######## pipeline_hazard_ctrl_flat ########
Fig. 1: pipeline_hazard_ctrl_flat, wiring by layer
The bar under the picture is 10 microns long. Only two layers are drawn.
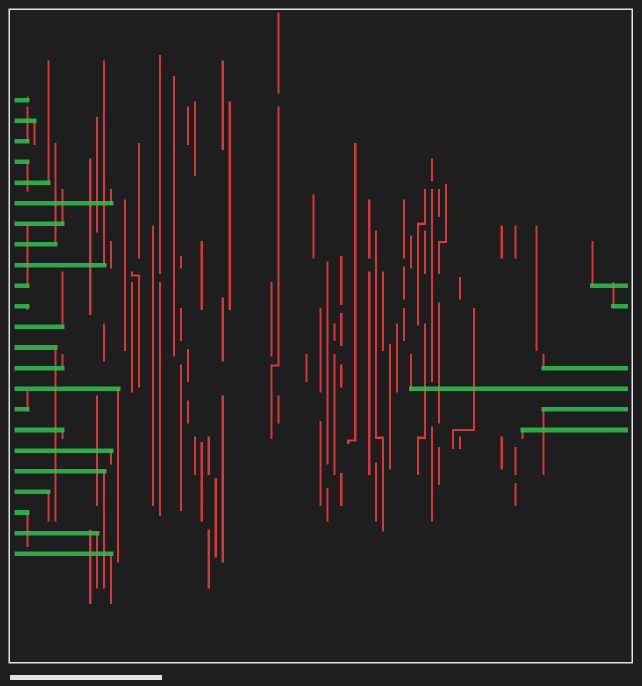

File: src/rtl/pipeline_hazard_ctrl_if.sv
// pipeline_hazard_ctrl_if
// Bundles the hazard-detection inputs and the pipeline-register control
// outputs of pipeline_hazard_ctrl.
//   master : pipeline side; drives hazard info, receives enables/flushes
//   slave  : hazard controller side
// Inputs to the controller : MemRead_EX, Rt_EX, Rs_ID, Rt_ID, UsesRt_ID,
//                            BranchTaken_EX, MemReq_MEM, MemReady
// Outputs of the controller: PCWrite, IFID_Write, IFID_Flush, IDEX_Write,
//                            IDEX_Flush, EXMEM_Write, MEMWB_Bubble, MemError,
//                            StallCycles (only when PIPE_CTRL_PERF_EN is defined)
interface pipeline_hazard_ctrl_if;
  logic        MemRead_EX;
  logic [4:0]  Rt_EX;
  logic [4:0]  Rs_ID;
  logic [4:0]  Rt_ID;
  logic        UsesRt_ID;
  logic        BranchTaken_EX;
  logic        MemReq_MEM;
  logic        MemReady;
  logic        PCWrite;
  logic        IFID_Write;
  logic        IFID_Flush;
  logic        IDEX_Write;
  logic        IDEX_Flush;
  logic        EXMEM_Write;
  logic        MEMWB_Bubble;
  logic        MemError;
`ifdef PIPE_CTRL_PERF_EN
  logic [31:0] StallCycles;
`endif

  modport master (
    output MemRead_EX, Rt_EX, Rs_ID, Rt_ID, UsesRt_ID, BranchTaken_EX,
           MemReq_MEM, MemReady,
`ifdef PIPE_CTRL_PERF_EN
    input  StallCycles,
`endif
    input  PCWrite, IFID_Write, IFID_Flush, IDEX_Write, IDEX_Flush,
           EXMEM_Write, MEMWB_Bubble, MemError
  );

  modport slave (
    input  MemRead_EX, Rt_EX, Rs_ID, Rt_ID, UsesRt_ID, BranchTaken_EX,
           MemReq_MEM, MemReady,
`ifdef PIPE_CTRL_PERF_EN
    output StallCycles,
`endif
    output PCWrite, IFID_Write, IFID_Flush, IDEX_Write, IDEX_Flush,
           EXMEM_Write, MEMWB_Bubble, MemError
  );
endinterface

File: src/rtl/pipeline_hazard_ctrl.sv
// pipeline_hazard_ctrl
// Control for the IF/ID, ID/EX, EX/MEM and MEM/WB pipeline registers of a
// 5-stage pipeline: load-use stalls, taken-branch flushes and data-memory
// wait states. Enables/flushes are combinational from the FSM state and the
// current inputs so they reach the register pins in the same cycle.
// Ports:
//   Clk    - clock, rising edge
//   Reset  - synchronous, active-high; forces all enables/flushes low
//   bus    - pipeline_hazard_ctrl_if.slave (hazard inputs, control outputs)
// Parameters:
//   FLUSH_CYCLES - IF/ID flush cycles after a taken branch (>=1)
//   MEM_TIMEOUT  - MEM_WAIT cycles before the access is aborted (1..15)
// Optional feature: define PIPE_CTRL_PERF_EN to add the 32-bit saturating
// StallCycles counter (cycles with PCWrite low).
module pipeline_hazard_ctrl #(
  parameter int FLUSH_CYCLES = 1,
  parameter int MEM_TIMEOUT  = 15
) (
  input logic                   Clk,
  input logic                   Reset,
  pipeline_hazard_ctrl_if.slave bus
);

  localparam int FCW = (FLUSH_CYCLES > 1) ? $clog2(FLUSH_CYCLES) : 1;

  typedef enum logic [1:0] {RUN, MEM_WAIT, FLUSH} state_t;

  state_t         state;
  logic [3:0]     waitCnt;
  logic [FCW-1:0] flushCnt;
  logic           memError;

  logic memWaitCond, branchCond, loadUseCond;
  logic stallMem, inFlush, doBranch, doLoadUse;
  logic pcWrite, ifidWrite, ifidFlush, idexWrite, idexFlush, exmemWrite, memwbBubble;

  assign memWaitCond = bus.MemReq_MEM & ~bus.MemReady;
  assign branchCond  = bus.BranchTaken_EX;
  // r0 is hardwired to zero, so a load targeting it never creates a hazard.
  assign loadUseCond = bus.MemRead_EX & (bus.Rt_EX != 5'd0) &
                       ((bus.Rt_EX == bus.Rs_ID) |
                        (bus.UsesRt_ID & (bus.Rt_EX == bus.Rt_ID)));

  // In MEM_WAIT the freeze holds until MemReady regardless of MemReq_MEM;
  // on the ready cycle the decision falls through to the normal RUN rules.
  assign stallMem  = (state == MEM_WAIT) ? ~bus.MemReady : memWaitCond;
  assign inFlush   = (state == FLUSH);
  assign doBranch  = ~stallMem & branchCond;
  // While flushing, ID holds a NOP, so a load-use match there is spurious.
  assign doLoadUse = ~stallMem & ~branchCond & ~inFlush & loadUseCond;

  always_comb begin
    pcWrite     = 1'b0;
    ifidWrite   = 1'b0;
    ifidFlush   = 1'b0;
    idexWrite   = 1'b0;
    idexFlush   = 1'b0;
    exmemWrite  = 1'b0;
    memwbBubble = 1'b0;
    if (!Reset) begin
      pcWrite     = ~stallMem & ~doLoadUse;
      ifidWrite   = ~stallMem & ~doLoadUse;
      ifidFlush   = ~stallMem & (doBranch | inFlush);
      idexWrite   = ~stallMem;
      idexFlush   = doBranch | doLoadUse;
      exmemWrite  = ~stallMem;
      // The cycle after a timeout also bubbles so the aborted access never writes back.
      memwbBubble = stallMem | memError;
    end
  end

  always_ff @(posedge Clk) begin
    if (Reset) begin
      state    <= RUN;
      waitCnt  <= 4'd0;
      flushCnt <= '0;
      memError <= 1'b0;
    end else begin
      memError <= 1'b0;
      case (state)
        MEM_WAIT: begin
          if (!bus.MemReady) begin
            if (waitCnt == 4'(MEM_TIMEOUT - 1)) begin
              state    <= RUN;
              waitCnt  <= 4'd0;
              flushCnt <= '0;
              memError <= 1'b1;
            end else begin
              waitCnt <= waitCnt + 4'd1;
            end
          end else if (branchCond && FLUSH_CYCLES > 1) begin
            state    <= FLUSH;
            flushCnt <= FCW'(FLUSH_CYCLES - 1);
          end else if (branchCond) begin
            state    <= RUN;
            flushCnt <= '0;
          end else if (flushCnt != '0) begin
            // Resume a flush sequence that was preempted by the memory wait.
            state <= FLUSH;
          end else begin
            state <= RUN;
          end
        end
        default: begin
          // RUN and FLUSH share the same priority order; flushCnt survives a
          // memory-wait preemption untouched.
          if (memWaitCond) begin
            state   <= MEM_WAIT;
            waitCnt <= 4'd0;
          end else if (branchCond && FLUSH_CYCLES > 1) begin
            state    <= FLUSH;
            flushCnt <= FCW'(FLUSH_CYCLES - 1);
          end else if (branchCond) begin
            state    <= RUN;
            flushCnt <= '0;
          end else if (state == FLUSH) begin
            if (flushCnt <= FCW'(1)) begin
              state    <= RUN;
              flushCnt <= '0;
            end else begin
              flushCnt <= flushCnt - FCW'(1);
            end
          end
        end
      endcase
    end
  end

`ifdef PIPE_CTRL_PERF_EN
  logic [31:0] stallCycles;

  always_ff @(posedge Clk) begin
    if (Reset) begin
      stallCycles <= 32'd0;
    end else if (!pcWrite && stallCycles != 32'hFFFF_FFFF) begin
      stallCycles <= stallCycles + 32'd1;
    end
  end

  assign bus.StallCycles = stallCycles;
`endif

  assign bus.PCWrite      = pcWrite;
  assign bus.IFID_Write   = ifidWrite;
  assign bus.IFID_Flush   = ifidFlush;
  assign bus.IDEX_Write   = idexWrite;
  assign bus.IDEX_Flush   = idexFlush;
  assign bus.EXMEM_Write  = exmemWrite;
  assign bus.MEMWB_Bubble = memwbBubble;
  assign bus.MemError     = memError;

endmodule
File: src/flat_wrapper.sv
// flat-port wrapper written by rule: the top's interface ports become plain ports
module pipeline_hazard_ctrl_flat 
#(
  parameter int FLUSH_CYCLES = 1,
  parameter int MEM_TIMEOUT  = 15
)
  (Clk, Reset, bus_MemRead_EX, bus_Rt_EX, bus_Rs_ID, bus_Rt_ID, bus_UsesRt_ID, bus_BranchTaken_EX, bus_MemReq_MEM, bus_MemReady, bus_PCWrite, bus_IFID_Write, bus_IFID_Flush, bus_IDEX_Write, bus_IDEX_Flush, bus_EXMEM_Write, bus_MEMWB_Bubble, bus_MemError);
  pipeline_hazard_ctrl_if bus_i ();
  input logic Clk;
  input logic Reset;
  input wire logic [$bits(bus_i.MemRead_EX)-1:0] bus_MemRead_EX;
  input wire logic [$bits(bus_i.Rt_EX)-1:0] bus_Rt_EX;
  input wire logic [$bits(bus_i.Rs_ID)-1:0] bus_Rs_ID;
  input wire logic [$bits(bus_i.Rt_ID)-1:0] bus_Rt_ID;
  input wire logic [$bits(bus_i.UsesRt_ID)-1:0] bus_UsesRt_ID;
  input wire logic [$bits(bus_i.BranchTaken_EX)-1:0] bus_BranchTaken_EX;
  input wire logic [$bits(bus_i.MemReq_MEM)-1:0] bus_MemReq_MEM;
  input wire logic [$bits(bus_i.MemReady)-1:0] bus_MemReady;
  output wire logic [$bits(bus_i.PCWrite)-1:0] bus_PCWrite;
  output wire logic [$bits(bus_i.IFID_Write)-1:0] bus_IFID_Write;
  output wire logic [$bits(bus_i.IFID_Flush)-1:0] bus_IFID_Flush;
  output wire logic [$bits(bus_i.IDEX_Write)-1:0] bus_IDEX_Write;
  output wire logic [$bits(bus_i.IDEX_Flush)-1:0] bus_IDEX_Flush;
  output wire logic [$bits(bus_i.EXMEM_Write)-1:0] bus_EXMEM_Write;
  output wire logic [$bits(bus_i.MEMWB_Bubble)-1:0] bus_MEMWB_Bubble;
  output wire logic [$bits(bus_i.MemError)-1:0] bus_MemError;
  assign bus_i.MemRead_EX = bus_MemRead_EX;
  assign bus_i.Rt_EX = bus_Rt_EX;
  assign bus_i.Rs_ID = bus_Rs_ID;
  assign bus_i.Rt_ID = bus_Rt_ID;
  assign bus_i.UsesRt_ID = bus_UsesRt_ID;
  assign bus_i.BranchTaken_EX = bus_BranchTaken_EX;
  assign bus_i.MemReq_MEM = bus_MemReq_MEM;
  assign bus_i.MemReady = bus_MemReady;
  assign bus_PCWrite = bus_i.PCWrite;
  assign bus_IFID_Write = bus_i.IFID_Write;
  assign bus_IFID_Flush = bus_i.IFID_Flush;
  assign bus_IDEX_Write = bus_i.IDEX_Write;
  assign bus_IDEX_Flush = bus_i.IDEX_Flush;
  assign bus_EXMEM_Write = bus_i.EXMEM_Write;
  assign bus_MEMWB_Bubble = bus_i.MEMWB_Bubble;
  assign bus_MemError = bus_i.MemError;
  pipeline_hazard_ctrl #(.FLUSH_CYCLES(FLUSH_CYCLES), .MEM_TIMEOUT(MEM_TIMEOUT)) u_core (.Clk(Clk), .Reset(Reset), .bus(bus_i));
endmodule
File: config.mk
export PLATFORM = sky130hd
export DESIGN_NAME = pipeline_hazard_ctrl_flat
export DESIGN_NICKNAME = d
export VERILOG_FILES = /design/src/rtl/pipeline_hazard_ctrl_if.sv /design/src/rtl/pipeline_hazard_ctrl.sv /design/src/flat_wrapper.sv
export SDC_FILE = /design/constraint.sdc
export NUM_CORES = 1
export LEC_CHECK = 0
export CORE_AREA = 2 2 39 41
export CTS_CLUSTER_SIZE = 25
export DETAILED_ROUTE_END_ITERATION = 10
export DIE_AREA = 0 0 41 43
export GPL_ROUTABILITY_DRIVEN = 1
export PLACE_DENSITY = 0.82
export SYNTH_ARGS = -nofsm -noshare
export SYNTH_HDL_FRONTEND = slang
export SYNTH_SLANG_ARGS = --single-unit
File: constraint.sdc
create_clock -name Clk -period 3.86 [get_ports Clk]
set_clock_uncertainty 0.05 [all_clocks]
set_input_delay 0.772 -clock Clk [delete_from_list [all_inputs] [get_ports Clk]]
set_output_delay 0.772 -clock Clk [all_outputs]
set_load 0.03 [all_outputs]
######## fetch_stage ########
## config.mk

```make
export PLATFORM = sky130hd
export DESIGN_NAME = fetch_stage
export DESIGN_NICKNAME = d
export VERILOG_FILES = /design/src/rtl/fetch_stage.sv
export SDC_FILE = /design/constraint.sdc
export NUM_CORES = 1
export LEC_CHECK = 0
export ABC_AREA = 1
export CORE_MARGIN = 1
export CORE_UTILIZATION = 58
export DETAILED_ROUTE_END_ITERATION = 8
export GPL_TIMING_DRIVEN = 0
export PLACE_DENSITY_LB_ADDON = 0.1
export SETUP_SLACK_MARGIN = 0.15
export SYNTH_ARGS = -nofsm -noshare
export SYNTH_HDL_FRONTEND = slang
export SYNTH_SLANG_ARGS = --single-unit
```

## constraint.sdc

```tcl
create_clock -name clk -period 3.5 [get_ports clk]
set_input_delay 0.35 -clock clk [delete_from_list [all_inputs] [get_ports clk]]
set_output_delay 0.35 -clock clk [all_outputs]
set_load 0.005 [all_outputs]
```

## src/rtl/fetch_stage.sv

```systemverilog
// Instruction fetch stage: owns the PC, runs the req/gnt/rvalid handshake to
// instruction memory and drives the IF/ID register, with a one-entry stall buffer.
module fetch_stage #(
    parameter logic [31:0] RESET_PC  = 32'h0000_0000,
    parameter logic [31:0] NOP_INSTR = 32'h0000_0013
) (
    input  logic        clk,
    input  logic        rst_n,
    input  logic        pc_write,
    input  logic        IF_ID_write,
    input  logic        flush,
    input  logic [31:0] branch_target,
    output logic        imem_req,
    output logic [31:0] imem_addr,
    input  logic        imem_gnt,
    input  logic        imem_rvalid,
    input  logic [31:0] imem_rdata,
    output logic [31:0] IF_ID_pc,
    output logic [31:0] IF_ID_instr,
    output logic        IF_ID_valid,
    output logic [4:0]  IF_ID_rs1,
    output logic [4:0]  IF_ID_rs2
);

    typedef enum logic [2:0] {
        ST_RST   = 3'd0,
        ST_FETCH = 3'd1,
        ST_WAIT  = 3'd2,
        ST_HOLD  = 3'd3,
        ST_DRAIN = 3'd4
    } state_e;

    state_e      state_q, state_d;
    logic [31:0] pc_q, pc_d;
    logic [31:0] req_pc_q, req_pc_d;
    logic [31:0] buf_pc_q, buf_pc_d;
    logic [31:0] buf_instr_q, buf_instr_d;
    logic [31:0] if_id_pc_q, if_id_pc_d;
    logic [31:0] if_id_instr_q, if_id_instr_d;
    logic        if_id_valid_q, if_id_valid_d;

    logic        stall_s;
    logic [31:0] target_s;
    logic        deliver_s;
    logic [31:0] deliver_pc_s;
    logic [31:0] deliver_instr_s;

    assign stall_s  = ~pc_write | ~IF_ID_write;
    assign target_s = branch_target & 32'hFFFF_FFFC;

    // Fetch FSM: next state, PC update and instruction hand-off to IF/ID.
    always_comb begin
        state_d         = state_q;
        pc_d            = pc_q;
        req_pc_d        = req_pc_q;
        buf_pc_d        = buf_pc_q;
        buf_instr_d     = buf_instr_q;
        deliver_s       = 1'b0;
        deliver_pc_s    = 32'h0000_0000;
        deliver_instr_s = NOP_INSTR;
        case (state_q)
            ST_RST: begin
                state_d = ST_FETCH;
                if (flush) begin
                    pc_d = target_s;
                end else begin
                    pc_d = pc_q;
                end
            end
            ST_FETCH: begin
                if (flush) begin
                    pc_d = target_s;
                    if (imem_gnt) begin
                        state_d = ST_DRAIN;
                    end else begin
                        state_d = ST_FETCH;
                    end
                end else if (imem_gnt) begin
                    state_d  = ST_WAIT;
                    req_pc_d = pc_q;
                end else begin
                    state_d = ST_FETCH;
                end
            end
            ST_WAIT: begin
                if (flush) begin
                    pc_d = target_s;
                    if (imem_rvalid) begin
                        state_d = ST_FETCH;
                    end else begin
                        state_d = ST_DRAIN;
                    end
                end else if (imem_rvalid) begin
                    if (!stall_s) begin
                        deliver_s       = 1'b1;
                        deliver_pc_s    = req_pc_q;
                        deliver_instr_s = imem_rdata;
                        pc_d            = req_pc_q + 32'd4;
                        state_d         = ST_FETCH;
                    end else begin
                        buf_pc_d    = req_pc_q;
                        buf_instr_d = imem_rdata;
                        state_d     = ST_HOLD;
                    end
                end else begin
                    state_d = ST_WAIT;
                end
            end
            ST_HOLD: begin
                if (flush) begin
                    pc_d    = target_s;
                    state_d = ST_FETCH;
                end else if (!stall_s) begin
                    deliver_s       = 1'b1;
                    deliver_pc_s    = buf_pc_q;
                    deliver_instr_s = buf_instr_q;
                    pc_d            = buf_pc_q + 32'd4;
                    state_d         = ST_FETCH;
                end else begin
                    state_d = ST_HOLD;
                end
            end
            ST_DRAIN: begin
                if (flush) begin
                    pc_d = target_s;
                end else begin
                    pc_d = pc_q;
                end
                if (imem_rvalid) begin
                    state_d = ST_FETCH;
                end else begin
                    state_d = ST_DRAIN;
                end
            end
            default: begin
                state_d = ST_RST;
            end
        endcase
    end

    // IF/ID register: flush wins, then the write enable, then bubble insertion.
    always_comb begin
        if_id_pc_d    = if_id_pc_q;
        if_id_instr_d = if_id_instr_q;
        if_id_valid_d = if_id_valid_q;
        if (flush) begin
            if_id_valid_d = 1'b0;
            if_id_instr_d = NOP_INSTR;
        end else if (IF_ID_write) begin
            if (deliver_s) begin
                if_id_pc_d    = deliver_pc_s;
                if_id_instr_d = deliver_instr_s;
                if_id_valid_d = 1'b1;
            end else begin
                if_id_instr_d = NOP_INSTR;
                if_id_valid_d = 1'b0;
            end
        end else begin
            if_id_valid_d = if_id_valid_q;
        end
    end

    // State, PC, buffer and IF/ID flops.
    always_ff @(posedge clk or negedge rst_n) begin
        if (!rst_n) begin
            state_q       <= ST_RST;
            pc_q          <= RESET_PC;
            req_pc_q      <= 32'h0000_0000;
            buf_pc_q      <= 32'h0000_0000;
            buf_instr_q   <= NOP_INSTR;
            if_id_pc_q    <= 32'h0000_0000;
            if_id_instr_q <= NOP_INSTR;
            if_id_valid_q <= 1'b0;
        end else begin
            state_q       <= state_d;
            pc_q          <= pc_d;
            req_pc_q      <= req_pc_d;
            buf_pc_q      <= buf_pc_d;
            buf_instr_q   <= buf_instr_d;
            if_id_pc_q    <= if_id_pc_d;
            if_id_instr_q <= if_id_instr_d;
            if_id_valid_q <= if_id_valid_d;
        end
    end

    // The request is decoded from state only, so gnt/rvalid/flush never reach it combinationally.
    assign imem_req    = (state_q == ST_FETCH);
    assign imem_addr   = pc_q;
    assign IF_ID_pc    = if_id_pc_q;
    assign IF_ID_instr = if_id_instr_q;
    assign IF_ID_valid = if_id_valid_q;
    assign IF_ID_rs1   = if_id_instr_q[19:15];
    assign IF_ID_rs2   = if_id_instr_q[24:20];

endmodule

```

Fig. 2: pipeline_hazard_ctrl_flat, wire density map
8 x 9 tiles, from white (low) to dark blue (high), scaled to the fullest tile. Values are wire area over tile area, all layers added.
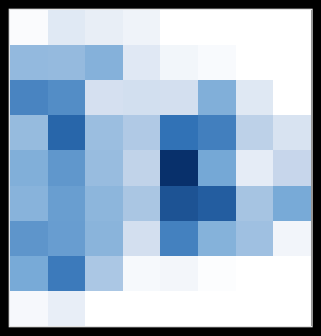
mean over tiles: 0.11
nearly empty tiles: 22%
emptiest ninth of the die: top right
fullest tile: 0.36
tiles over half the peak: 22%
densest ninth of the die: middle
WL final: 1140 microns
vias post-DR: 499
overall fraction of global-route tracks in use: 0.160
routed length per placed instance: 11.3 microns

About Fig. 1:
| colour | layer | wire length |
|---|---|---|
| red | metal 2 | 576 microns |
| green | metal 3 | 104 microns |

==> flow_metrics.rpt, pipeline_hazard_ctrl_flat <==
PHYSICAL IMPLEMENTATION REPORT
----------------------------------------------------
[Outcome]
  Run status ........................ completed

[Routing]
  First-iteration detailed-routing DRC count ........................ 8

[Yosys]
  Post-synth area from yosys stat ........................ 465 sq um
  Post-Syn Instances ........................ 54
  Basic Gates by Area ........................ 0.234
  Most frequent cells after synthesis ........................ 9 x sky130_fd_sc_hd__xor2_1, 6 x sky130_fd_sc_hd__dfxtp_1, 5 x sky130_fd_sc_hd__nor2_1, 4 x sky130_fd_sc_hd__nand2_1
  Main area contributors ........................ sky130_fd_sc_hd__dfxtp_1 26%, sky130_fd_sc_hd__xor2_1 17%, sky130_fd_sc_hd__ha_1 5.4%
  Yosys cell types ........................ 27

[Layout]
  Signed area change from the synthesized netlist to the final layout ........................ 69.9%
  Flop count ........................ 6
  Total of clock buffers placed in the layout ........................ 3

[Power]
  Switching part of the total ........................ 0.279

[Setup path]
  Top Family by Delay on Critical Path ........................ buffers and inverters
  Capturing point of the worst reg2reg path ........................ u_core.waitCnt[3]
  Worst-path cell with the longest stage delay ........................ sky130_fd_sc_hd__clkdlybuf4s50_1

[Final timing]
  Clock period minus final worst setup slack ........................ 3.67 ns
  Actual slew at the worst max-slew pin ........................ 0.320 ns

[Die]
  Tap Cells ........................ 16
  Chip Area ........................ 1760 sq um

[Global routing]
  Grt met3 use ........................ 0.0209

----------------------------------------------------
## pipeline_hazard_ctrl_flat: power groups by stage
stage | sequential (W) | combinational (W) | clock [W]
6_report | 0.0000642 | 0.0000663 | 0.0000569
5_1_grt | 0.0000642 | 0.0000721 | 0.0000620
3_5_place_dp | 0.0000653 | 0.0000668 | 0
2_1_floorplan | 0.0000650 | 0.0000301 | 0
3_3_place_gp | 0.0000652 | 0.0000662 | 0
4_1_cts | 0.0000641 | 0.0000672 | 0.0000594
Fig. 3: fetch_stage, wire density map
27 x 27 tiles, from white (low) to dark blue (high), scaled to the fullest tile. Values are wire area over tile area, all layers added.
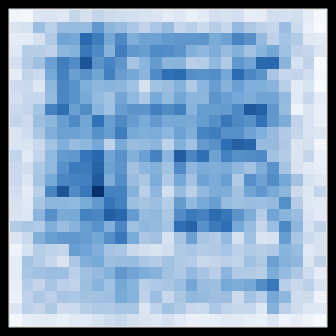
fullest tile: 0.85
tiles over half the peak: 30%
mean over tiles: 0.34

==> flow_metrics.rpt, fetch_stage <==
PHYSICAL IMPLEMENTATION REPORT
----------------------------------------------------
[Outcome]
  Run status ........................ completed

[Layout]
  Nets ........................ 1731
  Layout fillers ........................ 1426
  Signed area change from the synthesized netlist to the final layout ........................ 25.3%

[Setup path]
  Cell breakdown of the critical path ........................ ha_1 -> nand2_1 -> nor2_1 -> nand2_1 -> nor2_1 -> nand2_1 -> nand2_1 -> nand3_1 -> nand2_1 -> nand2_1 -> nand2_1 -> nand3_1 -> nand2_1
  Delay of the slowest cell on the worst path ........................ 0.54 ns
  Path length in cells of the critical path ........................ 13
  Endpoint of the worst setup timing path ........................ imem_addr[26]
  Endpoint class of the critical path ........................ flop
  Kind of start point of the critical path ........................ flop
  Required @ worst endpoint ........................ 3.89 ns

[Routing]
  Highest metal layer with signal wires ........................ met4
  WL final ........................ 37500 microns

[Final timing]
  RSZ-0062 raised after global routing ........................ no
  Slew Viols, Final ........................ 0
  Highest attainable clock frequency ........................ 371 MHz

[Clock tree]
  Clock insertion delay at the later pin of the skew report ........................ 0.46 ns
  Clock buffers created by TritonCTS ........................ 17

[Global routing]
  Grt met3 use ........................ 0.110
  Largest net degree at the start of global routing ........................ 112
  Antenna violations before repair ........................ 2

[Yosys]
  Yosys stat cell total ........................ 1462
  XOR/XNOR Area Share ........................ 0.00992

[Power]
  Switching part of the total ........................ 0.434

----------------------------------------------------
fetch_stage: final cells by class:
class                      count  area, sq um  share of cell area
inverter                     131          492              0.0370
tap                          229          287              0.0216
clock inverter                14          161              0.0122
sequential                   196         4910               0.370
buffer                        83          383              0.0288
multi-input combinational   1052         4810               0.362
timing repair buffer         177         1790               0.135
clock buffer                  18          439              0.0331
fetch_stage: kinds of logic (layout without fill, tap and decap cells):
logic type      Yosys count  count (layout)
compound gates          325             325
fa+ha+maj                 2               2
xor+xnor                 12              12
flops                   196             196
buf+inv                 214             423
simple gates            713             713

######## scalefac_short_decoder ########
Fig. 4: scalefac_short_decoder, wiring by layer
The bar under the picture is 20 microns long. Only two layers are drawn.
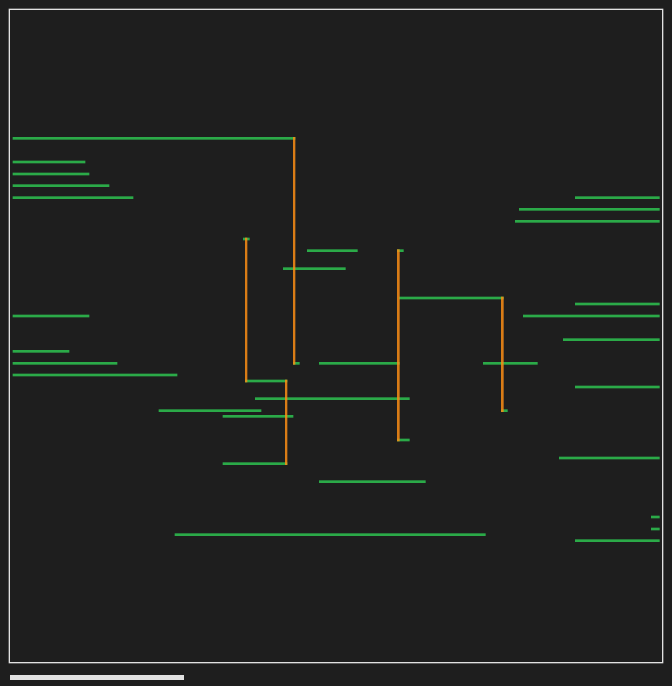

**config.mk**
```make
export PLATFORM = sky130hd
export DESIGN_NAME = scalefac_short_decoder
export DESIGN_NICKNAME = d
export VERILOG_FILES = /design/src/rtl/scalefac_short_decoder.sv
export SDC_FILE = /design/constraint.sdc
export NUM_CORES = 1
export LEC_CHECK = 0
export CORE_MARGIN = 8
export CORE_UTILIZATION = 50
export DETAILED_ROUTE_END_ITERATION = 8
export DONT_BUFFER_PORTS = 1
export SLEW_MARGIN = 10
export SYNTH_ARGS = -nofsm -noshare
export SYNTH_HDL_FRONTEND = slang
export SYNTH_SLANG_ARGS = --single-unit
```
**constraint.sdc**
```tcl
create_clock -name clk -period 3 [get_ports clk]
set_clock_uncertainty 0.15 [all_clocks]
set_input_delay 0.3 -clock clk [delete_from_list [all_inputs] [get_ports clk]]
set_output_delay 0.3 -clock clk [all_outputs]
set_load 0.01 [all_outputs]
```
**src/rtl/scalefac_short_decoder.sv**
```systemverilog
// scalefac_short_decoder
// Parses the part-2 short-block scalefactors of one granule/channel (pure short
// blocks only) from the bit reader and writes them, band-major/window-minor,
// into the short scalefactor buffer at one 4-bit value per cycle.
module scalefac_short_decoder (
    input  logic       clk,
    input  logic       rst,
    input  logic       start,
    input  logic [3:0] scalefac_compress,
    output logic       busy,
    output logic       done,
    output logic [6:0] bits_consumed,
    output logic       bit_read_enable,
    output logic [2:0] bit_read_count,
    input  logic [3:0] bit_read_data,
    input  logic       bit_read_valid,
    output logic       scalfac_write_enable,
    output logic [1:0] scalfac_write_addr_window,
    output logic [3:0] scalfac_write_addr_index,
    output logic [3:0] scalfac_write_data
);

    localparam logic [2:0] ST_IDLE  = 3'd0;
    localparam logic [2:0] ST_SETUP = 3'd1;
    localparam logic [2:0] ST_READ  = 3'd2;
    localparam logic [2:0] ST_ZERO  = 3'd3;
    localparam logic [2:0] ST_FIN   = 3'd4;

    logic [2:0] state;
    logic [2:0] slen1;
    logic [1:0] slen2;
    logic [3:0] sfb;
    logic [1:0] win;

    logic [2:0] lut_slen1;
    logic [1:0] lut_slen2;
    logic [2:0] cur_slen;
    logic       accept;
    logic       entry_done;
    logic [3:0] masked_data;

    // slen1/slen2 table indexed by scalefac_compress
    always_comb begin
        lut_slen1 = 3'd0;
        lut_slen2 = 2'd0;
        case (scalefac_compress)
            4'd0:  begin lut_slen1 = 3'd0; lut_slen2 = 2'd0; end
            4'd1:  begin lut_slen1 = 3'd0; lut_slen2 = 2'd1; end
            4'd2:  begin lut_slen1 = 3'd0; lut_slen2 = 2'd2; end
            4'd3:  begin lut_slen1 = 3'd0; lut_slen2 = 2'd3; end
            4'd4:  begin lut_slen1 = 3'd3; lut_slen2 = 2'd0; end
            4'd5:  begin lut_slen1 = 3'd1; lut_slen2 = 2'd1; end
            4'd6:  begin lut_slen1 = 3'd1; lut_slen2 = 2'd2; end
            4'd7:  begin lut_slen1 = 3'd1; lut_slen2 = 2'd3; end
            4'd8:  begin lut_slen1 = 3'd2; lut_slen2 = 2'd1; end
            4'd9:  begin lut_slen1 = 3'd2; lut_slen2 = 2'd2; end
            4'd10: begin lut_slen1 = 3'd2; lut_slen2 = 2'd3; end
            4'd11: begin lut_slen1 = 3'd3; lut_slen2 = 2'd1; end
            4'd12: begin lut_slen1 = 3'd3; lut_slen2 = 2'd2; end
            4'd13: begin lut_slen1 = 3'd3; lut_slen2 = 2'd3; end
            4'd14: begin lut_slen1 = 3'd4; lut_slen2 = 2'd2; end
            4'd15: begin lut_slen1 = 3'd4; lut_slen2 = 2'd3; end
            default: begin lut_slen1 = 3'd0; lut_slen2 = 2'd0; end
        endcase
    end

    // Current entry width, reader request and entry completion; start is refused
    // while busy so the done cycle (already back in IDLE) cannot retrigger
    always_comb begin
        cur_slen        = (sfb < 4'd6) ? slen1 : {1'b0, slen2};
        accept          = (state == ST_IDLE) && start && !busy;
        bit_read_enable = (state == ST_READ) && (cur_slen != 3'd0);
        bit_read_count  = bit_read_enable ? cur_slen : 3'd0;
        entry_done      = (state == ST_READ) && (!bit_read_enable || bit_read_valid);
        case (cur_slen)
            3'd1:    masked_data = {3'b000, bit_read_data[0]};
            3'd2:    masked_data = {2'b00, bit_read_data[1:0]};
            3'd3:    masked_data = {1'b0, bit_read_data[2:0]};
            3'd4:    masked_data = bit_read_data;
            default: masked_data = 4'd0;
        endcase
    end

    // Control FSM walking sfb 0..11 in READ, then the three sfb12 zeros
    always_ff @(posedge clk) begin
        if (rst) begin
            state <= ST_IDLE;
            slen1 <= 3'd0;
            slen2 <= 2'd0;
            sfb   <= 4'd0;
            win   <= 2'd0;
        end else begin
            case (state)
                ST_IDLE: begin
                    if (accept) begin
                        slen1 <= lut_slen1;
                        slen2 <= lut_slen2;
                        state <= ST_SETUP;
                    end
                end
                ST_SETUP: begin
                    sfb   <= 4'd0;
                    win   <= 2'd0;
                    state <= ST_READ;
                end
                ST_READ: begin
                    if (entry_done) begin
                        if (win == 2'd2) begin
                            win <= 2'd0;
                            sfb <= sfb + 4'd1;
                            if (sfb == 4'd11) begin
                                state <= ST_ZERO;
                            end
                        end else begin
                            win <= win + 2'd1;
                        end
                    end
                end
                ST_ZERO: begin
                    if (win == 2'd2) begin
                        win   <= 2'd0;
                        state <= ST_FIN;
                    end else begin
                        win <= win + 2'd1;
                    end
                end
                ST_FIN: begin
                    state <= ST_IDLE;
                end
                default: begin
                    state <= ST_IDLE;
                end
            endcase
        end
    end

    // Registered buffer write, status flags and part-2 bit count
    always_ff @(posedge clk) begin
        if (rst) begin
            scalfac_write_enable      <= 1'b0;
            scalfac_write_addr_window <= 2'd0;
            scalfac_write_addr_index  <= 4'd0;
            scalfac_write_data        <= 4'd0;
            done                      <= 1'b0;
            busy                      <= 1'b0;
            bits_consumed             <= 7'd0;
        end else begin
            scalfac_write_enable      <= entry_done || (state == ST_ZERO);
            scalfac_write_addr_window <= (entry_done || (state == ST_ZERO)) ? win : 2'd0;
            scalfac_write_addr_index  <= (entry_done || (state == ST_ZERO)) ? sfb : 4'd0;
            scalfac_write_data        <= entry_done ? masked_data : 4'd0;
            done                      <= (state == ST_FIN);
            if (accept) begin
                busy <= 1'b1;
            end else if (done) begin
                busy <= 1'b0;
            end
            if (accept) begin
                bits_consumed <= 7'd0;
            end else if (entry_done && bit_read_enable) begin
                bits_consumed <= bits_consumed + {4'b0000, cur_slen};
            end
        end
    end

endmodule
```
######## branch_resolution_queue_flat ########
`config.mk`:
```
export PLATFORM = sky130hd
export DESIGN_NAME = branch_resolution_queue_flat
export DESIGN_NICKNAME = d
export VERILOG_FILES = /design/src/rtl/rv32i_types.sv /design/src/rtl/branch_resolution_queue_if.sv /design/src/rtl/branch_record_fifo.sv /design/src/rtl/branch_resolution_queue.sv /design/src/flat_wrapper.sv
export SDC_FILE = /design/constraint.sdc
export NUM_CORES = 1
export LEC_CHECK = 0
export CORE_MARGIN = 5
export CORE_UTILIZATION = 38
export CTS_CLUSTER_SIZE = 28
export DETAILED_ROUTE_END_ITERATION = 12
export SYNTH_ARGS = -nofsm -noshare
export SYNTH_HDL_FRONTEND = slang
export SYNTH_SLANG_ARGS = --single-unit
```
`constraint.sdc`:
```
create_clock -name clk -period 10.1 [get_ports clk]
set_input_delay 1.01 -clock clk [delete_from_list [all_inputs] [get_ports clk]]
set_output_delay 1.01 -clock clk [all_outputs]
set_load 0.02 [all_outputs]
```
`src/rtl/rv32i_types.sv`:
```
// Shared types for the branch predictor update path: 2-bit counter states and
// the per-branch record kept between fetch and resolution.
package rv32i_types;

  typedef enum logic [1:0] {
    snt = 2'b00,
    wnt = 2'b01,
    wt  = 2'b10,
    st  = 2'b11
  } prediction_t;

  localparam int unsigned PastBranchBits = 2;

  typedef struct packed {
    logic [31:0]               pc;
    prediction_t               prediction;
    logic [31:0]               target;
    logic [PastBranchBits-1:0] hist;
  } branch_record_t;

  function automatic logic pred_taken(input prediction_t p);
    return (p == wt) || (p == st);
  endfunction

endpackage

```
`src/rtl/branch_resolution_queue_if.sv`:
```
// Fetch/execute/predictor-facing signals of the branch resolution queue.
interface branch_resolution_queue_if #(
    parameter int unsigned PAST_BRANCH_BITS = 2
);
  import rv32i_types::*;

  logic                        push;
  logic [31:0]                 push_pc;
  prediction_t                 push_prediction;
  logic [31:0]                 push_target;
  logic                        full;
  logic                        resolve;
  logic                        resolve_taken;
  logic [31:0]                 resolve_target;
  logic [PAST_BRANCH_BITS-1:0] spec_history;
  logic                        update;
  logic                        correct;
  logic [31:0]                 pc_update;
  prediction_t                 previous_prediction;
  logic [31:0]                 calculated_target;
  logic [PAST_BRANCH_BITS-1:0] update_history;
  logic                        flush;
  logic [31:0]                 redirect_pc;

  modport master (
    output push, push_pc, push_prediction, push_target,
    output resolve, resolve_taken, resolve_target,
    input  full, spec_history, update, correct, pc_update, previous_prediction,
    input  calculated_target, update_history, flush, redirect_pc
  );

  modport slave (
    input  push, push_pc, push_prediction, push_target,
    input  resolve, resolve_taken, resolve_target,
    output full, spec_history, update, correct, pc_update, previous_prediction,
    output calculated_target, update_history, flush, redirect_pc
  );

endinterface

```
`src/rtl/branch_record_fifo.sv`:
```
// Circular buffer with wrap-bit pointers; push is allowed when full if a pop
// happens on the same edge. clear empties the queue and wins over push/pop.
module branch_record_fifo #(
    parameter int unsigned DEPTH = 8,
    parameter int unsigned WIDTH = 8
) (
    input  logic             clk,
    input  logic             rst,
    input  logic             clear,
    input  logic             push,
    input  logic [WIDTH-1:0] push_data,
    input  logic             pop,
    output logic [WIDTH-1:0] pop_data,
    output logic             full,
    output logic             empty
);
  localparam int unsigned AW = $clog2(DEPTH);

  logic [WIDTH-1:0] mem_q [DEPTH];
  logic [AW:0]      wr_ptr_q, rd_ptr_q;
  logic             do_push, do_pop;

  always_comb begin
    full     = (wr_ptr_q[AW-1:0] == rd_ptr_q[AW-1:0]) && (wr_ptr_q[AW] != rd_ptr_q[AW]);
    empty    = (wr_ptr_q == rd_ptr_q);
    do_pop   = pop && !empty;
    do_push  = push && (!full || do_pop);
    pop_data = mem_q[rd_ptr_q[AW-1:0]];
  end

  always_ff @(posedge clk or negedge rst) begin
    if (!rst) begin
      wr_ptr_q <= '0;
      rd_ptr_q <= '0;
    end else if (clear) begin
      wr_ptr_q <= '0;
      rd_ptr_q <= '0;
    end else begin
      if (do_push) wr_ptr_q <= wr_ptr_q + 1'b1;
      if (do_pop)  rd_ptr_q <= rd_ptr_q + 1'b1;
    end
  end

  always_ff @(posedge clk) begin
    if (do_push && !clear) mem_q[wr_ptr_q[AW-1:0]] <= push_data;
  end

endmodule

```
`src/rtl/branch_resolution_queue.sv`:
```
// Tracks predicted branches until execute resolves them, drives the predictor
// update port, and on a mispredict flushes, redirects and repairs history.
module branch_resolution_queue
  import rv32i_types::*;
#(
    parameter int unsigned DEPTH            = 8,
    parameter int unsigned PAST_BRANCH_BITS = 2
) (
    input logic                       clk,
    input logic                       rst,
    branch_resolution_queue_if.slave  bq
);
  localparam int unsigned HB = PAST_BRANCH_BITS;
  localparam int unsigned RW = $bits(branch_record_t);

  branch_record_t head, push_rec;
  logic [RW-1:0]  head_bits;
  logic           empty, full;
  logic           resolve_ok, push_req, push_ok, correct_c, mispredict, clear;
  logic [HB-1:0]  spec_history_q, spec_history_d;

  logic           update_q, correct_q, flush_q;
  logic [31:0]    pc_update_q, calc_target_q, redirect_q;
  prediction_t    prev_pred_q;
  logic [HB-1:0]  update_history_q;

  always_comb begin
    head       = branch_record_t'(head_bits);
    resolve_ok = bq.resolve && !empty;
    correct_c  = pred_taken(head.prediction) == bq.resolve_taken;
    mispredict = !correct_c || (bq.resolve_taken && (bq.resolve_target != head.target));
    clear      = resolve_ok && mispredict;
    // Pushes in the flush cycle or alongside a mispredict are wrong-path.
    push_req   = bq.push && !flush_q && !clear;
    push_ok    = push_req && (!full || resolve_ok);

    push_rec.pc         = bq.push_pc;
    push_rec.prediction = bq.push_prediction;
    push_rec.target     = bq.push_target;
    push_rec.hist       = PastBranchBits'(spec_history_q);

    spec_history_d = spec_history_q;
    if (clear) begin
      spec_history_d = HB'({HB'(head.hist), bq.resolve_taken});
    end else if (push_ok) begin
      spec_history_d = HB'({spec_history_q, pred_taken(bq.push_prediction)});
    end
  end

  branch_record_fifo #(
    .DEPTH (DEPTH),
    .WIDTH (RW)
  ) u_fifo (
    .clk       (clk),
    .rst       (rst),
    .clear     (clear),
    .push      (push_req),
    .push_data (push_rec),
    .pop       (resolve_ok),
    .pop_data  (head_bits),
    .full      (full),
    .empty     (empty)
  );

  always_ff @(posedge clk or negedge rst) begin
    if (!rst) begin
      spec_history_q   <= '0;
      update_q         <= 1'b0;
      correct_q        <= 1'b0;
      flush_q          <= 1'b0;
      pc_update_q      <= '0;
      calc_target_q    <= '0;
      redirect_q       <= '0;
      prev_pred_q      <= snt;
      update_history_q <= '0;
    end else begin
      spec_history_q <= spec_history_d;
      update_q       <= resolve_ok;
      flush_q        <= clear;
      if (resolve_ok) begin
        correct_q        <= correct_c;
        pc_update_q      <= head.pc;
        prev_pred_q      <= head.prediction;
        calc_target_q    <= bq.resolve_taken ? bq.resolve_target : head.target;
        update_history_q <= HB'(head.hist);
      end
      if (clear) redirect_q <= bq.resolve_taken ? bq.resolve_target : head.pc + 32'd4;
    end
  end

  assign bq.full                = full;
  assign bq.spec_history        = spec_history_q;
  assign bq.update              = update_q;
  assign bq.correct             = correct_q;
  assign bq.pc_update           = pc_update_q;
  assign bq.previous_prediction = prev_pred_q;
  assign bq.calculated_target   = calc_target_q;
  assign bq.update_history      = update_history_q;
  assign bq.flush               = flush_q;
  assign bq.redirect_pc         = redirect_q;

endmodule

```
`src/flat_wrapper.sv`:
```
// flat-port wrapper written by rule: the top's interface ports become plain ports
module branch_resolution_queue_flat import rv32i_types::*;
#(
    parameter int unsigned DEPTH            = 8,
    parameter int unsigned PAST_BRANCH_BITS = 2
)
  (clk, rst, bq_push, bq_push_pc, bq_push_prediction, bq_push_target, bq_resolve, bq_resolve_taken, bq_resolve_target, bq_full, bq_spec_history, bq_update, bq_correct, bq_pc_update, bq_previous_prediction, bq_calculated_target, bq_update_history, bq_flush, bq_redirect_pc);
  branch_resolution_queue_if #(.PAST_BRANCH_BITS(PAST_BRANCH_BITS)) bq_i ();
  input logic clk;
  input logic rst;
  input wire logic [$bits(bq_i.push)-1:0] bq_push;
  input wire logic [$bits(bq_i.push_pc)-1:0] bq_push_pc;
  input wire logic [$bits(bq_i.push_prediction)-1:0] bq_push_prediction;
  input wire logic [$bits(bq_i.push_target)-1:0] bq_push_target;
  input wire logic [$bits(bq_i.resolve)-1:0] bq_resolve;
  input wire logic [$bits(bq_i.resolve_taken)-1:0] bq_resolve_taken;
  input wire logic [$bits(bq_i.resolve_target)-1:0] bq_resolve_target;
  output wire logic [$bits(bq_i.full)-1:0] bq_full;
  output wire logic [$bits(bq_i.spec_history)-1:0] bq_spec_history;
  output wire logic [$bits(bq_i.update)-1:0] bq_update;
  output wire logic [$bits(bq_i.correct)-1:0] bq_correct;
  output wire logic [$bits(bq_i.pc_update)-1:0] bq_pc_update;
  output wire logic [$bits(bq_i.previous_prediction)-1:0] bq_previous_prediction;
  output wire logic [$bits(bq_i.calculated_target)-1:0] bq_calculated_target;
  output wire logic [$bits(bq_i.update_history)-1:0] bq_update_history;
  output wire logic [$bits(bq_i.flush)-1:0] bq_flush;
  output wire logic [$bits(bq_i.redirect_pc)-1:0] bq_redirect_pc;
  assign bq_i.push = bq_push;
  assign bq_i.push_pc = bq_push_pc;
  assign bq_i.push_prediction = bq_push_prediction;
  assign bq_i.push_target = bq_push_target;
  assign bq_i.resolve = bq_resolve;
  assign bq_i.resolve_taken = bq_resolve_taken;
  assign bq_i.resolve_target = bq_resolve_target;
  assign bq_full = bq_i.full;
  assign bq_spec_history = bq_i.spec_history;
  assign bq_update = bq_i.update;
  assign bq_correct = bq_i.correct;
  assign bq_pc_update = bq_i.pc_update;
  assign bq_previous_prediction = bq_i.previous_prediction;
  assign bq_calculated_target = bq_i.calculated_target;
  assign bq_update_history = bq_i.update_history;
  assign bq_flush = bq_i.flush;
  assign bq_redirect_pc = bq_i.redirect_pc;
  branch_resolution_queue #(.DEPTH(DEPTH), .PAST_BRANCH_BITS(PAST_BRANCH_BITS)) u_core (.clk(clk), .rst(rst), .bq(bq_i));
endmodule
```
Fig. 5: branch_resolution_queue_flat, routing congestion
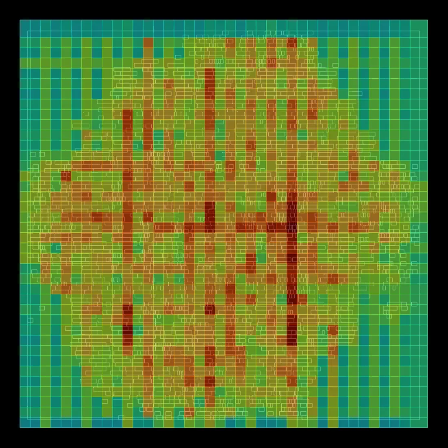
layer with the highest usage: met2
GR Util met2: 0.296
met1 global-route usage: 0.271

==> flow_metrics.rpt, branch_resolution_queue_flat <==
PHYSICAL IMPLEMENTATION REPORT
----------------------------------------------------
[Yosys]
  Mean instance size in the synthesized netlist ........................ 17.9 sq um
  Synthesis-stage register bit count ........................ 657

[Outcome]
  Run status ........................ completed

[Setup path]
  Kind of start point of the critical path ........................ flop
  Most frequent cell on the critical path ........................ sky130_fd_sc_hd__buf_4
  Start of the worst register-to-register path ........................ u_core.u_fifo.rd_ptr_q[0]
  Internal reg-to-reg setup slack ........................ 3.82 ns

[Layout]
  Fraction of area in multi-input gates ........................ 0.214

[Die]
  Count of boundary I/O pins ........................ 209
  Tap Cells ........................ 931

[Global routing]
  Antenna violations before repair ........................ 6
  Via count of the first global-routing pass ........................ 14.5k

[Final timing]
  Final worst clock skew ........................ 0.0277 ns
  Max-slew headroom ........................ 0.261
  Slew Viols, Final ........................ 0

[Place]
  Count of buffers inserted at the top-level ports ........................ 208

[Clock tree]
  TritonCTS clock tree ........................ built

----------------------------------------------------
-- branch_resolution_queue_flat: kinds of logic (layout without fill, tap and decap cells) --
group	count (synthesis)	count (layout)	synth area share
muxes	255	255	0.153
DFF	657	657	0.724
adders and majority gates	3	3	0.00142
xor gates and xnor gates	60	60	0.0199
other	0	3	0
AOI/OAI and AO/OA	159	159	0.0362
and+or+nand+nor	249	249	0.0463
buffers and inverters	93	388	0.0198
-- branch_resolution_queue_flat: per-layer routing --
metal,vias up,global-route usage,wire [microns]
li1,6293,-,-
met1,7589,0.271,31000
met2,518,0.296,33500
met3,69,0.0417,5300
met4,0,0.0433,1030
met5,-,0,0
Fig. 6: scalefac_short_decoder, wire density map
15 x 15 tiles, from white (low) to dark blue (high), scaled to the fullest tile. Values are wire area over tile area, all layers added.
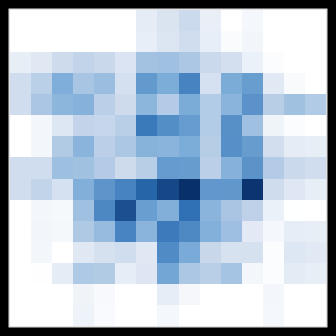
densest ninth of the die: middle
fullest tile: 0.53
mean over tiles: 0.12
tiles over half the peak: 13%
nearly empty tiles: 25%

Notes on Fig. 4 above:
| colour | layer | wire length |
|---|---|---|
| green | metal 3 | 364 microns |
| orange | metal 4 | 86.4 microns |

==> flow_metrics.rpt, scalefac_short_decoder <==
PHYSICAL IMPLEMENTATION REPORT
----------------------------------------------------
[Outcome]
  Run status ........................ completed

[Yosys]
  AND-OR/OR-AND share of the synthesized area ........................ 0.210
  Sequential cell area fraction in the yosys report ........................ 0.392
  Post-synthesis cell area ........................ 1740 sq um
  Mux area share ........................ 0.0468
  Number of warnings printed during yosys synthesis ........................ 0
  Yosys stat cell total ........................ 192
  Basic Gates by Area ........................ 0.235

[Final timing]
  Slew Viols, Final ........................ 0
  RSZ-0062 raised after global routing ........................ no
  Number of failing setup endpoints in the final timing report ........................ 0
  Highest attainable clock frequency ........................ 393 MHz
  Minimum setup slack in the final design ........................ 0.457 ns

[Setup path]
  Delay of the slowest cell on the worst path ........................ 0.41 ns
  Logic depth of the worst register-to-register path ........................ 9
  Endpoint class of the critical path ........................ flop

[Clock tree]
  Number of gates resized after cts ........................ 0
  Max Root-Sink Buffers ........................ 2
  Clock insertion delay at the later pin of the skew report ........................ 0.35 ns
  Post-CTS Setup Inserts ........................ 0

[Run]
  Number of warnings the tools reported ........................ 28

[Layout]
  Count of non-filler cells in the finished layout ........................ 247
  Clock-cell share of area ........................ 0.0405
  Top class by area ........................ multi-input combinational cells
  Register with the highest flop count ........................ bits_consumed
  Flop count ........................ 34

[Routing]
  Number of detailed-route iterations in the first pass ........................ 4
  M1 WL ........................ 1760 microns

[Global routing]
  Overall fraction of global-route tracks in use ........................ 0.159

[Place]
  Cell count after placement ........................ 231

----------------------------------------------------
-- scalefac_short_decoder: worst min-delay path by stage --
stage | startpoint | endpoint | slack, ns | cells after the start
floorplan | slen2[0] | slen2[0] | 0.29 | 2
global placement | rst | busy | 0.22 | 1
detailed placement | rst | slen2[0] | 0.22 | 1
CTS | scalefac_compress[3] | slen1[0] | 0.002 | 2
global route | scalefac_compress[3] | slen1[0] | 0.02 | 2
finish | scalefac_compress[3] | slen1[0] | 0.02 | 2

## Gallery

Zoomed window.
Plate I
The bar under the picture is 5 microns long. Window x 195 to 215, y 195 to 215 microns. Cells in grey, sequential cells in the stronger grey; small squares are vias.
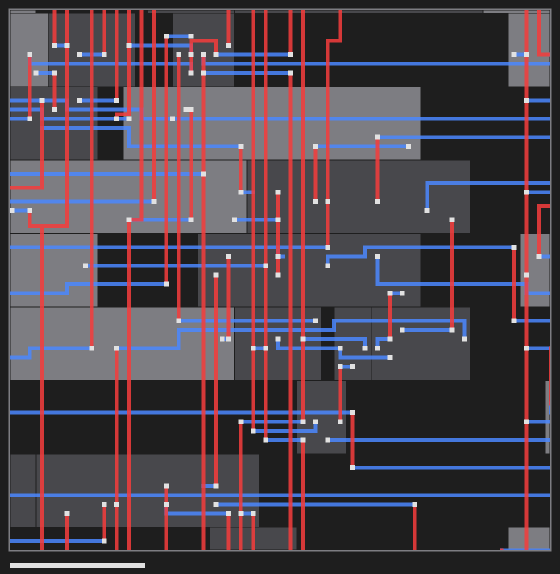
Plate II
The bar under the picture is 5 microns long. Window x 46 to 66, y 46 to 66 microns. Cells in grey, sequential cells in the stronger grey; small squares are vias.
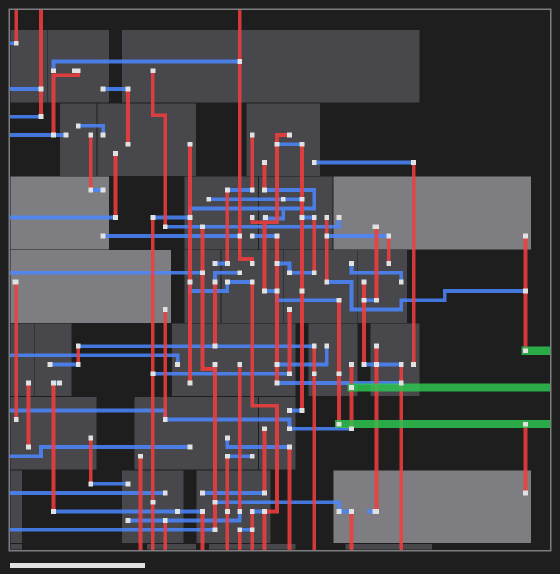
For scalefac_short_decoder, see Plate II.
For branch_resolution_queue_flat, see Plate I.

Key to Plate I:
| colour | layer |
|---|---|
| blue | metal 1 |
| red | metal 2 |
netlist names of flops here include: u_core.u_fifo.mem_q (3)
sequential cells in the window: 3
cells with their middle in the window: 12
most frequent: mux4_2 (3), edfxtp_1 (3), xor2_1 (2)


######## align_shiftright_flat ########
File: src/rtl/align_shiftright_if.sv
// Handshake and data bundle for the mantissa right-align unit.
// Operands come in on the input side; the aligned pair leaves on the output side.
interface align_shiftright_if #(
  parameter int MW = 24,
  parameter int EW = 8
);
  logic          in_valid;
  logic          in_ready;
  logic [EW-1:0] exp_a;
  logic [MW-1:0] mant_a;
  logic [EW-1:0] exp_b;
  logic [MW-1:0] mant_b;
  logic          out_valid;
  logic          out_ready;
  logic [EW-1:0] exp_out;
  logic [MW-1:0] mant_big;
  logic [MW+2:0] mant_small;
  logic          swapped;

  modport master (
    output in_valid, exp_a, mant_a, exp_b, mant_b, out_ready,
    input  in_ready, out_valid, exp_out, mant_big, mant_small, swapped
  );

  modport slave (
    input  in_valid, exp_a, mant_a, exp_b, mant_b, out_ready,
    output in_ready, out_valid, exp_out, mant_big, mant_small, swapped
  );
endinterface

File: src/rtl/align_shiftright.sv
// Two-stage mantissa alignment: S1 picks the larger exponent and clamps the shift,
// S2 right-shifts the smaller mantissa with a log shifter collapsing lost bits into sticky.
module align_shiftright #(
  parameter int MW = 24,
  parameter int EW = 8
) (
  input logic             clk,
  input logic             rst_n,
  align_shiftright_if.slave bus
);
  localparam int XW  = MW + 3;
  localparam int SHW = $clog2(XW + 1);

  logic          s1_valid;
  logic [EW-1:0] s1_exp;
  logic [MW-1:0] s1_big;
  logic [MW-1:0] s1_small;
  logic [SHW-1:0] s1_sh;
  logic          s1_swap;

  logic          s2_valid;
  logic [EW-1:0] s2_exp;
  logic [MW-1:0] s2_big;
  logic [XW-1:0] s2_small;
  logic          s2_swap;

  logic          s2_load;
  logic          in_rdy;

  logic          b_larger;
  logic [EW-1:0] diff;
  logic [SHW-1:0] sh_clamp;

  logic [XW-1:0] sh_vec;
  logic [XW-1:0] drop_mask;
  logic          sticky;
  logic [XW-1:0] aligned;

  assign s2_load = !s2_valid || bus.out_ready;
  assign in_rdy  = !s1_valid || s2_load;

  // Ties keep A as the big operand, so only a strictly larger B swaps.
  always_comb begin
    b_larger = bus.exp_b > bus.exp_a;
    diff     = b_larger ? (bus.exp_b - bus.exp_a) : (bus.exp_a - bus.exp_b);
    sh_clamp = (int'(diff) >= XW) ? SHW'(XW) : SHW'(diff);
  end

  // Each power-of-two stage ORs the bits it drops into a running sticky.
  always_comb begin
    sh_vec    = {s1_small, 3'b000};
    drop_mask = '0;
    sticky    = 1'b0;
    for (int i = SHW - 1; i >= 0; i--) begin
      if (s1_sh[i]) begin
        drop_mask = (XW'(1) << (2 ** i)) - XW'(1);
        sticky    = sticky | (|(sh_vec & drop_mask));
        sh_vec    = sh_vec >> (2 ** i);
      end
    end
    if (int'(s1_sh) >= XW) begin
      aligned = {{(XW-1){1'b0}}, |s1_small};
    end else begin
      aligned = {sh_vec[XW-1:1], sh_vec[0] | sticky};
    end
  end

  always_ff @(posedge clk or negedge rst_n) begin
    if (!rst_n) begin
      s1_valid <= 1'b0;
      s1_exp   <= '0;
      s1_big   <= '0;
      s1_small <= '0;
      s1_sh    <= '0;
      s1_swap  <= 1'b0;
      s2_valid <= 1'b0;
      s2_exp   <= '0;
      s2_big   <= '0;
      s2_small <= '0;
      s2_swap  <= 1'b0;
    end else begin
      if (in_rdy) begin
        s1_valid <= bus.in_valid;
        if (bus.in_valid) begin
          s1_exp   <= b_larger ? bus.exp_b  : bus.exp_a;
          s1_big   <= b_larger ? bus.mant_b : bus.mant_a;
          s1_small <= b_larger ? bus.mant_a : bus.mant_b;
          s1_sh    <= sh_clamp;
          s1_swap  <= b_larger;
        end
      end
      if (s2_load) begin
        s2_valid <= s1_valid;
        if (s1_valid) begin
          s2_exp   <= s1_exp;
          s2_big   <= s1_big;
          s2_small <= aligned;
          s2_swap  <= s1_swap;
        end
      end
    end
  end

  assign bus.in_ready   = in_rdy;
  assign bus.out_valid  = s2_valid;
  assign bus.exp_out    = s2_exp;
  assign bus.mant_big   = s2_big;
  assign bus.mant_small = s2_small;
  assign bus.swapped    = s2_swap;
endmodule

File: src/flat_wrapper.sv
// flat-port wrapper written by rule: the top's interface ports become plain ports
module align_shiftright_flat 
#(
  parameter int MW = 24,
  parameter int EW = 8
)
  (clk, rst_n, bus_in_valid, bus_exp_a, bus_mant_a, bus_exp_b, bus_mant_b, bus_out_ready, bus_in_ready, bus_out_valid, bus_exp_out, bus_mant_big, bus_mant_small, bus_swapped);
  align_shiftright_if #(.MW(MW), .EW(EW)) bus_i ();
  input logic clk;
  input logic rst_n;
  input wire logic [$bits(bus_i.in_valid)-1:0] bus_in_valid;
  input wire logic [$bits(bus_i.exp_a)-1:0] bus_exp_a;
  input wire logic [$bits(bus_i.mant_a)-1:0] bus_mant_a;
  input wire logic [$bits(bus_i.exp_b)-1:0] bus_exp_b;
  input wire logic [$bits(bus_i.mant_b)-1:0] bus_mant_b;
  input wire logic [$bits(bus_i.out_ready)-1:0] bus_out_ready;
  output wire logic [$bits(bus_i.in_ready)-1:0] bus_in_ready;
  output wire logic [$bits(bus_i.out_valid)-1:0] bus_out_valid;
  output wire logic [$bits(bus_i.exp_out)-1:0] bus_exp_out;
  output wire logic [$bits(bus_i.mant_big)-1:0] bus_mant_big;
  output wire logic [$bits(bus_i.mant_small)-1:0] bus_mant_small;
  output wire logic [$bits(bus_i.swapped)-1:0] bus_swapped;
  assign bus_i.in_valid = bus_in_valid;
  assign bus_i.exp_a = bus_exp_a;
  assign bus_i.mant_a = bus_mant_a;
  assign bus_i.exp_b = bus_exp_b;
  assign bus_i.mant_b = bus_mant_b;
  assign bus_i.out_ready = bus_out_ready;
  assign bus_in_ready = bus_i.in_ready;
  assign bus_out_valid = bus_i.out_valid;
  assign bus_exp_out = bus_i.exp_out;
  assign bus_mant_big = bus_i.mant_big;
  assign bus_mant_small = bus_i.mant_small;
  assign bus_swapped = bus_i.swapped;
  align_shiftright #(.MW(MW), .EW(EW)) u_core (.clk(clk), .rst_n(rst_n), .bus(bus_i));
endmodule
File: config.mk
export PLATFORM = sky130hd
export DESIGN_NAME = align_shiftright_flat
export DESIGN_NICKNAME = d
export VERILOG_FILES = /design/src/rtl/align_shiftright_if.sv /design/src/rtl/align_shiftright.sv /design/src/flat_wrapper.sv
export SDC_FILE = /design/constraint.sdc
export NUM_CORES = 1
export LEC_CHECK = 0
export CORE_UTILIZATION = 55
export CTS_BUF_LIST = sky130_fd_sc_hd__clkbuf_8 sky130_fd_sc_hd__clkbuf_16
export CTS_CLUSTER_DIAMETER = 50
export DETAILED_ROUTE_END_ITERATION = 10
export PLACE_DENSITY = 0.88
export SLEW_MARGIN = 20
export SYNTH_ARGS = -nofsm -noshare
export SYNTH_HDL_FRONTEND = slang
export SYNTH_SLANG_ARGS = --single-unit
File: constraint.sdc
create_clock -name clk -period 3.7 [get_ports clk]
set_clock_uncertainty 0.1 [all_clocks]
set_input_delay 0.74 -clock clk [delete_from_list [all_inputs] [get_ports clk]]
set_output_delay 0.74 -clock clk [all_outputs]
set_load 0.05 [all_outputs]
######## asin_scheduler ########
==> src/rtl/asin_scheduler_pkg.sv <==
// asin_scheduler_pkg: shared FSM encoding, widths and saturation defaults for the arcsine scheduler
package asin_scheduler_pkg;
  localparam int OP_W = 16;
  localparam int RES_W = 17;
  localparam int TIMEOUT_DEF = 64;
  localparam logic signed [RES_W-1:0] SAT_POS_DEF = 17'sh07FFF;
  localparam logic signed [RES_W-1:0] SAT_NEG_DEF = 17'sh18001;
  typedef enum logic [1:0] {
    S_IDLE  = 2'd0,
    S_ISSUE = 2'd1,
    S_WAIT  = 2'd2,
    S_DONE  = 2'd3
  } state_t;
endpackage

==> src/rtl/asin_scheduler_req.sv <==
// asin_req_slot: one-deep per-axis job buffer with pending and sticky overrun flags
// Ports: clock/reset (sync, active-high); capture_i loads l_i/mag_i and sets pending;
// clear_i drops pending (capture wins); l_o/mag_o buffered operands; pending_o; overrun_o sticky.
module asin_req_slot
  import asin_scheduler_pkg::*;
(
  input  logic                   clock,
  input  logic                   reset,
  input  logic                   capture_i,
  input  logic                   clear_i,
  input  logic signed [OP_W-1:0] l_i,
  input  logic signed [OP_W-1:0] mag_i,
  output logic signed [OP_W-1:0] l_o,
  output logic signed [OP_W-1:0] mag_o,
  output logic                   pending_o,
  output logic                   overrun_o
);
  logic signed [OP_W-1:0] l_q, mag_q;
  logic pending_q, overrun_q;
  always_ff @(posedge clock) begin
    if (reset) begin
      l_q       <= '0;
      mag_q     <= '0;
      pending_q <= 1'b0;
      overrun_q <= 1'b0;
    end else begin
      l_q       <= capture_i ? l_i : l_q;
      mag_q     <= capture_i ? mag_i : mag_q;
      pending_q <= capture_i | (pending_q & ~clear_i);
      // a job being granted this cycle is not lost, so it is not an overrun
      overrun_q <= overrun_q | (capture_i & pending_q & ~clear_i);
    end
  end
  assign l_o       = l_q;
  assign mag_o     = mag_q;
  assign pending_o = pending_q;
  assign overrun_o = overrun_q;
endmodule

==> src/rtl/asin_scheduler.sv <==
// asin_scheduler: round-robin sharing of one arcsine stage between the X (0) and Y (1) plate axes
// Ports: clock/reset (sync, active-high); reqValid/reqL*/reqMag* per-axis job requests;
// stageValidIn/stageL/stageMag issue a job, stageValidOut/stageLUTin return its result;
// result0/result1/resultValid per-axis results; busy; overrun (sticky); timeout (sticky).
// Build option ASIN_SCHED_TIMEOUT_EN aborts a job after TIMEOUT_CYCLES cycles in WAIT.
module asin_scheduler
  import asin_scheduler_pkg::*;
#(
`ifdef ASIN_SCHED_TIMEOUT_EN
  parameter int                      TIMEOUT_CYCLES = TIMEOUT_DEF,
`endif
  parameter logic signed [RES_W-1:0] SAT_POS        = SAT_POS_DEF,
  parameter logic signed [RES_W-1:0] SAT_NEG        = SAT_NEG_DEF
) (
  input  logic                    clock,
  input  logic                    reset,
  input  logic [1:0]              reqValid,
  input  logic signed [OP_W-1:0]  reqL0,
  input  logic signed [OP_W-1:0]  reqMag0,
  input  logic signed [OP_W-1:0]  reqL1,
  input  logic signed [OP_W-1:0]  reqMag1,
  output logic                    stageValidIn,
  output logic signed [OP_W-1:0]  stageL,
  output logic signed [OP_W-1:0]  stageMag,
  input  logic                    stageValidOut,
  input  logic signed [RES_W-1:0] stageLUTin,
  output logic signed [RES_W-1:0] result0,
  output logic signed [RES_W-1:0] result1,
  output logic [1:0]              resultValid,
  output logic                    busy,
  output logic [1:0]              overrun,
  output logic                    timeout
);
  state_t state_q, state_d;
  logic rr_q, rr_d, gid_q, gid_d, wr, abort;
  logic [1:0] pend, clr, rv_q;
  logic signed [OP_W-1:0] sl0, sm0, sl1, sm1, l_q, l_d, mag_q, mag_d;
  logic signed [RES_W-1:0] r0_q, r1_q, res;
  asin_req_slot u_slot0 (
    .clock     (clock),
    .reset     (reset),
    .capture_i (reqValid[0]),
    .clear_i   (clr[0]),
    .l_i       (reqL0),
    .mag_i     (reqMag0),
    .l_o       (sl0),
    .mag_o     (sm0),
    .pending_o (pend[0]),
    .overrun_o (overrun[0])
  );
  asin_req_slot u_slot1 (
    .clock     (clock),
    .reset     (reset),
    .capture_i (reqValid[1]),
    .clear_i   (clr[1]),
    .l_i       (reqL1),
    .mag_i     (reqMag1),
    .l_o       (sl1),
    .mag_o     (sm1),
    .pending_o (pend[1]),
    .overrun_o (overrun[1])
  );
`ifdef ASIN_SCHED_TIMEOUT_EN
  localparam int CW = $clog2(TIMEOUT_CYCLES) + 1;
  logic [CW-1:0] cnt_q;
  logic to_q;
  // cnt_q counts completed WAIT cycles; the last allowed WAIT cycle aborts unless the stage answers
  assign abort = state_q == S_WAIT && !stageValidOut && cnt_q == CW'(TIMEOUT_CYCLES - 1);
  always_ff @(posedge clock) begin
    if (reset) begin
      cnt_q <= '0;
      to_q  <= 1'b0;
    end else begin
      cnt_q <= state_q == S_WAIT ? cnt_q + 1'b1 : '0;
      to_q  <= to_q | abort;
    end
  end
  assign timeout = to_q;
`else
  assign abort   = 1'b0;
  assign timeout = 1'b0;
`endif
  always_comb begin
    state_d = state_q;
    rr_d    = rr_q;
    gid_d   = gid_q;
    l_d     = l_q;
    mag_d   = mag_q;
    clr     = '0;
    wr      = 1'b0;
    res     = stageLUTin;
    case (state_q)
      S_IDLE: if (|pend) begin
        gid_d   = &pend ? rr_q : pend[1];
        rr_d    = &pend ? ~rr_q : rr_q;
        clr     = gid_d ? 2'b10 : 2'b01;
        l_d     = gid_d ? sl1 : sl0;
        mag_d   = gid_d ? sm1 : sm0;
        // zero magnitude bypasses the stage with a saturated angle of the sign of L
        wr      = mag_d == '0;
        res     = l_d[OP_W-1] ? SAT_NEG : SAT_POS;
        state_d = wr ? S_DONE : S_ISSUE;
      end
      S_ISSUE: state_d = S_WAIT;
      S_WAIT: begin
        wr      = stageValidOut;
        state_d = stageValidOut ? S_DONE : abort ? S_IDLE : S_WAIT;
      end
      default: state_d = S_IDLE;
    endcase
  end
  // results are written on entry to DONE so the register is valid during the resultValid pulse
  always_ff @(posedge clock) begin
    if (reset) begin
      state_q <= S_IDLE;
      rr_q    <= 1'b0;
      gid_q   <= 1'b0;
      l_q     <= '0;
      mag_q   <= '0;
      r0_q    <= '0;
      r1_q    <= '0;
      rv_q    <= '0;
    end else begin
      state_q <= state_d;
      rr_q    <= rr_d;
      gid_q   <= gid_d;
      l_q     <= l_d;
      mag_q   <= mag_d;
      r0_q    <= wr && !gid_d ? res : r0_q;
      r1_q    <= wr && gid_d ? res : r1_q;
      rv_q    <= wr ? (gid_d ? 2'b10 : 2'b01) : 2'b00;
    end
  end
  assign stageValidIn = state_q == S_ISSUE;
  assign stageL       = l_q;
  assign stageMag     = mag_q;
  assign result0      = r0_q;
  assign result1      = r1_q;
  assign resultValid  = rv_q;
  assign busy         = state_q != S_IDLE || |pend;
endmodule

==> config.mk <==
export PLATFORM = sky130hd
export DESIGN_NAME = asin_scheduler
export DESIGN_NICKNAME = d
export VERILOG_FILES = /design/src/rtl/asin_scheduler_pkg.sv /design/src/rtl/asin_scheduler_req.sv /design/src/rtl/asin_scheduler.sv
export SDC_FILE = /design/constraint.sdc
export NUM_CORES = 1
export LEC_CHECK = 0
export CAP_MARGIN = 15
export CORE_UTILIZATION = 43
export DETAILED_ROUTE_END_ITERATION = 8
export HOLD_SLACK_MARGIN = 0.03
export PLACE_DENSITY = 0.76
export SLEW_MARGIN = 20
export SYNTH_ARGS = -nofsm -noshare
export SYNTH_HDL_FRONTEND = slang
export SYNTH_SLANG_ARGS = --single-unit
==> constraint.sdc <==
create_clock -name clock -period 1.9 [get_ports clock]
set_input_delay 0.38 -clock clock [delete_from_list [all_inputs] [get_ports clock]]
set_output_delay 0.38 -clock clock [all_outputs]
set_load 0.03 [all_outputs]
######## vga_frame_ctrl_flat ########
File: src/rtl/vga_frame_ctrl_if.sv
// Raster timing and conditioned trigger bundle between vga_frame_ctrl (master)
// and the downstream pattern generator (slave).
interface vga_frame_ctrl_if;
  logic       trigger_raw;
  logic       hsync;
  logic       vsync;
  logic       valid;
  logic [9:0] col;
  logic [9:0] row;
  logic       screen_reset;
  logic       trigger;

  modport master (
    input  trigger_raw,
    output hsync, vsync, valid, col, row, screen_reset, trigger
  );

  modport slave (
    output trigger_raw,
    input  hsync, vsync, valid, col, row, screen_reset, trigger
  );
endinterface

File: src/rtl/vga_frame_ctrl.sv
// Free-running VGA raster generator with per-frame strobe and a synchronised,
// debounced, frame-aligned gun trigger.
module vga_frame_ctrl #(
  parameter int unsigned H_ACTIVE        = 640,
  parameter int unsigned H_FP            = 16,
  parameter int unsigned H_SYNC          = 96,
  parameter int unsigned H_BP            = 48,
  parameter int unsigned V_ACTIVE        = 480,
  parameter int unsigned V_FP            = 10,
  parameter int unsigned V_SYNC          = 2,
  parameter int unsigned V_BP            = 33,
  parameter int unsigned DEBOUNCE_CYCLES = 250000
) (
  input  logic             clk,
  input  logic             rst,
  vga_frame_ctrl_if.master bus
);

  localparam int unsigned H_TOTAL = H_ACTIVE + H_FP + H_SYNC + H_BP;
  localparam int unsigned V_TOTAL = V_ACTIVE + V_FP + V_SYNC + V_BP;
  localparam int unsigned DB_W    = (DEBOUNCE_CYCLES > 1) ? $clog2(DEBOUNCE_CYCLES) : 1;

  localparam logic [9:0] H_LAST   = 10'(H_TOTAL - 1);
  localparam logic [9:0] V_LAST   = 10'(V_TOTAL - 1);
  localparam logic [9:0] H_ACT    = 10'(H_ACTIVE);
  localparam logic [9:0] V_ACT    = 10'(V_ACTIVE);
  localparam logic [9:0] HS_START = 10'(H_ACTIVE + H_FP);
  localparam logic [9:0] HS_END   = 10'(H_ACTIVE + H_FP + H_SYNC);
  localparam logic [9:0] VS_START = 10'(V_ACTIVE + V_FP);
  localparam logic [9:0] VS_END   = 10'(V_ACTIVE + V_FP + V_SYNC);
  localparam logic [DB_W-1:0] DB_LAST = DB_W'(DEBOUNCE_CYCLES - 1);

  logic [9:0]      hcnt_q, hcnt_d;
  logic [9:0]      vcnt_q, vcnt_d;
  logic            hsync_q, hsync_d;
  logic            vsync_q, vsync_d;
  logic            valid_q, valid_d;
  logic            sr_q, sr_d;
  logic            trig_q, trig_d;
  logic [1:0]      sync_q;
  logic            deb_q, deb_d;
  logic [DB_W-1:0] dcnt_q, dcnt_d;
  logic            frame_start_d;

  always_comb begin
    hcnt_d = hcnt_q + 10'd1;
    vcnt_d = vcnt_q;
    if (hcnt_q == H_LAST) begin
      hcnt_d = '0;
      vcnt_d = (vcnt_q == V_LAST) ? '0 : vcnt_q + 10'd1;
    end
  end

  // Flags decode the next counts so they register alongside col/row.
  always_comb begin
    valid_d       = (hcnt_d < H_ACT) && (vcnt_d < V_ACT);
    hsync_d       = !((hcnt_d >= HS_START) && (hcnt_d < HS_END));
    vsync_d       = !((vcnt_d >= VS_START) && (vcnt_d < VS_END));
    sr_d          = (hcnt_d == '0) && (vcnt_d == V_ACT);
    frame_start_d = (hcnt_d == '0) && (vcnt_d == '0);
  end

  // Trigger samples the pre-update debounced level, so a toggle landing on
  // the frame-start clock shows up one frame later.
  always_comb begin
    deb_d  = deb_q;
    dcnt_d = '0;
    if (sync_q[1] != deb_q) begin
      if (dcnt_q == DB_LAST) begin
        deb_d = sync_q[1];
      end else begin
        dcnt_d = dcnt_q + DB_W'(1);
      end
    end
    trig_d = frame_start_d ? deb_q : trig_q;
  end

  always_ff @(posedge clk or negedge rst) begin
    if (!rst) begin
      hcnt_q  <= H_LAST;
      vcnt_q  <= V_LAST;
      hsync_q <= 1'b1;
      vsync_q <= 1'b1;
      valid_q <= 1'b0;
      sr_q    <= 1'b0;
      trig_q  <= 1'b0;
      sync_q  <= '0;
      deb_q   <= 1'b0;
      dcnt_q  <= '0;
    end else begin
      hcnt_q  <= hcnt_d;
      vcnt_q  <= vcnt_d;
      hsync_q <= hsync_d;
      vsync_q <= vsync_d;
      valid_q <= valid_d;
      sr_q    <= sr_d;
      trig_q  <= trig_d;
      sync_q  <= {sync_q[0], bus.trigger_raw};
      deb_q   <= deb_d;
      dcnt_q  <= dcnt_d;
    end
  end

  assign bus.hsync        = hsync_q;
  assign bus.vsync        = vsync_q;
  assign bus.valid        = valid_q;
  assign bus.col          = hcnt_q;
  assign bus.row          = vcnt_q;
  assign bus.screen_reset = sr_q;
  assign bus.trigger      = trig_q;

endmodule

File: src/flat_wrapper.sv
// flat-port wrapper written by rule: the top's interface ports become plain ports
module vga_frame_ctrl_flat 
#(
  parameter int unsigned H_ACTIVE        = 640,
  parameter int unsigned H_FP            = 16,
  parameter int unsigned H_SYNC          = 96,
  parameter int unsigned H_BP            = 48,
  parameter int unsigned V_ACTIVE        = 480,
  parameter int unsigned V_FP            = 10,
  parameter int unsigned V_SYNC          = 2,
  parameter int unsigned V_BP            = 33,
  parameter int unsigned DEBOUNCE_CYCLES = 250000
)
  (clk, rst, bus_trigger_raw, bus_hsync, bus_vsync, bus_valid, bus_col, bus_row, bus_screen_reset, bus_trigger);
  vga_frame_ctrl_if bus_i ();
  input  logic clk;
  input  logic rst;
  input wire logic [$bits(bus_i.trigger_raw)-1:0] bus_trigger_raw;
  output wire logic [$bits(bus_i.hsync)-1:0] bus_hsync;
  output wire logic [$bits(bus_i.vsync)-1:0] bus_vsync;
  output wire logic [$bits(bus_i.valid)-1:0] bus_valid;
  output wire logic [$bits(bus_i.col)-1:0] bus_col;
  output wire logic [$bits(bus_i.row)-1:0] bus_row;
  output wire logic [$bits(bus_i.screen_reset)-1:0] bus_screen_reset;
  output wire logic [$bits(bus_i.trigger)-1:0] bus_trigger;
  assign bus_i.trigger_raw = bus_trigger_raw;
  assign bus_hsync = bus_i.hsync;
  assign bus_vsync = bus_i.vsync;
  assign bus_valid = bus_i.valid;
  assign bus_col = bus_i.col;
  assign bus_row = bus_i.row;
  assign bus_screen_reset = bus_i.screen_reset;
  assign bus_trigger = bus_i.trigger;
  vga_frame_ctrl #(.H_ACTIVE(H_ACTIVE), .H_FP(H_FP), .H_SYNC(H_SYNC), .H_BP(H_BP), .V_ACTIVE(V_ACTIVE), .V_FP(V_FP), .V_SYNC(V_SYNC), .V_BP(V_BP), .DEBOUNCE_CYCLES(DEBOUNCE_CYCLES)) u_core (.clk(clk), .rst(rst), .bus(bus_i));
endmodule
File: config.mk
export PLATFORM = sky130hd
export DESIGN_NAME = vga_frame_ctrl_flat
export DESIGN_NICKNAME = d
export VERILOG_FILES = /design/src/rtl/vga_frame_ctrl_if.sv /design/src/rtl/vga_frame_ctrl.sv /design/src/flat_wrapper.sv
export SDC_FILE = /design/constraint.sdc
export NUM_CORES = 1
export LEC_CHECK = 0
export CORE_ASPECT_RATIO = 1.5
export CORE_UTILIZATION = 59
export CTS_CLUSTER_DIAMETER = 80
export DETAILED_ROUTE_END_ITERATION = 6
export GPL_TIMING_DRIVEN = 0
export PLACE_DENSITY = 0.9
export SYNTH_ARGS = -nofsm -noshare
export SYNTH_HDL_FRONTEND = slang
export SYNTH_SLANG_ARGS = --single-unit
export TNS_END_PERCENT = 30
File: constraint.sdc
create_clock -name clk -period 4.53 [get_ports clk]
set_input_delay 0.906 -clock clk [delete_from_list [all_inputs] [get_ports clk]]
set_output_delay 0.906 -clock clk [all_outputs]
set_load 0.01 [all_outputs]

==> layout pictures side by side <==
Wiring by layer.
The bar under the picture is 20 microns long. Only two layers are drawn.
panel A
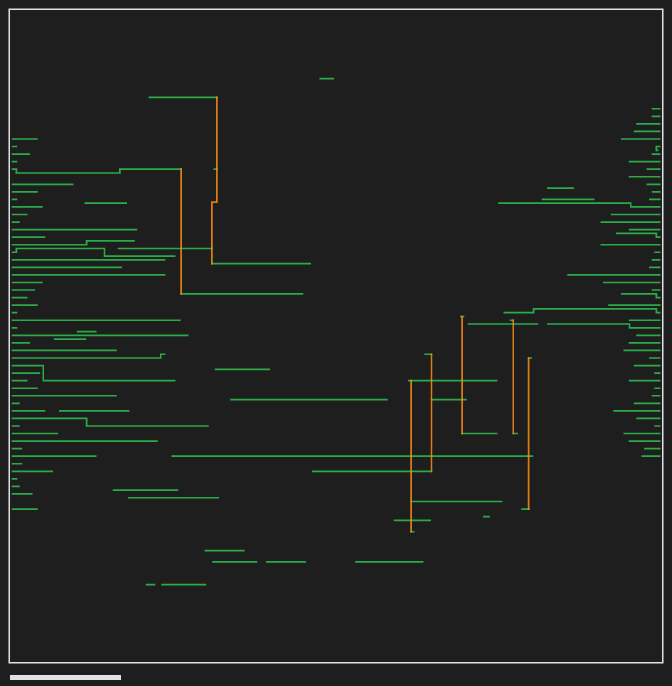
panel B
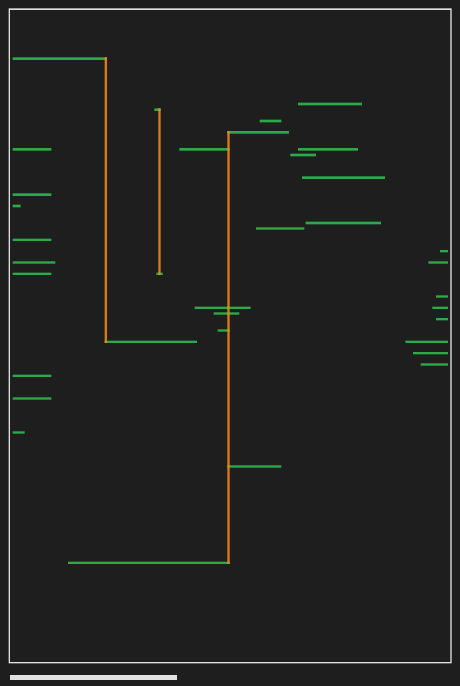
panel C
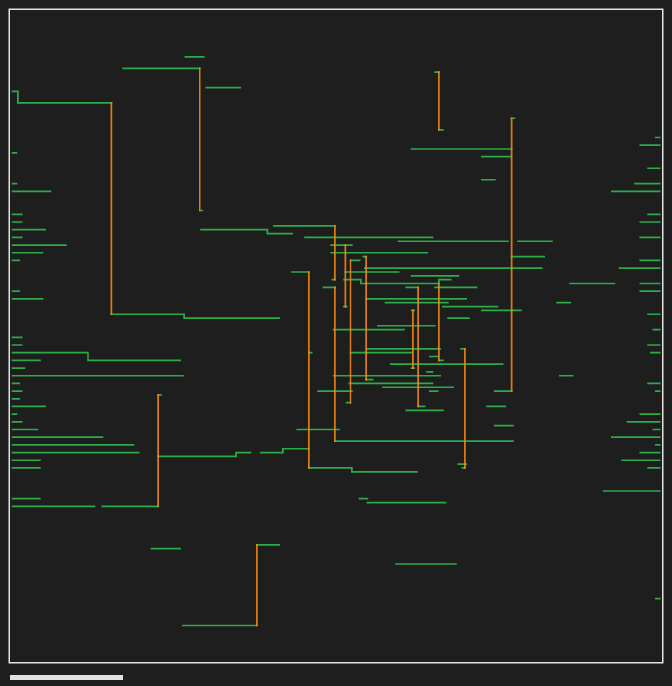
Of these, smallest die: panel B
For vga_frame_ctrl_flat, see panel B.
For align_shiftright_flat, see panel C.
For asin_scheduler, see panel A.

Fig. 7: vga_frame_ctrl_flat, signal wires on met1
The bar under the picture is 20 microns long.
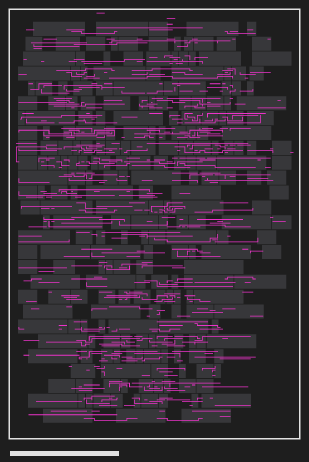
longest straight run: 19.3 microns
main direction: horizontal
share of all routed wire: 44%

==> flow_metrics.rpt, vga_frame_ctrl_flat <==
PHYSICAL IMPLEMENTATION REPORT
----------------------------------------------------
[Power]
  Switching part of the total ........................ 0.212
  Total power consumption of the routed design ........................ 0.000740 W
  Internal power summed over all cells ........................ 0.000583 W
  Largest power group ........................ sequential cells
  Clock share of power ........................ 0.416

[Yosys]
  Basic Gates by Area ........................ 0.271
  Top-count cell post-synth ........................ sky130_fd_sc_hd__dfrtp_1
  Post-synthesis net count ........................ 226

[Routing]
  Vias post-DR ........................ 1728
  Number of detailed-route iterations in the first pass ........................ 4

[Layout]
  Clock-cell share of area ........................ 0.0416
  Flop count ........................ 46
  Number of combinational gates with multiple inputs ........................ 160

[Setup path]
  Path length in cells of the critical path ........................ 10
  Internal reg-to-reg setup slack ........................ 1.68 ns

[Global routing]
  Met1 global-route usage ........................ 0.332
  Antenna violations before repair ........................ 0

[Final timing]
  Setup TNS ........................ 0 ns

[Outcome]
  Run status ........................ completed

----------------------------------------------------
[vga_frame_ctrl_flat: metrics by stage]
stage | area [sq um] | setup WS [ns] | utilization | hold WS (ns) | std cells
floorplan | 2290 | 2.02 | - | 0.331 | 219
global placement | 2610 | 1.42 | 0.709 | 0.339 | 289
detailed placement | 2630 | 1.71 | 0.713 | 0.352 | 290
CTS | 2740 | 1.65 | 0.744 | 0.373 | 298
global route | 2740 | 1.45 | 0.744 | 0.391 | 298
finish | 2740 | 1.68 | 0.744 | 0.365 | 298
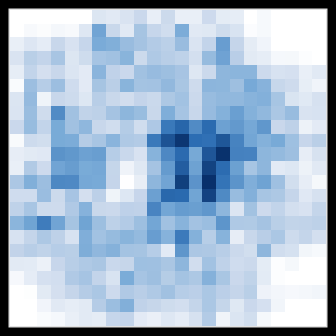
Fig. 8. Wire density map (align_shiftright_flat).
23 x 23 tiles, from white (low) to dark blue (high), scaled to the fullest tile. Values are wire area over tile area, all layers added.
emptiest ninth of the die: bottom right
mean over tiles: 0.20
fullest tile: 0.67

Fig. 9: align_shiftright_flat, routing congestion
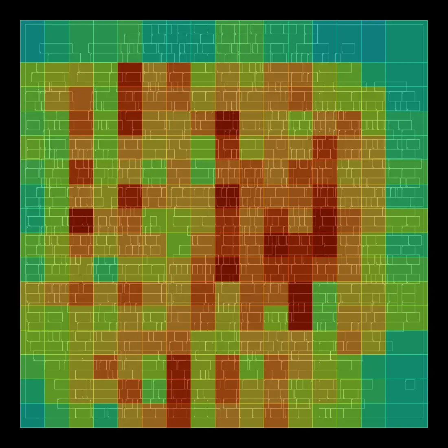
utilization of the core after routing: 0.727
met1 global-route usage: 0.335

==> flow_metrics.rpt, align_shiftright_flat <==
PHYSICAL IMPLEMENTATION REPORT
----------------------------------------------------
[Setup path]
  Logic depth of the worst register-to-register path ........................ 7
  Capturing point of the worst reg2reg path ........................ u_core.bus.mant_small[0]
  Critical path arrival ........................ 2.27 ns
  Critical path launch point ........................ bus_out_ready

[Routing]
  WL met2 ........................ 8090 microns
  Number of nets still failing antenna checks after routing ........................ 0

[Clock tree]
  Count of hold-fix buffers inserted at cts ........................ 0

[Global routing]
  Overall fraction of global-route tracks in use ........................ 0.265

[Run]
  Number of warnings the tools reported ........................ 33

[Outcome]
  Run status ........................ completed

[Yosys]
  Post-Syn Instances ........................ 735
  Adders+Majority by Area ........................ 0.0322

[Layout]
  Summed area of non-filler cells in the final layout ........................ 9140 sq um
  Fraction of area in multi-input gates ........................ 0.400
  Logic cell area ........................ 3660 sq um

[Power]
  Power density normalized to cell area ........................ 592 nW/um^2

[Final timing]
  Actual slew at the worst max-slew pin ........................ 0.752 ns
  Final Hold Violating Endpoints ........................ 0

[Place]
  Cell area after placement ........................ 8490 sq um

----------------------------------------------------
[align_shiftright_flat: sequential cells by signal, summed over array words and instances (netlist names)]
| name | count |
|---|---|
| u_core.bus.out_valid | 1 |
| u_core.s1_small | 24 |
| u_core.s1_exp | 8 |
| u_core.bus.swapped | 1 |
| u_core.bus.mant_small | 27 |
| u_core.s1_sh | 5 |
| u_core.bus.mant_big | 24 |
| u_core.bus.exp_out | 8 |
| u_core.s1_big | 24 |
| u_core.s1_valid | 1 |
| u_core.s1_swap | 1 |
Fig. 10: asin_scheduler, routing congestion
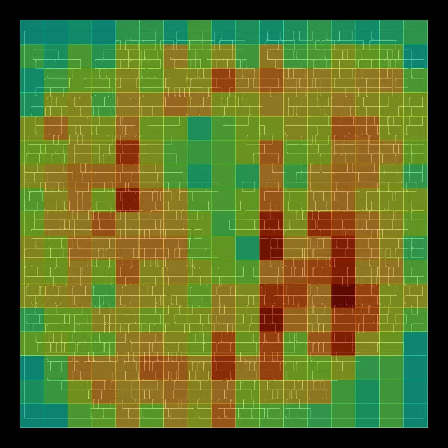
utilization of the core after routing: 0.635
grt met3 use: 0.0773

Fig. 11: asin_scheduler, signal wires on met1
The bar under the picture is 20 microns long.
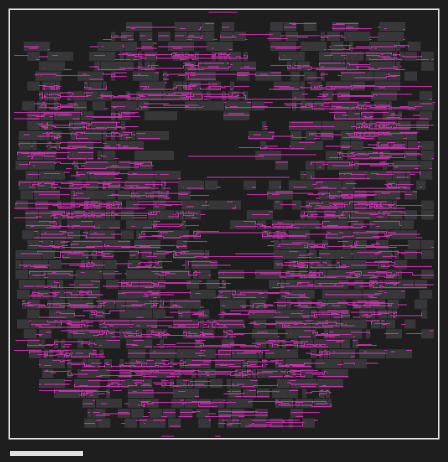
longest straight run: 43.7 microns
nets with wire on the layer: 739
main direction: horizontal
share of all routed wire: 42%
wire length on this layer: 6550 microns

==> flow_metrics.rpt, asin_scheduler <==
PHYSICAL IMPLEMENTATION REPORT
----------------------------------------------------
[Outcome]
  Run status ........................ completed

[Layout]
  Clock-cell share of area ........................ 0.0741
  Non-clk bufs ........................ 182
  Nets ........................ 836
  Count of non-filler cells in the finished layout ........................ 931

[Global routing]
  Met1 global-route usage ........................ 0.269
  Antenna violations before repair ........................ 0
  Overflow left after global routing ........................ 0
  Largest net degree at the start of global routing ........................ 55

[Final timing]
  Worst hold margin ........................ 0.343 ns

[Yosys]
  Most area-hungry cell type in the Yosys netlist ........................ sky130_fd_sc_hd__dfxtp_1
  Adders+Majority by Area ........................ 0.00874
  Post-synth EDFFs ........................ 0
  Post-Syn Instances ........................ 598
  Post-synth area from yosys stat ........................ 5730 sq um

[Power]
  P_clk ........................ 0.00337 W
  Leak Pwr ........................ 3.37 nW
  Largest vdd supply drop ........................ 725 uV

[Clock tree]
  Count of hold-fix buffers inserted at cts ........................ 0
  Post-CTS Setup Inserts ........................ 2
  TritonCTS clock tree ........................ built

[Worst hold path]
  Critical hold path startpoint ........................ reset
  Class of the tightest hold or removal check ........................ in -> reg

[Setup path]
  Buf/Inv on CP ........................ 1
  Cell breakdown of the critical path ........................ clkdlybuf4s50_1
  Critical path arrival ........................ 1.48 ns

[Run]
  Max-capacitance violation count ........................ 0

[Routing]
  WL final ........................ 15600 microns
  Remaining routing DRC violations ........................ 0

----------------------------------------------------
-- asin_scheduler: sequential cells by signal, indices dropped and copies added, names as in the netlist --
| name | flops |
|---|---|
| gid_q | 1 |
| result0 | 17 |
| result1 | 17 |
| resultValid | 2 |
| rr_q | 1 |
| stageL | 16 |
| stageMag | 16 |
| state_q | 2 |
| u_slot0.l_o | 16 |
| u_slot0.mag_o | 16 |
| u_slot0.overrun_o | 1 |
| u_slot0.pending_o | 1 |
| u_slot1.l_o | 16 |
| u_slot1.mag_o | 16 |
| u_slot1.overrun_o | 1 |
| u_slot1.pending_o | 1 |

######## updown_mod_counter ########
Fig. 12: updown_mod_counter, zoomed window
The bar under the picture is 5 microns long. Window x 26 to 46, y 26 to 46 microns. Cells in grey, sequential cells in the stronger grey; small squares are vias.
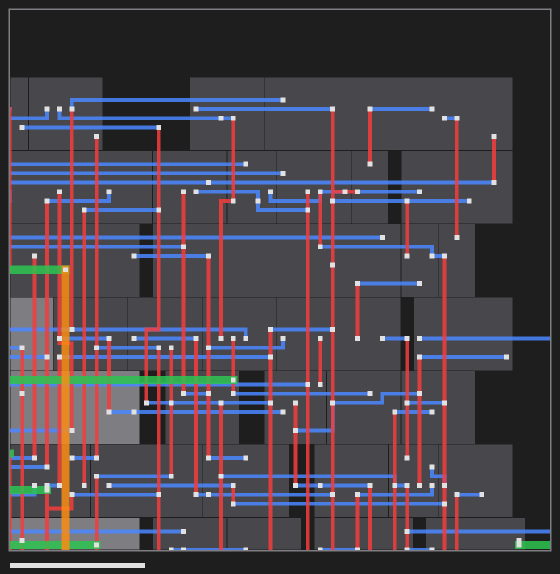

[config.mk]
export PLATFORM = sky130hd
export DESIGN_NAME = updown_mod_counter
export DESIGN_NICKNAME = d
export VERILOG_FILES = /design/src/rtl/updown_counter_pkg.sv /design/src/rtl/updown_mod_counter.sv
export SDC_FILE = /design/constraint.sdc
export NUM_CORES = 1
export LEC_CHECK = 0
export ABC_AREA = 0
export ABC_CLOCK_PERIOD_IN_PS = 1700
export CAP_MARGIN = 15
export CORE_MARGIN = 3
export CORE_UTILIZATION = 48
export CTS_BUF_LIST = sky130_fd_sc_hd__clkbuf_2 sky130_fd_sc_hd__clkbuf_4 sky130_fd_sc_hd__clkbuf_8
export DETAILED_ROUTE_END_ITERATION = 7
export PLACE_DENSITY = 0.78
export SLEW_MARGIN = 20
export SYNTH_ARGS = -nofsm -noshare
export SYNTH_HDL_FRONTEND = slang
export SYNTH_SLANG_ARGS = --single-unit
[constraint.sdc]
create_clock -name clk -period 1.7 [get_ports clk]
set_input_delay 0.17 -clock clk [delete_from_list [all_inputs] [get_ports clk]]
set_output_delay 0.17 -clock clk [all_outputs]
set_load 0.005 [all_outputs]
[src/rtl/updown_counter_pkg.sv]
// Shared types and helpers for the modulus up/down counter.
// Holds the one-shot state encoding, mode codes and the step function.
package updown_counter_pkg;

  typedef enum logic [1:0] {
    IDLE = 2'd0,
    RUN  = 2'd1,
    DONE = 2'd2
  } state_t;

  localparam logic WRAP    = 1'b0;
  localparam logic ONESHOT = 1'b1;

  // One modulo-m step in the requested direction.
  function automatic int unsigned next_val(
    input int unsigned q,
    input logic        up,
    input int unsigned m
  );
    if (up)
      return (q == m - 32'd1) ? 32'd0 : q + 32'd1;
    else
      return (q == 32'd0) ? m - 32'd1 : q - 32'd1;
  endfunction

endpackage

[src/rtl/updown_mod_counter.sv]
// Synchronous modulus up/down counter with load, wrap and one-shot modes.
// Step datapath, one-shot FSM and registered terminal count in one place.
module updown_mod_counter
  import updown_counter_pkg::*;
#(
  parameter int unsigned N   = 4,
  parameter int unsigned MOD = 16
) (
  input  logic         clk,
  input  logic         rst,
  input  logic         en,
  input  logic         up,
  input  logic         load,
  input  logic [N-1:0] din,
  input  logic         mode,
  input  logic         start,
  output logic [N-1:0] q,
  output logic         tc,
  output logic         busy
);

  localparam logic [N:0]   MOD_W = (N+1)'(MOD);
  localparam logic [N-1:0] MAX_V = N'(MOD - 1);

  state_t       state;
  state_t       state_n;
  logic         mode_q;
  logic [N-1:0] q_n;
  logic [N-1:0] q_step;
  logic [N-1:0] tgt;
  logic [N-1:0] start_v;
  logic [N-1:0] ld_v;
  logic         tc_n;
  logic         wrap_hit;

  assign q_step   = N'(next_val(32'(q), up, MOD));
  assign tgt      = up ? MAX_V : '0;
  assign start_v  = up ? '0 : MAX_V;
  assign ld_v     = ({1'b0, din} < MOD_W) ? din : MAX_V;
  assign wrap_hit = up ? (q == MAX_V) : (q == '0);
  assign busy     = (state == RUN);

  // Next count, next state and terminal-count decision.
  always_comb begin
    q_n     = q;
    state_n = state;
    tc_n    = 1'b0;
    if (mode != mode_q) begin
      state_n = IDLE;
    end else if (load) begin
      q_n = ld_v;
    end else if (mode == WRAP) begin
      state_n = IDLE;
      if (en) begin
        q_n  = q_step;
        tc_n = wrap_hit;
      end
    end else begin
      unique case (state)
        IDLE, DONE: begin
          if (start) begin
            q_n     = start_v;
            state_n = RUN;
          end
        end
        RUN: begin
          if (en) begin
            if (q == tgt) begin
              state_n = DONE;
              tc_n    = 1'b1;
            end else begin
              q_n = q_step;
              if (q_step == tgt) begin
                state_n = DONE;
                tc_n    = 1'b1;
              end
            end
          end
        end
        default: state_n = IDLE;
      endcase
    end
  end

  // Count, FSM state, tc pulse and last-seen mode registers.
  always_ff @(posedge clk or posedge rst) begin
    if (rst) begin
      q      <= '0;
      tc     <= 1'b0;
      state  <= IDLE;
      mode_q <= WRAP;
    end else begin
      q      <= q_n;
      tc     <= tc_n;
      state  <= state_n;
      mode_q <= mode;
    end
  end

endmodule

######## input_port_requester ########
$ cat src/rtl/input_port_requester.sv
// Per-input-port initiator for the switch-control reserve/relieve protocol.
// Routes the head flit XY, reserves the output, streams the packet, then relieves.
module input_port_requester #(
  parameter int unsigned N             = 4,
  parameter int unsigned DATA_WIDTH    = 32,
  parameter int unsigned REQUEST_WIDTH = 3,
  parameter int unsigned MY_X          = 0,
  parameter int unsigned MY_Y          = 0
) (
  input  logic                     clk,
  input  logic                     rst,
  input  logic [DATA_WIDTH-1:0]    in_data,
  input  logic                     in_valid,
  output logic                     in_ready,
  output logic                     routeReserveRequestValid,
  output logic [REQUEST_WIDTH-1:0] routeReserveRequest,
  input  logic                     routeReserveStatus,
  output logic                     routeRelieve,
  output logic [DATA_WIDTH-1:0]    out_data,
  output logic                     out_valid,
  input  logic                     out_ready,
  output logic [15:0]              pkt_count,
  output logic [7:0]               drop_count
);

  localparam int unsigned COORD_W = (N > 1) ? $clog2(N) : 1;
  localparam int unsigned X_MSB   = DATA_WIDTH - 3;
  localparam int unsigned Y_MSB   = DATA_WIDTH - 3 - COORD_W;

  localparam logic [REQUEST_WIDTH-1:0] PORT_LOCAL = REQUEST_WIDTH'(0);
  localparam logic [REQUEST_WIDTH-1:0] PORT_NORTH = REQUEST_WIDTH'(1);
  localparam logic [REQUEST_WIDTH-1:0] PORT_EAST  = REQUEST_WIDTH'(2);
  localparam logic [REQUEST_WIDTH-1:0] PORT_SOUTH = REQUEST_WIDTH'(3);
  localparam logic [REQUEST_WIDTH-1:0] PORT_WEST  = REQUEST_WIDTH'(4);

  typedef enum logic [1:0] {
    IDLE     = 2'd0,
    REQ_WAIT = 2'd1,
    FORWARD  = 2'd2,
    RELIEVE  = 2'd3
  } state_t;

  state_t                     state, state_d;
  logic [REQUEST_WIDTH-1:0]   route_q, route_c;
  logic [1:0]                 flit_type;
  logic [COORD_W-1:0]         dest_x, dest_y;
  logic                       route_load;
  logic                       drop;

  // Type bit 0 marks a head (01/11); type bit 1 marks a packet end (10/11).
  assign flit_type = in_data[DATA_WIDTH-1 -: 2];
  assign dest_x    = in_data[X_MSB -: COORD_W];
  assign dest_y    = in_data[Y_MSB -: COORD_W];

  // Held from the request through the relieve cycle; switch control decodes relieve from it.
  assign routeReserveRequest = route_q;

  // XY dimension-order routing: resolve x first, then y.
  always_comb begin
    route_c = PORT_LOCAL;
    if (dest_x > COORD_W'(MY_X))      route_c = PORT_EAST;
    else if (dest_x < COORD_W'(MY_X)) route_c = PORT_WEST;
    else if (dest_y > COORD_W'(MY_Y)) route_c = PORT_NORTH;
    else if (dest_y < COORD_W'(MY_Y)) route_c = PORT_SOUTH;
  end

  always_ff @(posedge clk) begin
    if (rst) begin
      state      <= IDLE;
      route_q    <= '0;
      pkt_count  <= '0;
      drop_count <= '0;
    end else begin
      state <= state_d;
      if (route_load) route_q <= route_c;
      if (routeRelieve) pkt_count <= pkt_count + 16'd1;
      if (drop && (drop_count != 8'hFF)) drop_count <= drop_count + 8'd1;
    end
  end

  // Next state and handshake outputs.
  always_comb begin
    state_d                  = state;
    in_ready                 = 1'b0;
    out_valid                = 1'b0;
    out_data                 = '0;
    routeReserveRequestValid = 1'b0;
    routeRelieve             = 1'b0;
    route_load               = 1'b0;
    drop                     = 1'b0;
    case (state)
      IDLE: begin
        if (in_valid) begin
          if (flit_type[0]) begin
            route_load = 1'b1;
            state_d    = REQ_WAIT;
          end else begin
            in_ready = 1'b1;
            drop     = 1'b1;
          end
        end
      end
      REQ_WAIT: begin
        routeReserveRequestValid = ~routeReserveStatus;
        if (routeReserveStatus) state_d = FORWARD;
      end
      FORWARD: begin
        out_data  = in_data;
        out_valid = in_valid;
        in_ready  = out_ready;
        if (in_valid && out_ready && flit_type[1]) state_d = RELIEVE;
      end
      RELIEVE: begin
        routeRelieve = 1'b1;
        state_d      = IDLE;
      end
      default: state_d = IDLE;
    endcase
  end

endmodule

$ cat config.mk
export PLATFORM = sky130hd
export DESIGN_NAME = input_port_requester
export DESIGN_NICKNAME = d
export VERILOG_FILES = /design/src/rtl/input_port_requester.sv
export SDC_FILE = /design/constraint.sdc
export NUM_CORES = 1
export LEC_CHECK = 0
export CORE_AREA = 3 3 88 65
export CTS_BUF_LIST = sky130_fd_sc_hd__clkbuf_4 sky130_fd_sc_hd__clkbuf_8
export CTS_CLUSTER_DIAMETER = 120
export DETAILED_ROUTE_END_ITERATION = 10
export DIE_AREA = 0 0 91 68
export PLACE_DENSITY = 0.77
export SLEW_MARGIN = 20
export SYNTH_ARGS = -nofsm -noshare
export SYNTH_HDL_FRONTEND = slang
export SYNTH_SLANG_ARGS = --single-unit
$ cat constraint.sdc
create_clock -name clk -period 2 [get_ports clk]
set_input_delay 0.4 -clock clk [delete_from_list [all_inputs] [get_ports clk]]
set_output_delay 0.4 -clock clk [all_outputs]
set_load 0.01 [all_outputs]
######## mips_test_sequencer ########
File: config.mk
export PLATFORM = sky130hd
export DESIGN_NAME = mips_test_sequencer
export DESIGN_NICKNAME = d
export VERILOG_FILES = /design/src/rtl/mips_pkg.sv /design/src/rtl/mips_vec_ram.sv /design/src/rtl/mips_test_sequencer.sv
export SDC_FILE = /design/constraint.sdc
export NUM_CORES = 1
export LEC_CHECK = 0
export CAP_MARGIN = 25
export CORE_AREA = 3 3 337 339
export CTS_CLUSTER_DIAMETER = 40
export DETAILED_ROUTE_END_ITERATION = 8
export DIE_AREA = 0 0 340 342
export PLACE_DENSITY = 0.74
export RECOVER_POWER = 25
export SLEW_MARGIN = 10
export SYNTH_ARGS = -nofsm -noshare
export SYNTH_HDL_FRONTEND = slang
export SYNTH_HIERARCHICAL = 1
export SYNTH_SLANG_ARGS = --single-unit
File: constraint.sdc
create_clock -name clk -period 28.9 [get_ports clk]
set_input_delay 2.89 -clock clk [delete_from_list [all_inputs] [get_ports clk]]
set_output_delay 2.89 -clock clk [all_outputs]
set_load 0.05 [all_outputs]
File: src/rtl/mips_pkg.sv
// Shared encodings for the MIPS test sequencer.
// FSM states and per-vector check modes.
package mips_pkg;

    typedef enum logic [1:0] {
        IDLE   = 2'd0,
        DUTRST = 2'd1,
        RUN    = 2'd2,
        DONE   = 2'd3
    } state_t;

    localparam logic [1:0] CHK_NONE  = 2'b00;
    localparam logic [1:0] CHK_ALU   = 2'b01;
    localparam logic [1:0] CHK_STORE = 2'b10;
    localparam logic [1:0] CHK_PC    = 2'b11;

endpackage

File: src/rtl/mips_vec_ram.sv
// Test-vector table: one write port, async read by run index.
// Contents are deliberately left unreset.
module mips_vec_ram
    import mips_pkg::*;
#(
    parameter int WIDTH = 32,
    parameter int DEPTH = 16,
    localparam int AW = $clog2(DEPTH),
    localparam int EW = 3 * WIDTH + 2
) (
    input  logic          clk,
    input  logic          we,
    input  logic [AW-1:0] waddr,
    input  logic [EW-1:0] wdata,
    input  logic [AW-1:0] raddr,
    output logic [EW-1:0] rdata
);

    logic [EW-1:0] mem [DEPTH];

    // Append one vector per accepted handshake
    always_ff @(posedge clk) begin
        if (we) mem[waddr] <= wdata;
    end

    assign rdata = mem[raddr];

endmodule

File: src/rtl/mips_test_sequencer.sv
// Feeds stored instruction vectors to a MIPS core under test,
// one per cycle, and scores the core's responses.
module mips_test_sequencer
    import mips_pkg::*;
#(
    parameter int WIDTH = 32,
    parameter int DEPTH = 16,
    parameter int RST_CYCLES = 2,
    localparam int AW = $clog2(DEPTH)
) (
    input  logic             clk,
    input  logic             reset,
    input  logic             load_valid,
    output logic             load_ready,
    input  logic [WIDTH-1:0] load_instr,
    input  logic [WIDTH-1:0] load_rdata,
    input  logic [WIDTH-1:0] load_expect,
    input  logic [1:0]       load_mode,
    input  logic             start,
    input  logic             abort,
    input  logic             clear,
    output logic             dut_reset,
    output logic [WIDTH-1:0] instr,
    output logic [WIDTH-1:0] readdata,
    input  logic [WIDTH-1:0] pc,
    input  logic [WIDTH-1:0] aluout,
    input  logic [WIDTH-1:0] writedata,
    input  logic             memwrite,
    output logic             busy,
    output logic             done,
    output logic [AW:0]      pass_count,
    output logic [AW:0]      fail_count,
    output logic             fail_seen,
    output logic [AW-1:0]    first_fail_idx
);

    localparam int EW = 3 * WIDTH + 2;
    localparam int RW = (RST_CYCLES > 1) ? $clog2(RST_CYCLES) : 1;
    localparam logic [RW-1:0] RLAST = RW'(RST_CYCLES - 1);
    localparam logic [RW-1:0] R1 = RW'(1);
    localparam logic [AW:0] FULL = (AW + 1)'(DEPTH);
    localparam logic [AW:0] C1 = (AW + 1)'(1);
    localparam logic [AW-1:0] I1 = AW'(1);

    state_t state, state_n;

    logic [AW:0]       count;
    logic [AW-1:0]     idx;
    logic [RW-1:0]     rcnt;
    logic [EW-1:0]     rd;
    logic [WIDTH-1:0]  v_instr, v_rdata, v_exp;
    logic [1:0]        v_mode;
    logic              idle_like, push, empty, last, hit;

    assign idle_like = (state == IDLE) || (state == DONE);
    assign push      = load_valid && load_ready && !clear;
    assign empty     = (count == '0);
    assign last      = ({1'b0, idx} == (count - C1));

    mips_vec_ram #(.WIDTH(WIDTH), .DEPTH(DEPTH)) u_ram (
        .clk   (clk),
        .we    (push),
        .waddr (count[AW-1:0]),
        .wdata ({load_instr, load_rdata, load_expect, load_mode}),
        .raddr (idx),
        .rdata (rd)
    );

    assign {v_instr, v_rdata, v_exp, v_mode} = rd;

    // Score the current vector against the core's outputs
    always_comb begin
        hit = 1'b1;
        unique case (v_mode)
            CHK_NONE:  hit = 1'b1;
            CHK_ALU:   hit = (aluout == v_exp);
            CHK_STORE: hit = memwrite && (writedata == v_exp);
            CHK_PC:    hit = (pc == v_exp);
        endcase
    end

    // State register
    always_ff @(posedge clk or posedge reset) begin
        if (reset) state <= IDLE;
        else       state <= state_n;
    end

    // Next-state: abort beats run progress, empty table ends at once
    always_comb begin
        state_n = state;
        case (state)
            IDLE, DONE: if (start) state_n = DUTRST;
            DUTRST: begin
                if (abort)              state_n = IDLE;
                else if (rcnt == RLAST) state_n = RUN;
            end
            RUN: begin
                if (abort)              state_n = IDLE;
                else if (empty || last) state_n = DONE;
            end
            default: state_n = IDLE;
        endcase
    end

    // Outputs; vectors only reach the core while running
    always_comb begin
        busy       = (state == DUTRST) || (state == RUN);
        done       = (state == DONE);
        dut_reset  = reset || (state == DUTRST);
        load_ready = idle_like && (count != FULL);
        instr      = '0;
        readdata   = '0;
        if (state == RUN && !empty) begin
            instr    = v_instr;
            readdata = v_rdata;
        end
    end

    // Table count, run index, reset timer and scoreboard
    always_ff @(posedge clk or posedge reset) begin
        if (reset) begin
            count          <= '0;
            idx            <= '0;
            rcnt           <= '0;
            pass_count     <= '0;
            fail_count     <= '0;
            fail_seen      <= 1'b0;
            first_fail_idx <= '0;
        end else begin
            case (state)
                IDLE, DONE: begin
                    if (clear)     count <= '0;
                    else if (push) count <= count + C1;
                    if (start) begin
                        pass_count     <= '0;
                        fail_count     <= '0;
                        fail_seen      <= 1'b0;
                        first_fail_idx <= '0;
                        rcnt           <= '0;
                    end
                end
                DUTRST: begin
                    if (!abort) begin
                        rcnt <= rcnt + R1;
                        idx  <= '0;
                    end
                end
                RUN: begin
                    if (!abort && !empty) begin
                        if (hit) begin
                            pass_count <= pass_count + C1;
                        end else begin
                            fail_count <= fail_count + C1;
                            if (!fail_seen) begin
                                fail_seen      <= 1'b1;
                                first_fail_idx <= idx;
                            end
                        end
                        if (!last) idx <= idx + I1;
                    end
                end
                default: ;
            endcase
        end
    end

endmodule
Fig. 13: input_port_requester, routing congestion
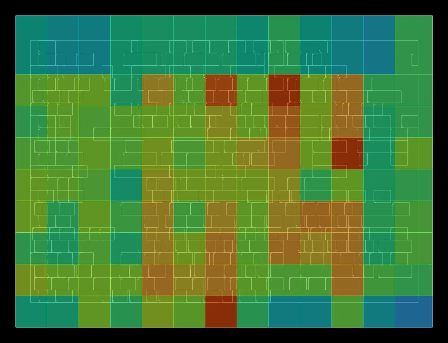
met1 global-route usage: 0.182
GR Util met2: 0.277

==> flow_metrics.rpt, input_port_requester <==
PHYSICAL IMPLEMENTATION REPORT
----------------------------------------------------
[Outcome]
  Run status ........................ completed

[Clock tree]
  Clock Sink Count ........................ 28

[Routing]
  Number of nets still failing antenna checks after routing ........................ 0

[Global routing]
  Overflow left after global routing ........................ 0
  Layer with the highest usage ........................ met2

[Final timing]
  Setup TNS ........................ 0 ns
  Final worst clock skew ........................ 0.00496 ns
  Slew Viols, Final ........................ 0

[Die]
  Share of the core filled by cells before placement ........................ 0.349
  Die Height ........................ 68 microns

[Setup path]
  Worst-path cell with the longest stage delay ........................ sky130_fd_sc_hd__dfxtp_2
  Endpoint class of the critical path ........................ output port

[Worst hold path]
  Endpoint of the worst hold path ........................ routeReserveRequest[0]
  Class of the tightest hold or removal check ........................ reg -> reg

[Yosys]
  Most area-hungry cell type in the Yosys netlist ........................ sky130_fd_sc_hd__dfxtp_1
  Yosys stat cell total ........................ 200

[Layout]
  Count of non-filler cells in the finished layout ........................ 372

[Power]
  Internal power summed over all cells ........................ 0.00124 W

----------------------------------------------------
[input_port_requester: worst reg2reg max path: cells and delay by family (launching register included)]
| kind | cells | cell delay, ns |
|---|---|---|
| adder cells (fa/ha/maj) | 1 | 0.21 |
| AND/OR/NAND/NOR | 2 | 0.62 |
| flip-flops | 1 | 0.35 |
| multiplexers | 1 | 0.38 |
| buffers and inverters | 1 | 0.12 |
[input_port_requester: layout make-up]
cell class / count / area (sq um)
sequential: 28 / 563
tap: 69 / 86.3
multi-input combinational: 155 / 1060
timing repair buffer: 110 / 1070
fill: 473 / 1970
inverter: 6 / 22.5
clock buffer: 4 / 55.1
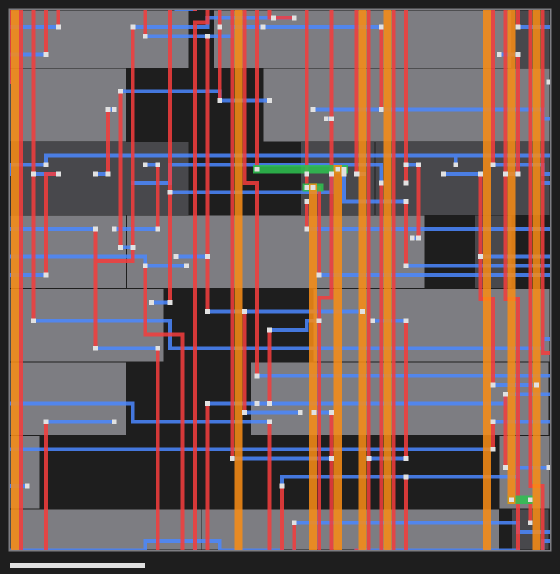
Fig. 14. Zoomed window (mips_test_sequencer).
The bar under the picture is 5 microns long. Window x 245 to 265, y 246 to 266 microns. Cells in grey, sequential cells in the stronger grey; small squares are vias.
| colour | layer |
|---|---|
| orange | metal 4 |
| green | metal 3 |
| red | metal 2 |
| blue | metal 1 |
most frequent: edfxtp_1 (9), mux4_2 (2)
cells with their middle in the window: 14
sequential cells in the window: 9
netlist names of flops here include: u_ram/mem (9)

==> flow_metrics.rpt, mips_test_sequencer <==
PHYSICAL IMPLEMENTATION REPORT
----------------------------------------------------
[Layout]
  Utilization of the core after routing ........................ 0.658
  Count of antenna diodes in the layout ........................ 11
  Clock-cell share of area ........................ 0.0854
  Count of non-filler cells in the finished layout ........................ 4871
  Max FFs per register ........................ 1568
  Layout fillers ........................ 6946

[Yosys]
  Post-Syn Instances ........................ 2850
  Adders+Majority by Area ........................ 0.00162
  AND-OR/OR-AND share of the synthesized area ........................ 0.0333
  Mean instance size in the synthesized netlist ........................ 21.7 sq um

[Power]
  Total sequential power ........................ 0.00262 W
  Total power consumption of the routed design ........................ 0.00572 W

[Outcome]
  Run status ........................ completed

[Clock tree]
  Clk Tree Root Cell ........................ sky130_fd_sc_hd__clkbuf_16
  Clock insertion delay at the later pin of the skew report ........................ 0.78 ns
  Count of hold-fix buffers inserted at cts ........................ 0

[Setup path]
  Critical path launch point ........................ idx[0]
  Path length in cells of the critical path ........................ 8
  Category of the most critical setup path ........................ reg -> out

[Final timing]
  Number of failing setup endpoints in the final timing report ........................ 0
  Part of the cycle the worst path needs ........................ 0.295

[Routing]
  Remaining routing DRC violations ........................ 0

[Worst hold path]
  Class of the tightest hold or removal check ........................ reg -> reg

[Die]
  Die Height ........................ 342 microns

----------------------------------------------------
-- mips_test_sequencer: worst min path at each step --
stage	start	to	slack [ns]	depth (start not counted)
after floorplan	state[0]	state[0]	0.55	2
after global placement	pass_count[4]	pass_count[4]	0.50	2
after detailed placement	pass_count[4]	pass_count[4]	0.52	2
after CTS	pass_count[4]	pass_count[4]	0.53	2
after global routing	pass_count[4]	pass_count[4]	0.56	2
final	pass_count[4]	pass_count[4]	0.54	2
Fig. 15: updown_mod_counter, wiring by layer
The bar under the picture is 10 microns long. Only two layers are drawn.
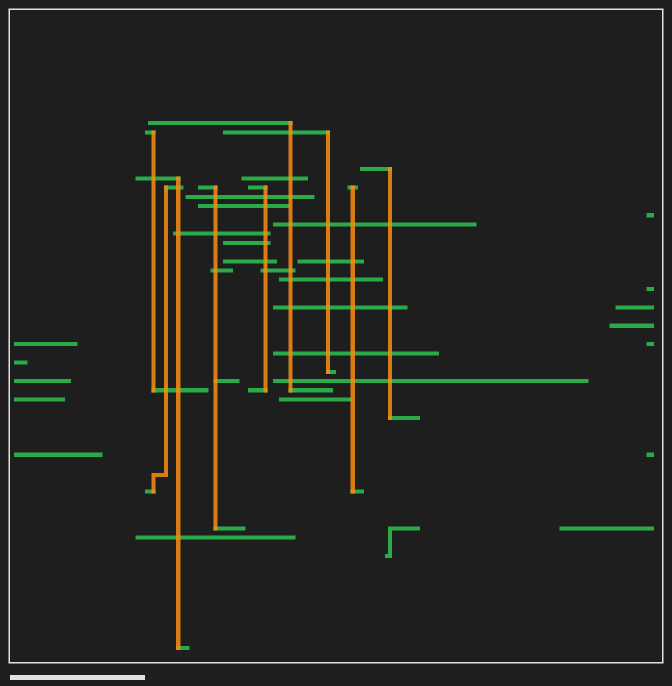
| colour | layer | wire length |
|---|---|---|
| orange | metal 4 | 195 microns |
| green | metal 3 | 204 microns |
WL final: 2930 microns
routed length per placed instance: 17.9 microns
overall fraction of global-route tracks in use: 0.258
vias post-DR: 1001

Notes on Fig. 12 above:
| colour | layer |
|---|---|
| green | metal 3 |
| red | metal 2 |
| orange | metal 4 |
| blue | metal 1 |
sequential cells in the window: 1
most frequent: buf_4 (8)
cells with their middle in the window: 28
netlist names of flops here include: q (1)

==> flow_metrics.rpt, updown_mod_counter <==
PHYSICAL IMPLEMENTATION REPORT
----------------------------------------------------
[Outcome]
  Run status ........................ finished, violations left
  Violations in the final reports ........................ setup timing

[Global routing]
  Grt met3 use ........................ 0.0258
  Met1 global-route usage ........................ 0.348
  Global-route wire length before repair ........................ 4140 microns
  Antenna violations before repair ........................ 0

[Final timing]
  Minimum setup slack in the final design ........................ -0.117 ns
  Number of failing setup endpoints in the final timing report ........................ 5
  Final Hold Violating Endpoints ........................ 0
  Actual slew at the worst max-slew pin ........................ 0.478 ns

[Layout]
  Non-clk bufs ........................ 44
  Top logic cells by instance count in the layout ........................ 25 x sky130_fd_sc_hd__buf_4, 16 x sky130_fd_sc_hd__clkdlybuf4s50_1, 7 x sky130_fd_sc_hd__nor2_1, 7 x sky130_fd_sc_hd__inv_1, 6 x sky130_fd_sc_hd__nand2_1
  Register share of the cell area ........................ 0.150
  Utilization of the core after routing ........................ 0.856
  Register area ........................ 204 sq um

[Setup path]
  Required @ worst endpoint ........................ 1.81 ns
  Buf/Inv on CP ........................ 2
  Logic depth of the worst register-to-register path ........................ 7
  Worst-path cell with the longest stage delay ........................ sky130_fd_sc_hd__dfrtp_2

[Yosys]
  Main area contributors ........................ sky130_fd_sc_hd__dfrtp_1 23%, sky130_fd_sc_hd__inv_1 4.0%, sky130_fd_sc_hd__nand2b_1 3.7%
  Yosys stat cell total ........................ 99
  XOR/XNOR Area Share ........................ 0.0308
  Async set-or-reset flop fraction in the synthesized netlist ........................ 1.00
  Flip-flop cell with the highest count after synthesis ........................ sky130_fd_sc_hd__dfrtp_1

[Run]
  Number of warnings the tools reported ........................ 30

[Place]
  Placement Setup Slack ........................ -0.174 ns
  Cell count after placement ........................ 158

[Power]
  Largest vdd supply drop ........................ 673 uV

[Routing]
  Number of detailed-route iterations in the first pass ........................ 4

[Die]
  Share of the core filled by cells before placement ........................ 0.535

----------------------------------------------------
-- updown_mod_counter: report_power, final --
part	total [W]	internal [W]	switching, W
registers	0.000320	0.000234	0.0000854
clock network	0.000176	0.000106	0.0000703
logic	0.00119	0.000642	0.000547
-- updown_mod_counter: registers in the layout, indices dropped and copies added (netlist names) --
signal / count
mode_q: 1
state: 2
tc: 1
q: 4
-- updown_mod_counter: path summary, 6_finish.rpt --
kind,endpoint,slack (ns)
worst min register to register,state[1],0.60
worst min-delay path,tc,0.16
min in group clk,mode_q,0.57
max in group asynchronous,q[2],1.29
worst max-delay path,q[3],-0.12
worst max register to register,q[3],-0.12

==> layout pictures side by side <==
Signal wires on met1.
image #1
The bar under the picture is 20 microns long.
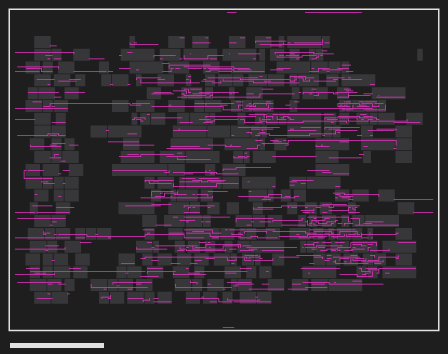
image #2
The bar under the picture is 10 microns long.
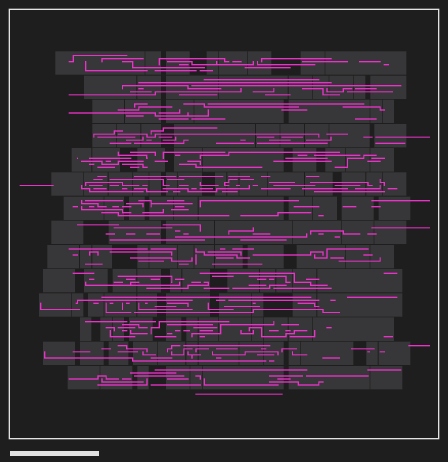
image #3
The bar under the picture is 100 microns long.
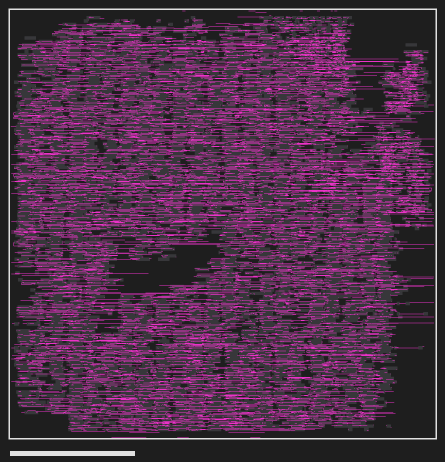
input_port_requester -> image #1
mips_test_sequencer -> image #3
updown_mod_counter -> image #2

Key to image #3:
wire length on this layer: 58.0 mm
share of all routed wire: 39%
longest straight run: 84.2 microns
nets with wire on the layer: 3293


######## rgb_entry_ctrl ########
Fig. 16: rgb_entry_ctrl, routing congestion
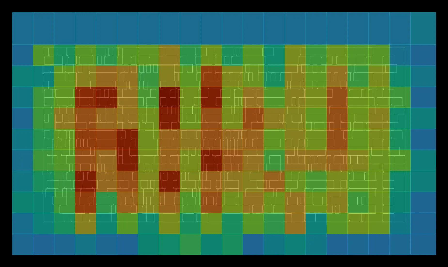
--- src/rtl/rgb_entry_ctrl.sv ---
// Keypad colour-entry sequencer: converts the three-digit buffer to binary, range-checks it
// and commits it to R, G, B in turn. Define RGB_ENTRY_AUTOCOMMIT_EN to commit on a full buffer.
module rgb_entry_ctrl #(
    parameter int unsigned MAX_VAL = 255
) (
    input  logic       clk,
    input  logic       reset,
    input  logic [4:0] u,
    input  logic [4:0] d,
    input  logic [4:0] c,
    input  logic       rgb_full,
    input  logic       key_enter,
    input  logic       key_clear,
    output logic       mem_clr_n,
    output logic [7:0] r,
    output logic [7:0] g,
    output logic [7:0] b,
    output logic [1:0] chan,
    output logic       ch_load,
    output logic       frame_done,
    output logic       err
);

    typedef enum logic [2:0] {
        ST_WAIT,
        ST_CONV,
        ST_CHECK,
        ST_COMMIT,
        ST_ERR,
        ST_CLEAR
    } state_t;

    localparam logic [4:0] BLANK   = 5'd16;
    localparam logic [9:0] MAX_ACC = 10'(MAX_VAL);

    state_t     state_q, state_d;
    logic [9:0] acc_q, acc_d;
    logic [7:0] r_q, r_d;
    logic [7:0] g_q, g_d;
    logic [7:0] b_q, b_d;
    logic [1:0] chan_q, chan_d;
    logic       err_q, err_d;
    logic       mem_clr_n_q, mem_clr_n_d;
    logic       ch_load_q, ch_load_d;
    logic       frame_done_q, frame_done_d;

    logic       start_req;
    logic       digits_ok;
    logic [9:0] c_val, d_val, u_val;
    logic [9:0] c_x100, d_x10, acc_sum;

    function automatic logic [9:0] digit_val(input logic [4:0] x);
        return (x == BLANK) ? 10'd0 : {5'd0, x};
    endfunction

    function automatic logic digit_ok(input logic [4:0] x);
        return (x < 5'd10) || (x == BLANK);
    endfunction

    // Blank digits count as zero; multiplies are built from shifts and adds.
    always_comb begin
        c_val     = digit_val(c);
        d_val     = digit_val(d);
        u_val     = digit_val(u);
        c_x100    = (c_val << 6) + (c_val << 5) + (c_val << 2);
        d_x10     = (d_val << 3) + (d_val << 1);
        acc_sum   = acc_q + u_val;
        digits_ok = digit_ok(c) && digit_ok(d) && digit_ok(u);
`ifdef RGB_ENTRY_AUTOCOMMIT_EN
        start_req = (key_enter || rgb_full) && (u != BLANK);
`else
        start_req = key_enter && (u != BLANK);
`endif
    end

    always_comb begin
        state_d      = state_q;
        acc_d        = acc_q;
        r_d          = r_q;
        g_d          = g_q;
        b_d          = b_q;
        chan_d       = chan_q;
        err_d        = err_q;
        ch_load_d    = 1'b0;
        frame_done_d = 1'b0;

        case (state_q)
            ST_WAIT: begin
                if (start_req) begin
                    state_d = ST_CONV;
                end
            end
            ST_CONV: begin
                acc_d   = c_x100 + d_x10;
                state_d = ST_CHECK;
            end
            ST_CHECK: begin
                acc_d   = acc_sum;
                state_d = (!digits_ok || (acc_sum > MAX_ACC)) ? ST_ERR : ST_COMMIT;
            end
            ST_COMMIT: begin
                case (chan_q)
                    2'd0:    r_d = acc_q[7:0];
                    2'd1:    g_d = acc_q[7:0];
                    2'd2:    b_d = acc_q[7:0];
                    default: ;
                endcase
                chan_d       = (chan_q == 2'd2) ? 2'd0 : chan_q + 2'd1;
                frame_done_d = (chan_q == 2'd2);
                ch_load_d    = 1'b1;
                err_d        = 1'b0;
                state_d      = ST_CLEAR;
            end
            ST_ERR: begin
                err_d   = 1'b1;
                state_d = ST_CLEAR;
            end
            ST_CLEAR: begin
                state_d = ST_WAIT;
            end
            default: begin
                state_d = ST_WAIT;
            end
        endcase

        // Abort wins over everything, including a commit already in flight.
        if (key_clear && (state_q != ST_CLEAR)) begin
            state_d      = ST_CLEAR;
            acc_d        = acc_q;
            r_d          = r_q;
            g_d          = g_q;
            b_d          = b_q;
            chan_d       = chan_q;
            err_d        = 1'b0;
            ch_load_d    = 1'b0;
            frame_done_d = 1'b0;
        end

        mem_clr_n_d = (state_d != ST_CLEAR);
    end

    always_ff @(posedge clk or negedge reset) begin
        if (!reset) begin
            state_q      <= ST_WAIT;
            acc_q        <= 10'd0;
            r_q          <= 8'd0;
            g_q          <= 8'd0;
            b_q          <= 8'd0;
            chan_q       <= 2'd0;
            err_q        <= 1'b0;
            mem_clr_n_q  <= 1'b1;
            ch_load_q    <= 1'b0;
            frame_done_q <= 1'b0;
        end else begin
            state_q      <= state_d;
            acc_q        <= acc_d;
            r_q          <= r_d;
            g_q          <= g_d;
            b_q          <= b_d;
            chan_q       <= chan_d;
            err_q        <= err_d;
            mem_clr_n_q  <= mem_clr_n_d;
            ch_load_q    <= ch_load_d;
            frame_done_q <= frame_done_d;
        end
    end

    assign mem_clr_n  = mem_clr_n_q;
    assign r          = r_q;
    assign g          = g_q;
    assign b          = b_q;
    assign chan       = chan_q;
    assign ch_load    = ch_load_q;
    assign frame_done = frame_done_q;
    assign err        = err_q;

endmodule
--- config.mk ---
export PLATFORM = sky130hd
export DESIGN_NAME = rgb_entry_ctrl
export DESIGN_NICKNAME = d
export VERILOG_FILES = /design/src/rtl/rgb_entry_ctrl.sv
export SDC_FILE = /design/constraint.sdc
export NUM_CORES = 1
export LEC_CHECK = 0
export ABC_AREA = 1
export CAP_MARGIN = 10
export CELL_PAD_IN_SITES_DETAIL_PLACEMENT = 1
export CELL_PAD_IN_SITES_GLOBAL_PLACEMENT = 1
export CORE_ASPECT_RATIO = 0.5
export CORE_MARGIN = 10
export CORE_UTILIZATION = 40
export DETAILED_ROUTE_END_ITERATION = 6
export PLACE_DENSITY_LB_ADDON = 0.1
export SLEW_MARGIN = 30
export SYNTH_ARGS = -nofsm -noshare
export SYNTH_HDL_FRONTEND = slang
export SYNTH_SLANG_ARGS = --single-unit
--- constraint.sdc ---
create_clock -name clk -period 2.3 [get_ports clk]
set_input_delay 0.23 -clock clk [delete_from_list [all_inputs] [get_ports clk]]
set_output_delay 0.23 -clock clk [all_outputs]
set_load 0.05 [all_outputs]
==> flow_metrics.rpt <==
PHYSICAL IMPLEMENTATION REPORT
----------------------------------------------------
[Outcome]
  Run status ........................ finished, violations left
  Violations in the final reports ........................ setup timing

[Clock tree]
  Clk Tree Root Cell ........................ sky130_fd_sc_hd__clkbuf_16
  TritonCTS clock tree ........................ built

[Layout]
  Layout fillers ........................ 792
  Max FFs per register ........................ 10
  Count of antenna diodes in the layout ........................ 0
  Top logic cells by instance count in the layout ........................ 70 x sky130_fd_sc_hd__nand2_1, 42 x sky130_fd_sc_hd__dfrtp_1, 39 x sky130_fd_sc_hd__inv_1, 39 x sky130_fd_sc_hd__clkdlybuf4s50_1, 33 x sky130_fd_sc_hd__buf_4

[Global routing]
  Layer with the highest usage ........................ met2
  Global-route wire length before repair ........................ 13900 microns

[Final timing]
  Minimum setup slack in the final design ........................ -0.237 ns
  Number of failing setup endpoints in the final timing report ........................ 5

[Yosys]
  Flip-flop cell with the highest count after synthesis ........................ sky130_fd_sc_hd__dfrtp_1
  AND-OR/OR-AND share of the synthesized area ........................ 0.147

[Routing]
  Number of detailed-route iterations in the first pass ........................ 4
  First-iteration detailed-routing DRC count ........................ 116

[Setup path]
  Cell breakdown of the critical path ........................ buf_12 -> inv_12 -> ha_4 -> nand4_1 -> nand2_1 -> inv_2 -> fa_2 -> fa_2 -> fa_2 -> or2_4 -> a31oi_1 -> a22oi_1

----------------------------------------------------
## Picture notes: Fig. 16
met1 global-route usage: 0.178
routed length per placed instance: 16.9 microns

## where the power goes
part | internal (W) | switching [W] | leakage, nW
Sequential | 0.00104 | 0.000235 | 0.559
Combinational | 0.000978 | 0.00173 | 1.26
Clock | 0.000512 | 0.000303 | 0.0838
Total | 0.00253 | 0.00227 | 1.91
## final cells by class
cell class | instances | area [sq um] | share of cell area
multi-input combinational | 228 | 1660 | 0.419
sequential | 43 | 1080 | 0.271
timing repair buffer | 81 | 732 | 0.184
inverter | 50 | 215 | 0.0542
clock buffer | 5 | 125 | 0.0315
tap | 92 | 115 | 0.0290
clock inverter | 3 | 43.8 | 0.0110


==> notes/layouts.md <==
Pictures saved along the way, in no particular order.

Routing congestion.
picture 1
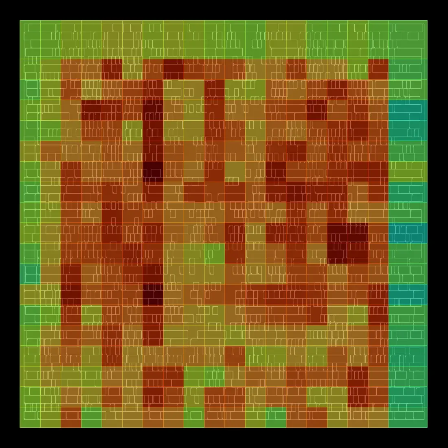
picture 2
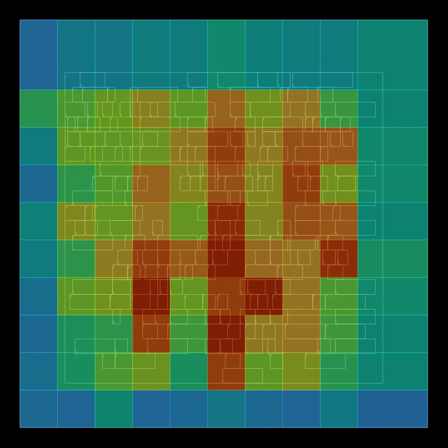
picture 3
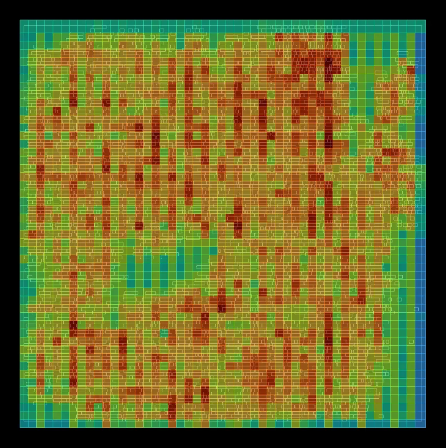
Of these, least wire per cell: picture 2
scalefac_short_decoder: picture 2
mips_test_sequencer: picture 3
fetch_stage: picture 1


==> gallery <==
Zoomed window.
(a)
The bar under the picture is 5 microns long. Window x 77 to 97, y 77 to 97 microns. Cells in grey, sequential cells in the stronger grey; small squares are vias.
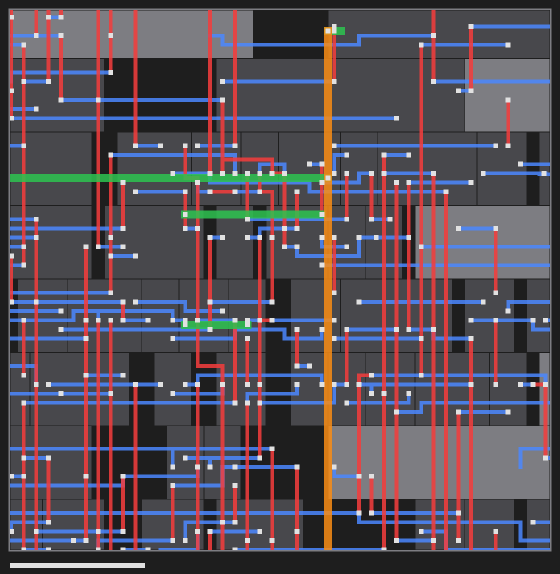
(b)
The bar under the picture is 5 microns long. Window x 58 to 78, y 41 to 61 microns. Cells in grey, sequential cells in the stronger grey; small squares are vias.
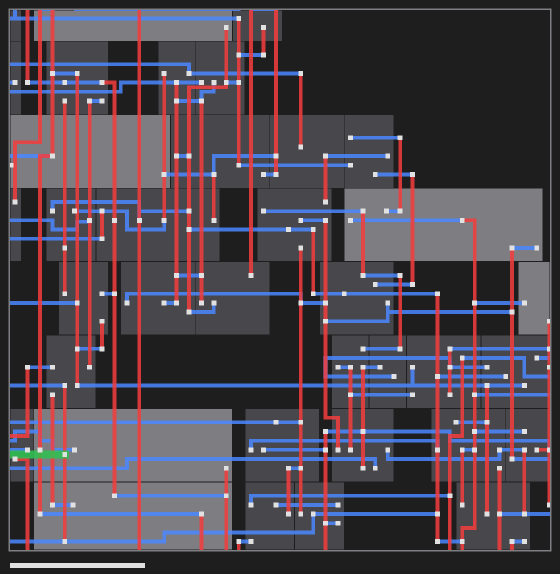
(c)
The bar under the picture is 5 microns long. Window x 95 to 115, y 50 to 70 microns. Cells in grey, sequential cells in the stronger grey; small squares are vias.
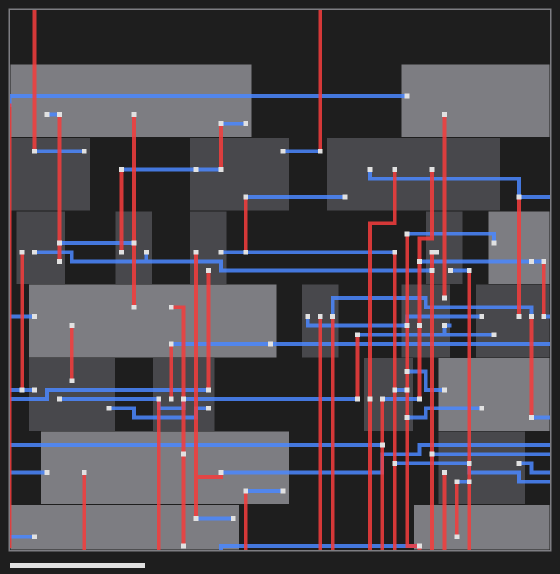
(d)
The bar under the picture is 5 microns long. Window x 21 to 41, y 22 to 42 microns. Cells in grey, sequential cells in the stronger grey; small squares are vias.
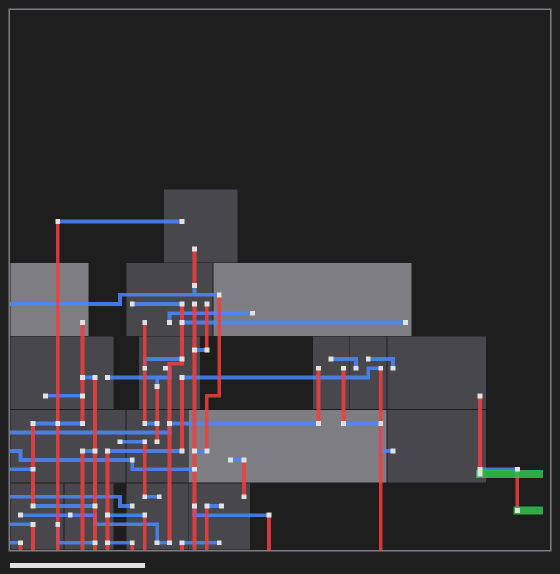
(e)
The bar under the picture is 5 microns long. Window x 78 to 98, y 78 to 98 microns. Cells in grey, sequential cells in the stronger grey; small squares are vias.
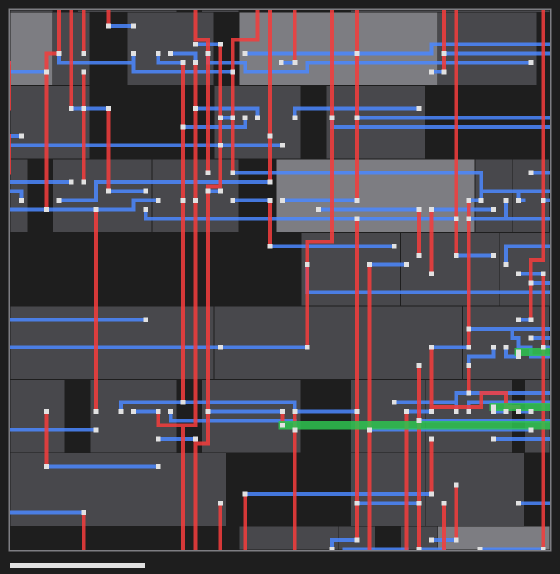
(f)
The bar under the picture is 5 microns long. Window x 93 to 113, y 93 to 113 microns. Cells in grey, sequential cells in the stronger grey; small squares are vias.
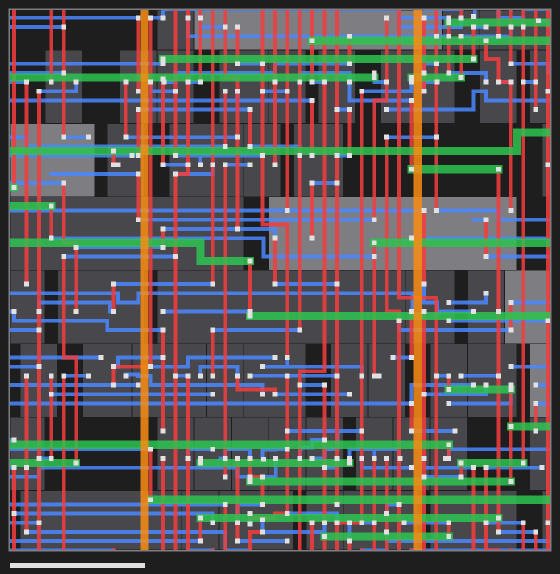
- (f) = fetch_stage
- (c) = rgb_entry_ctrl
- (a) = align_shiftright_flat
- (e) = asin_scheduler
- (b) = input_port_requester
- (d) = pipeline_hazard_ctrl_flat
- largest die: (f)
- smallest die: (d)

Key to (b):
| colour | layer |
|---|---|
| red | metal 2 |
| green | metal 3 |
| blue | metal 1 |
most frequent: dfxtp_1 (4)
cells with their middle in the window: 29
netlist names of flops here include: pkt_count (4)
sequential cells in the window: 4

Power is estimated from default activity; no workload was simulated.
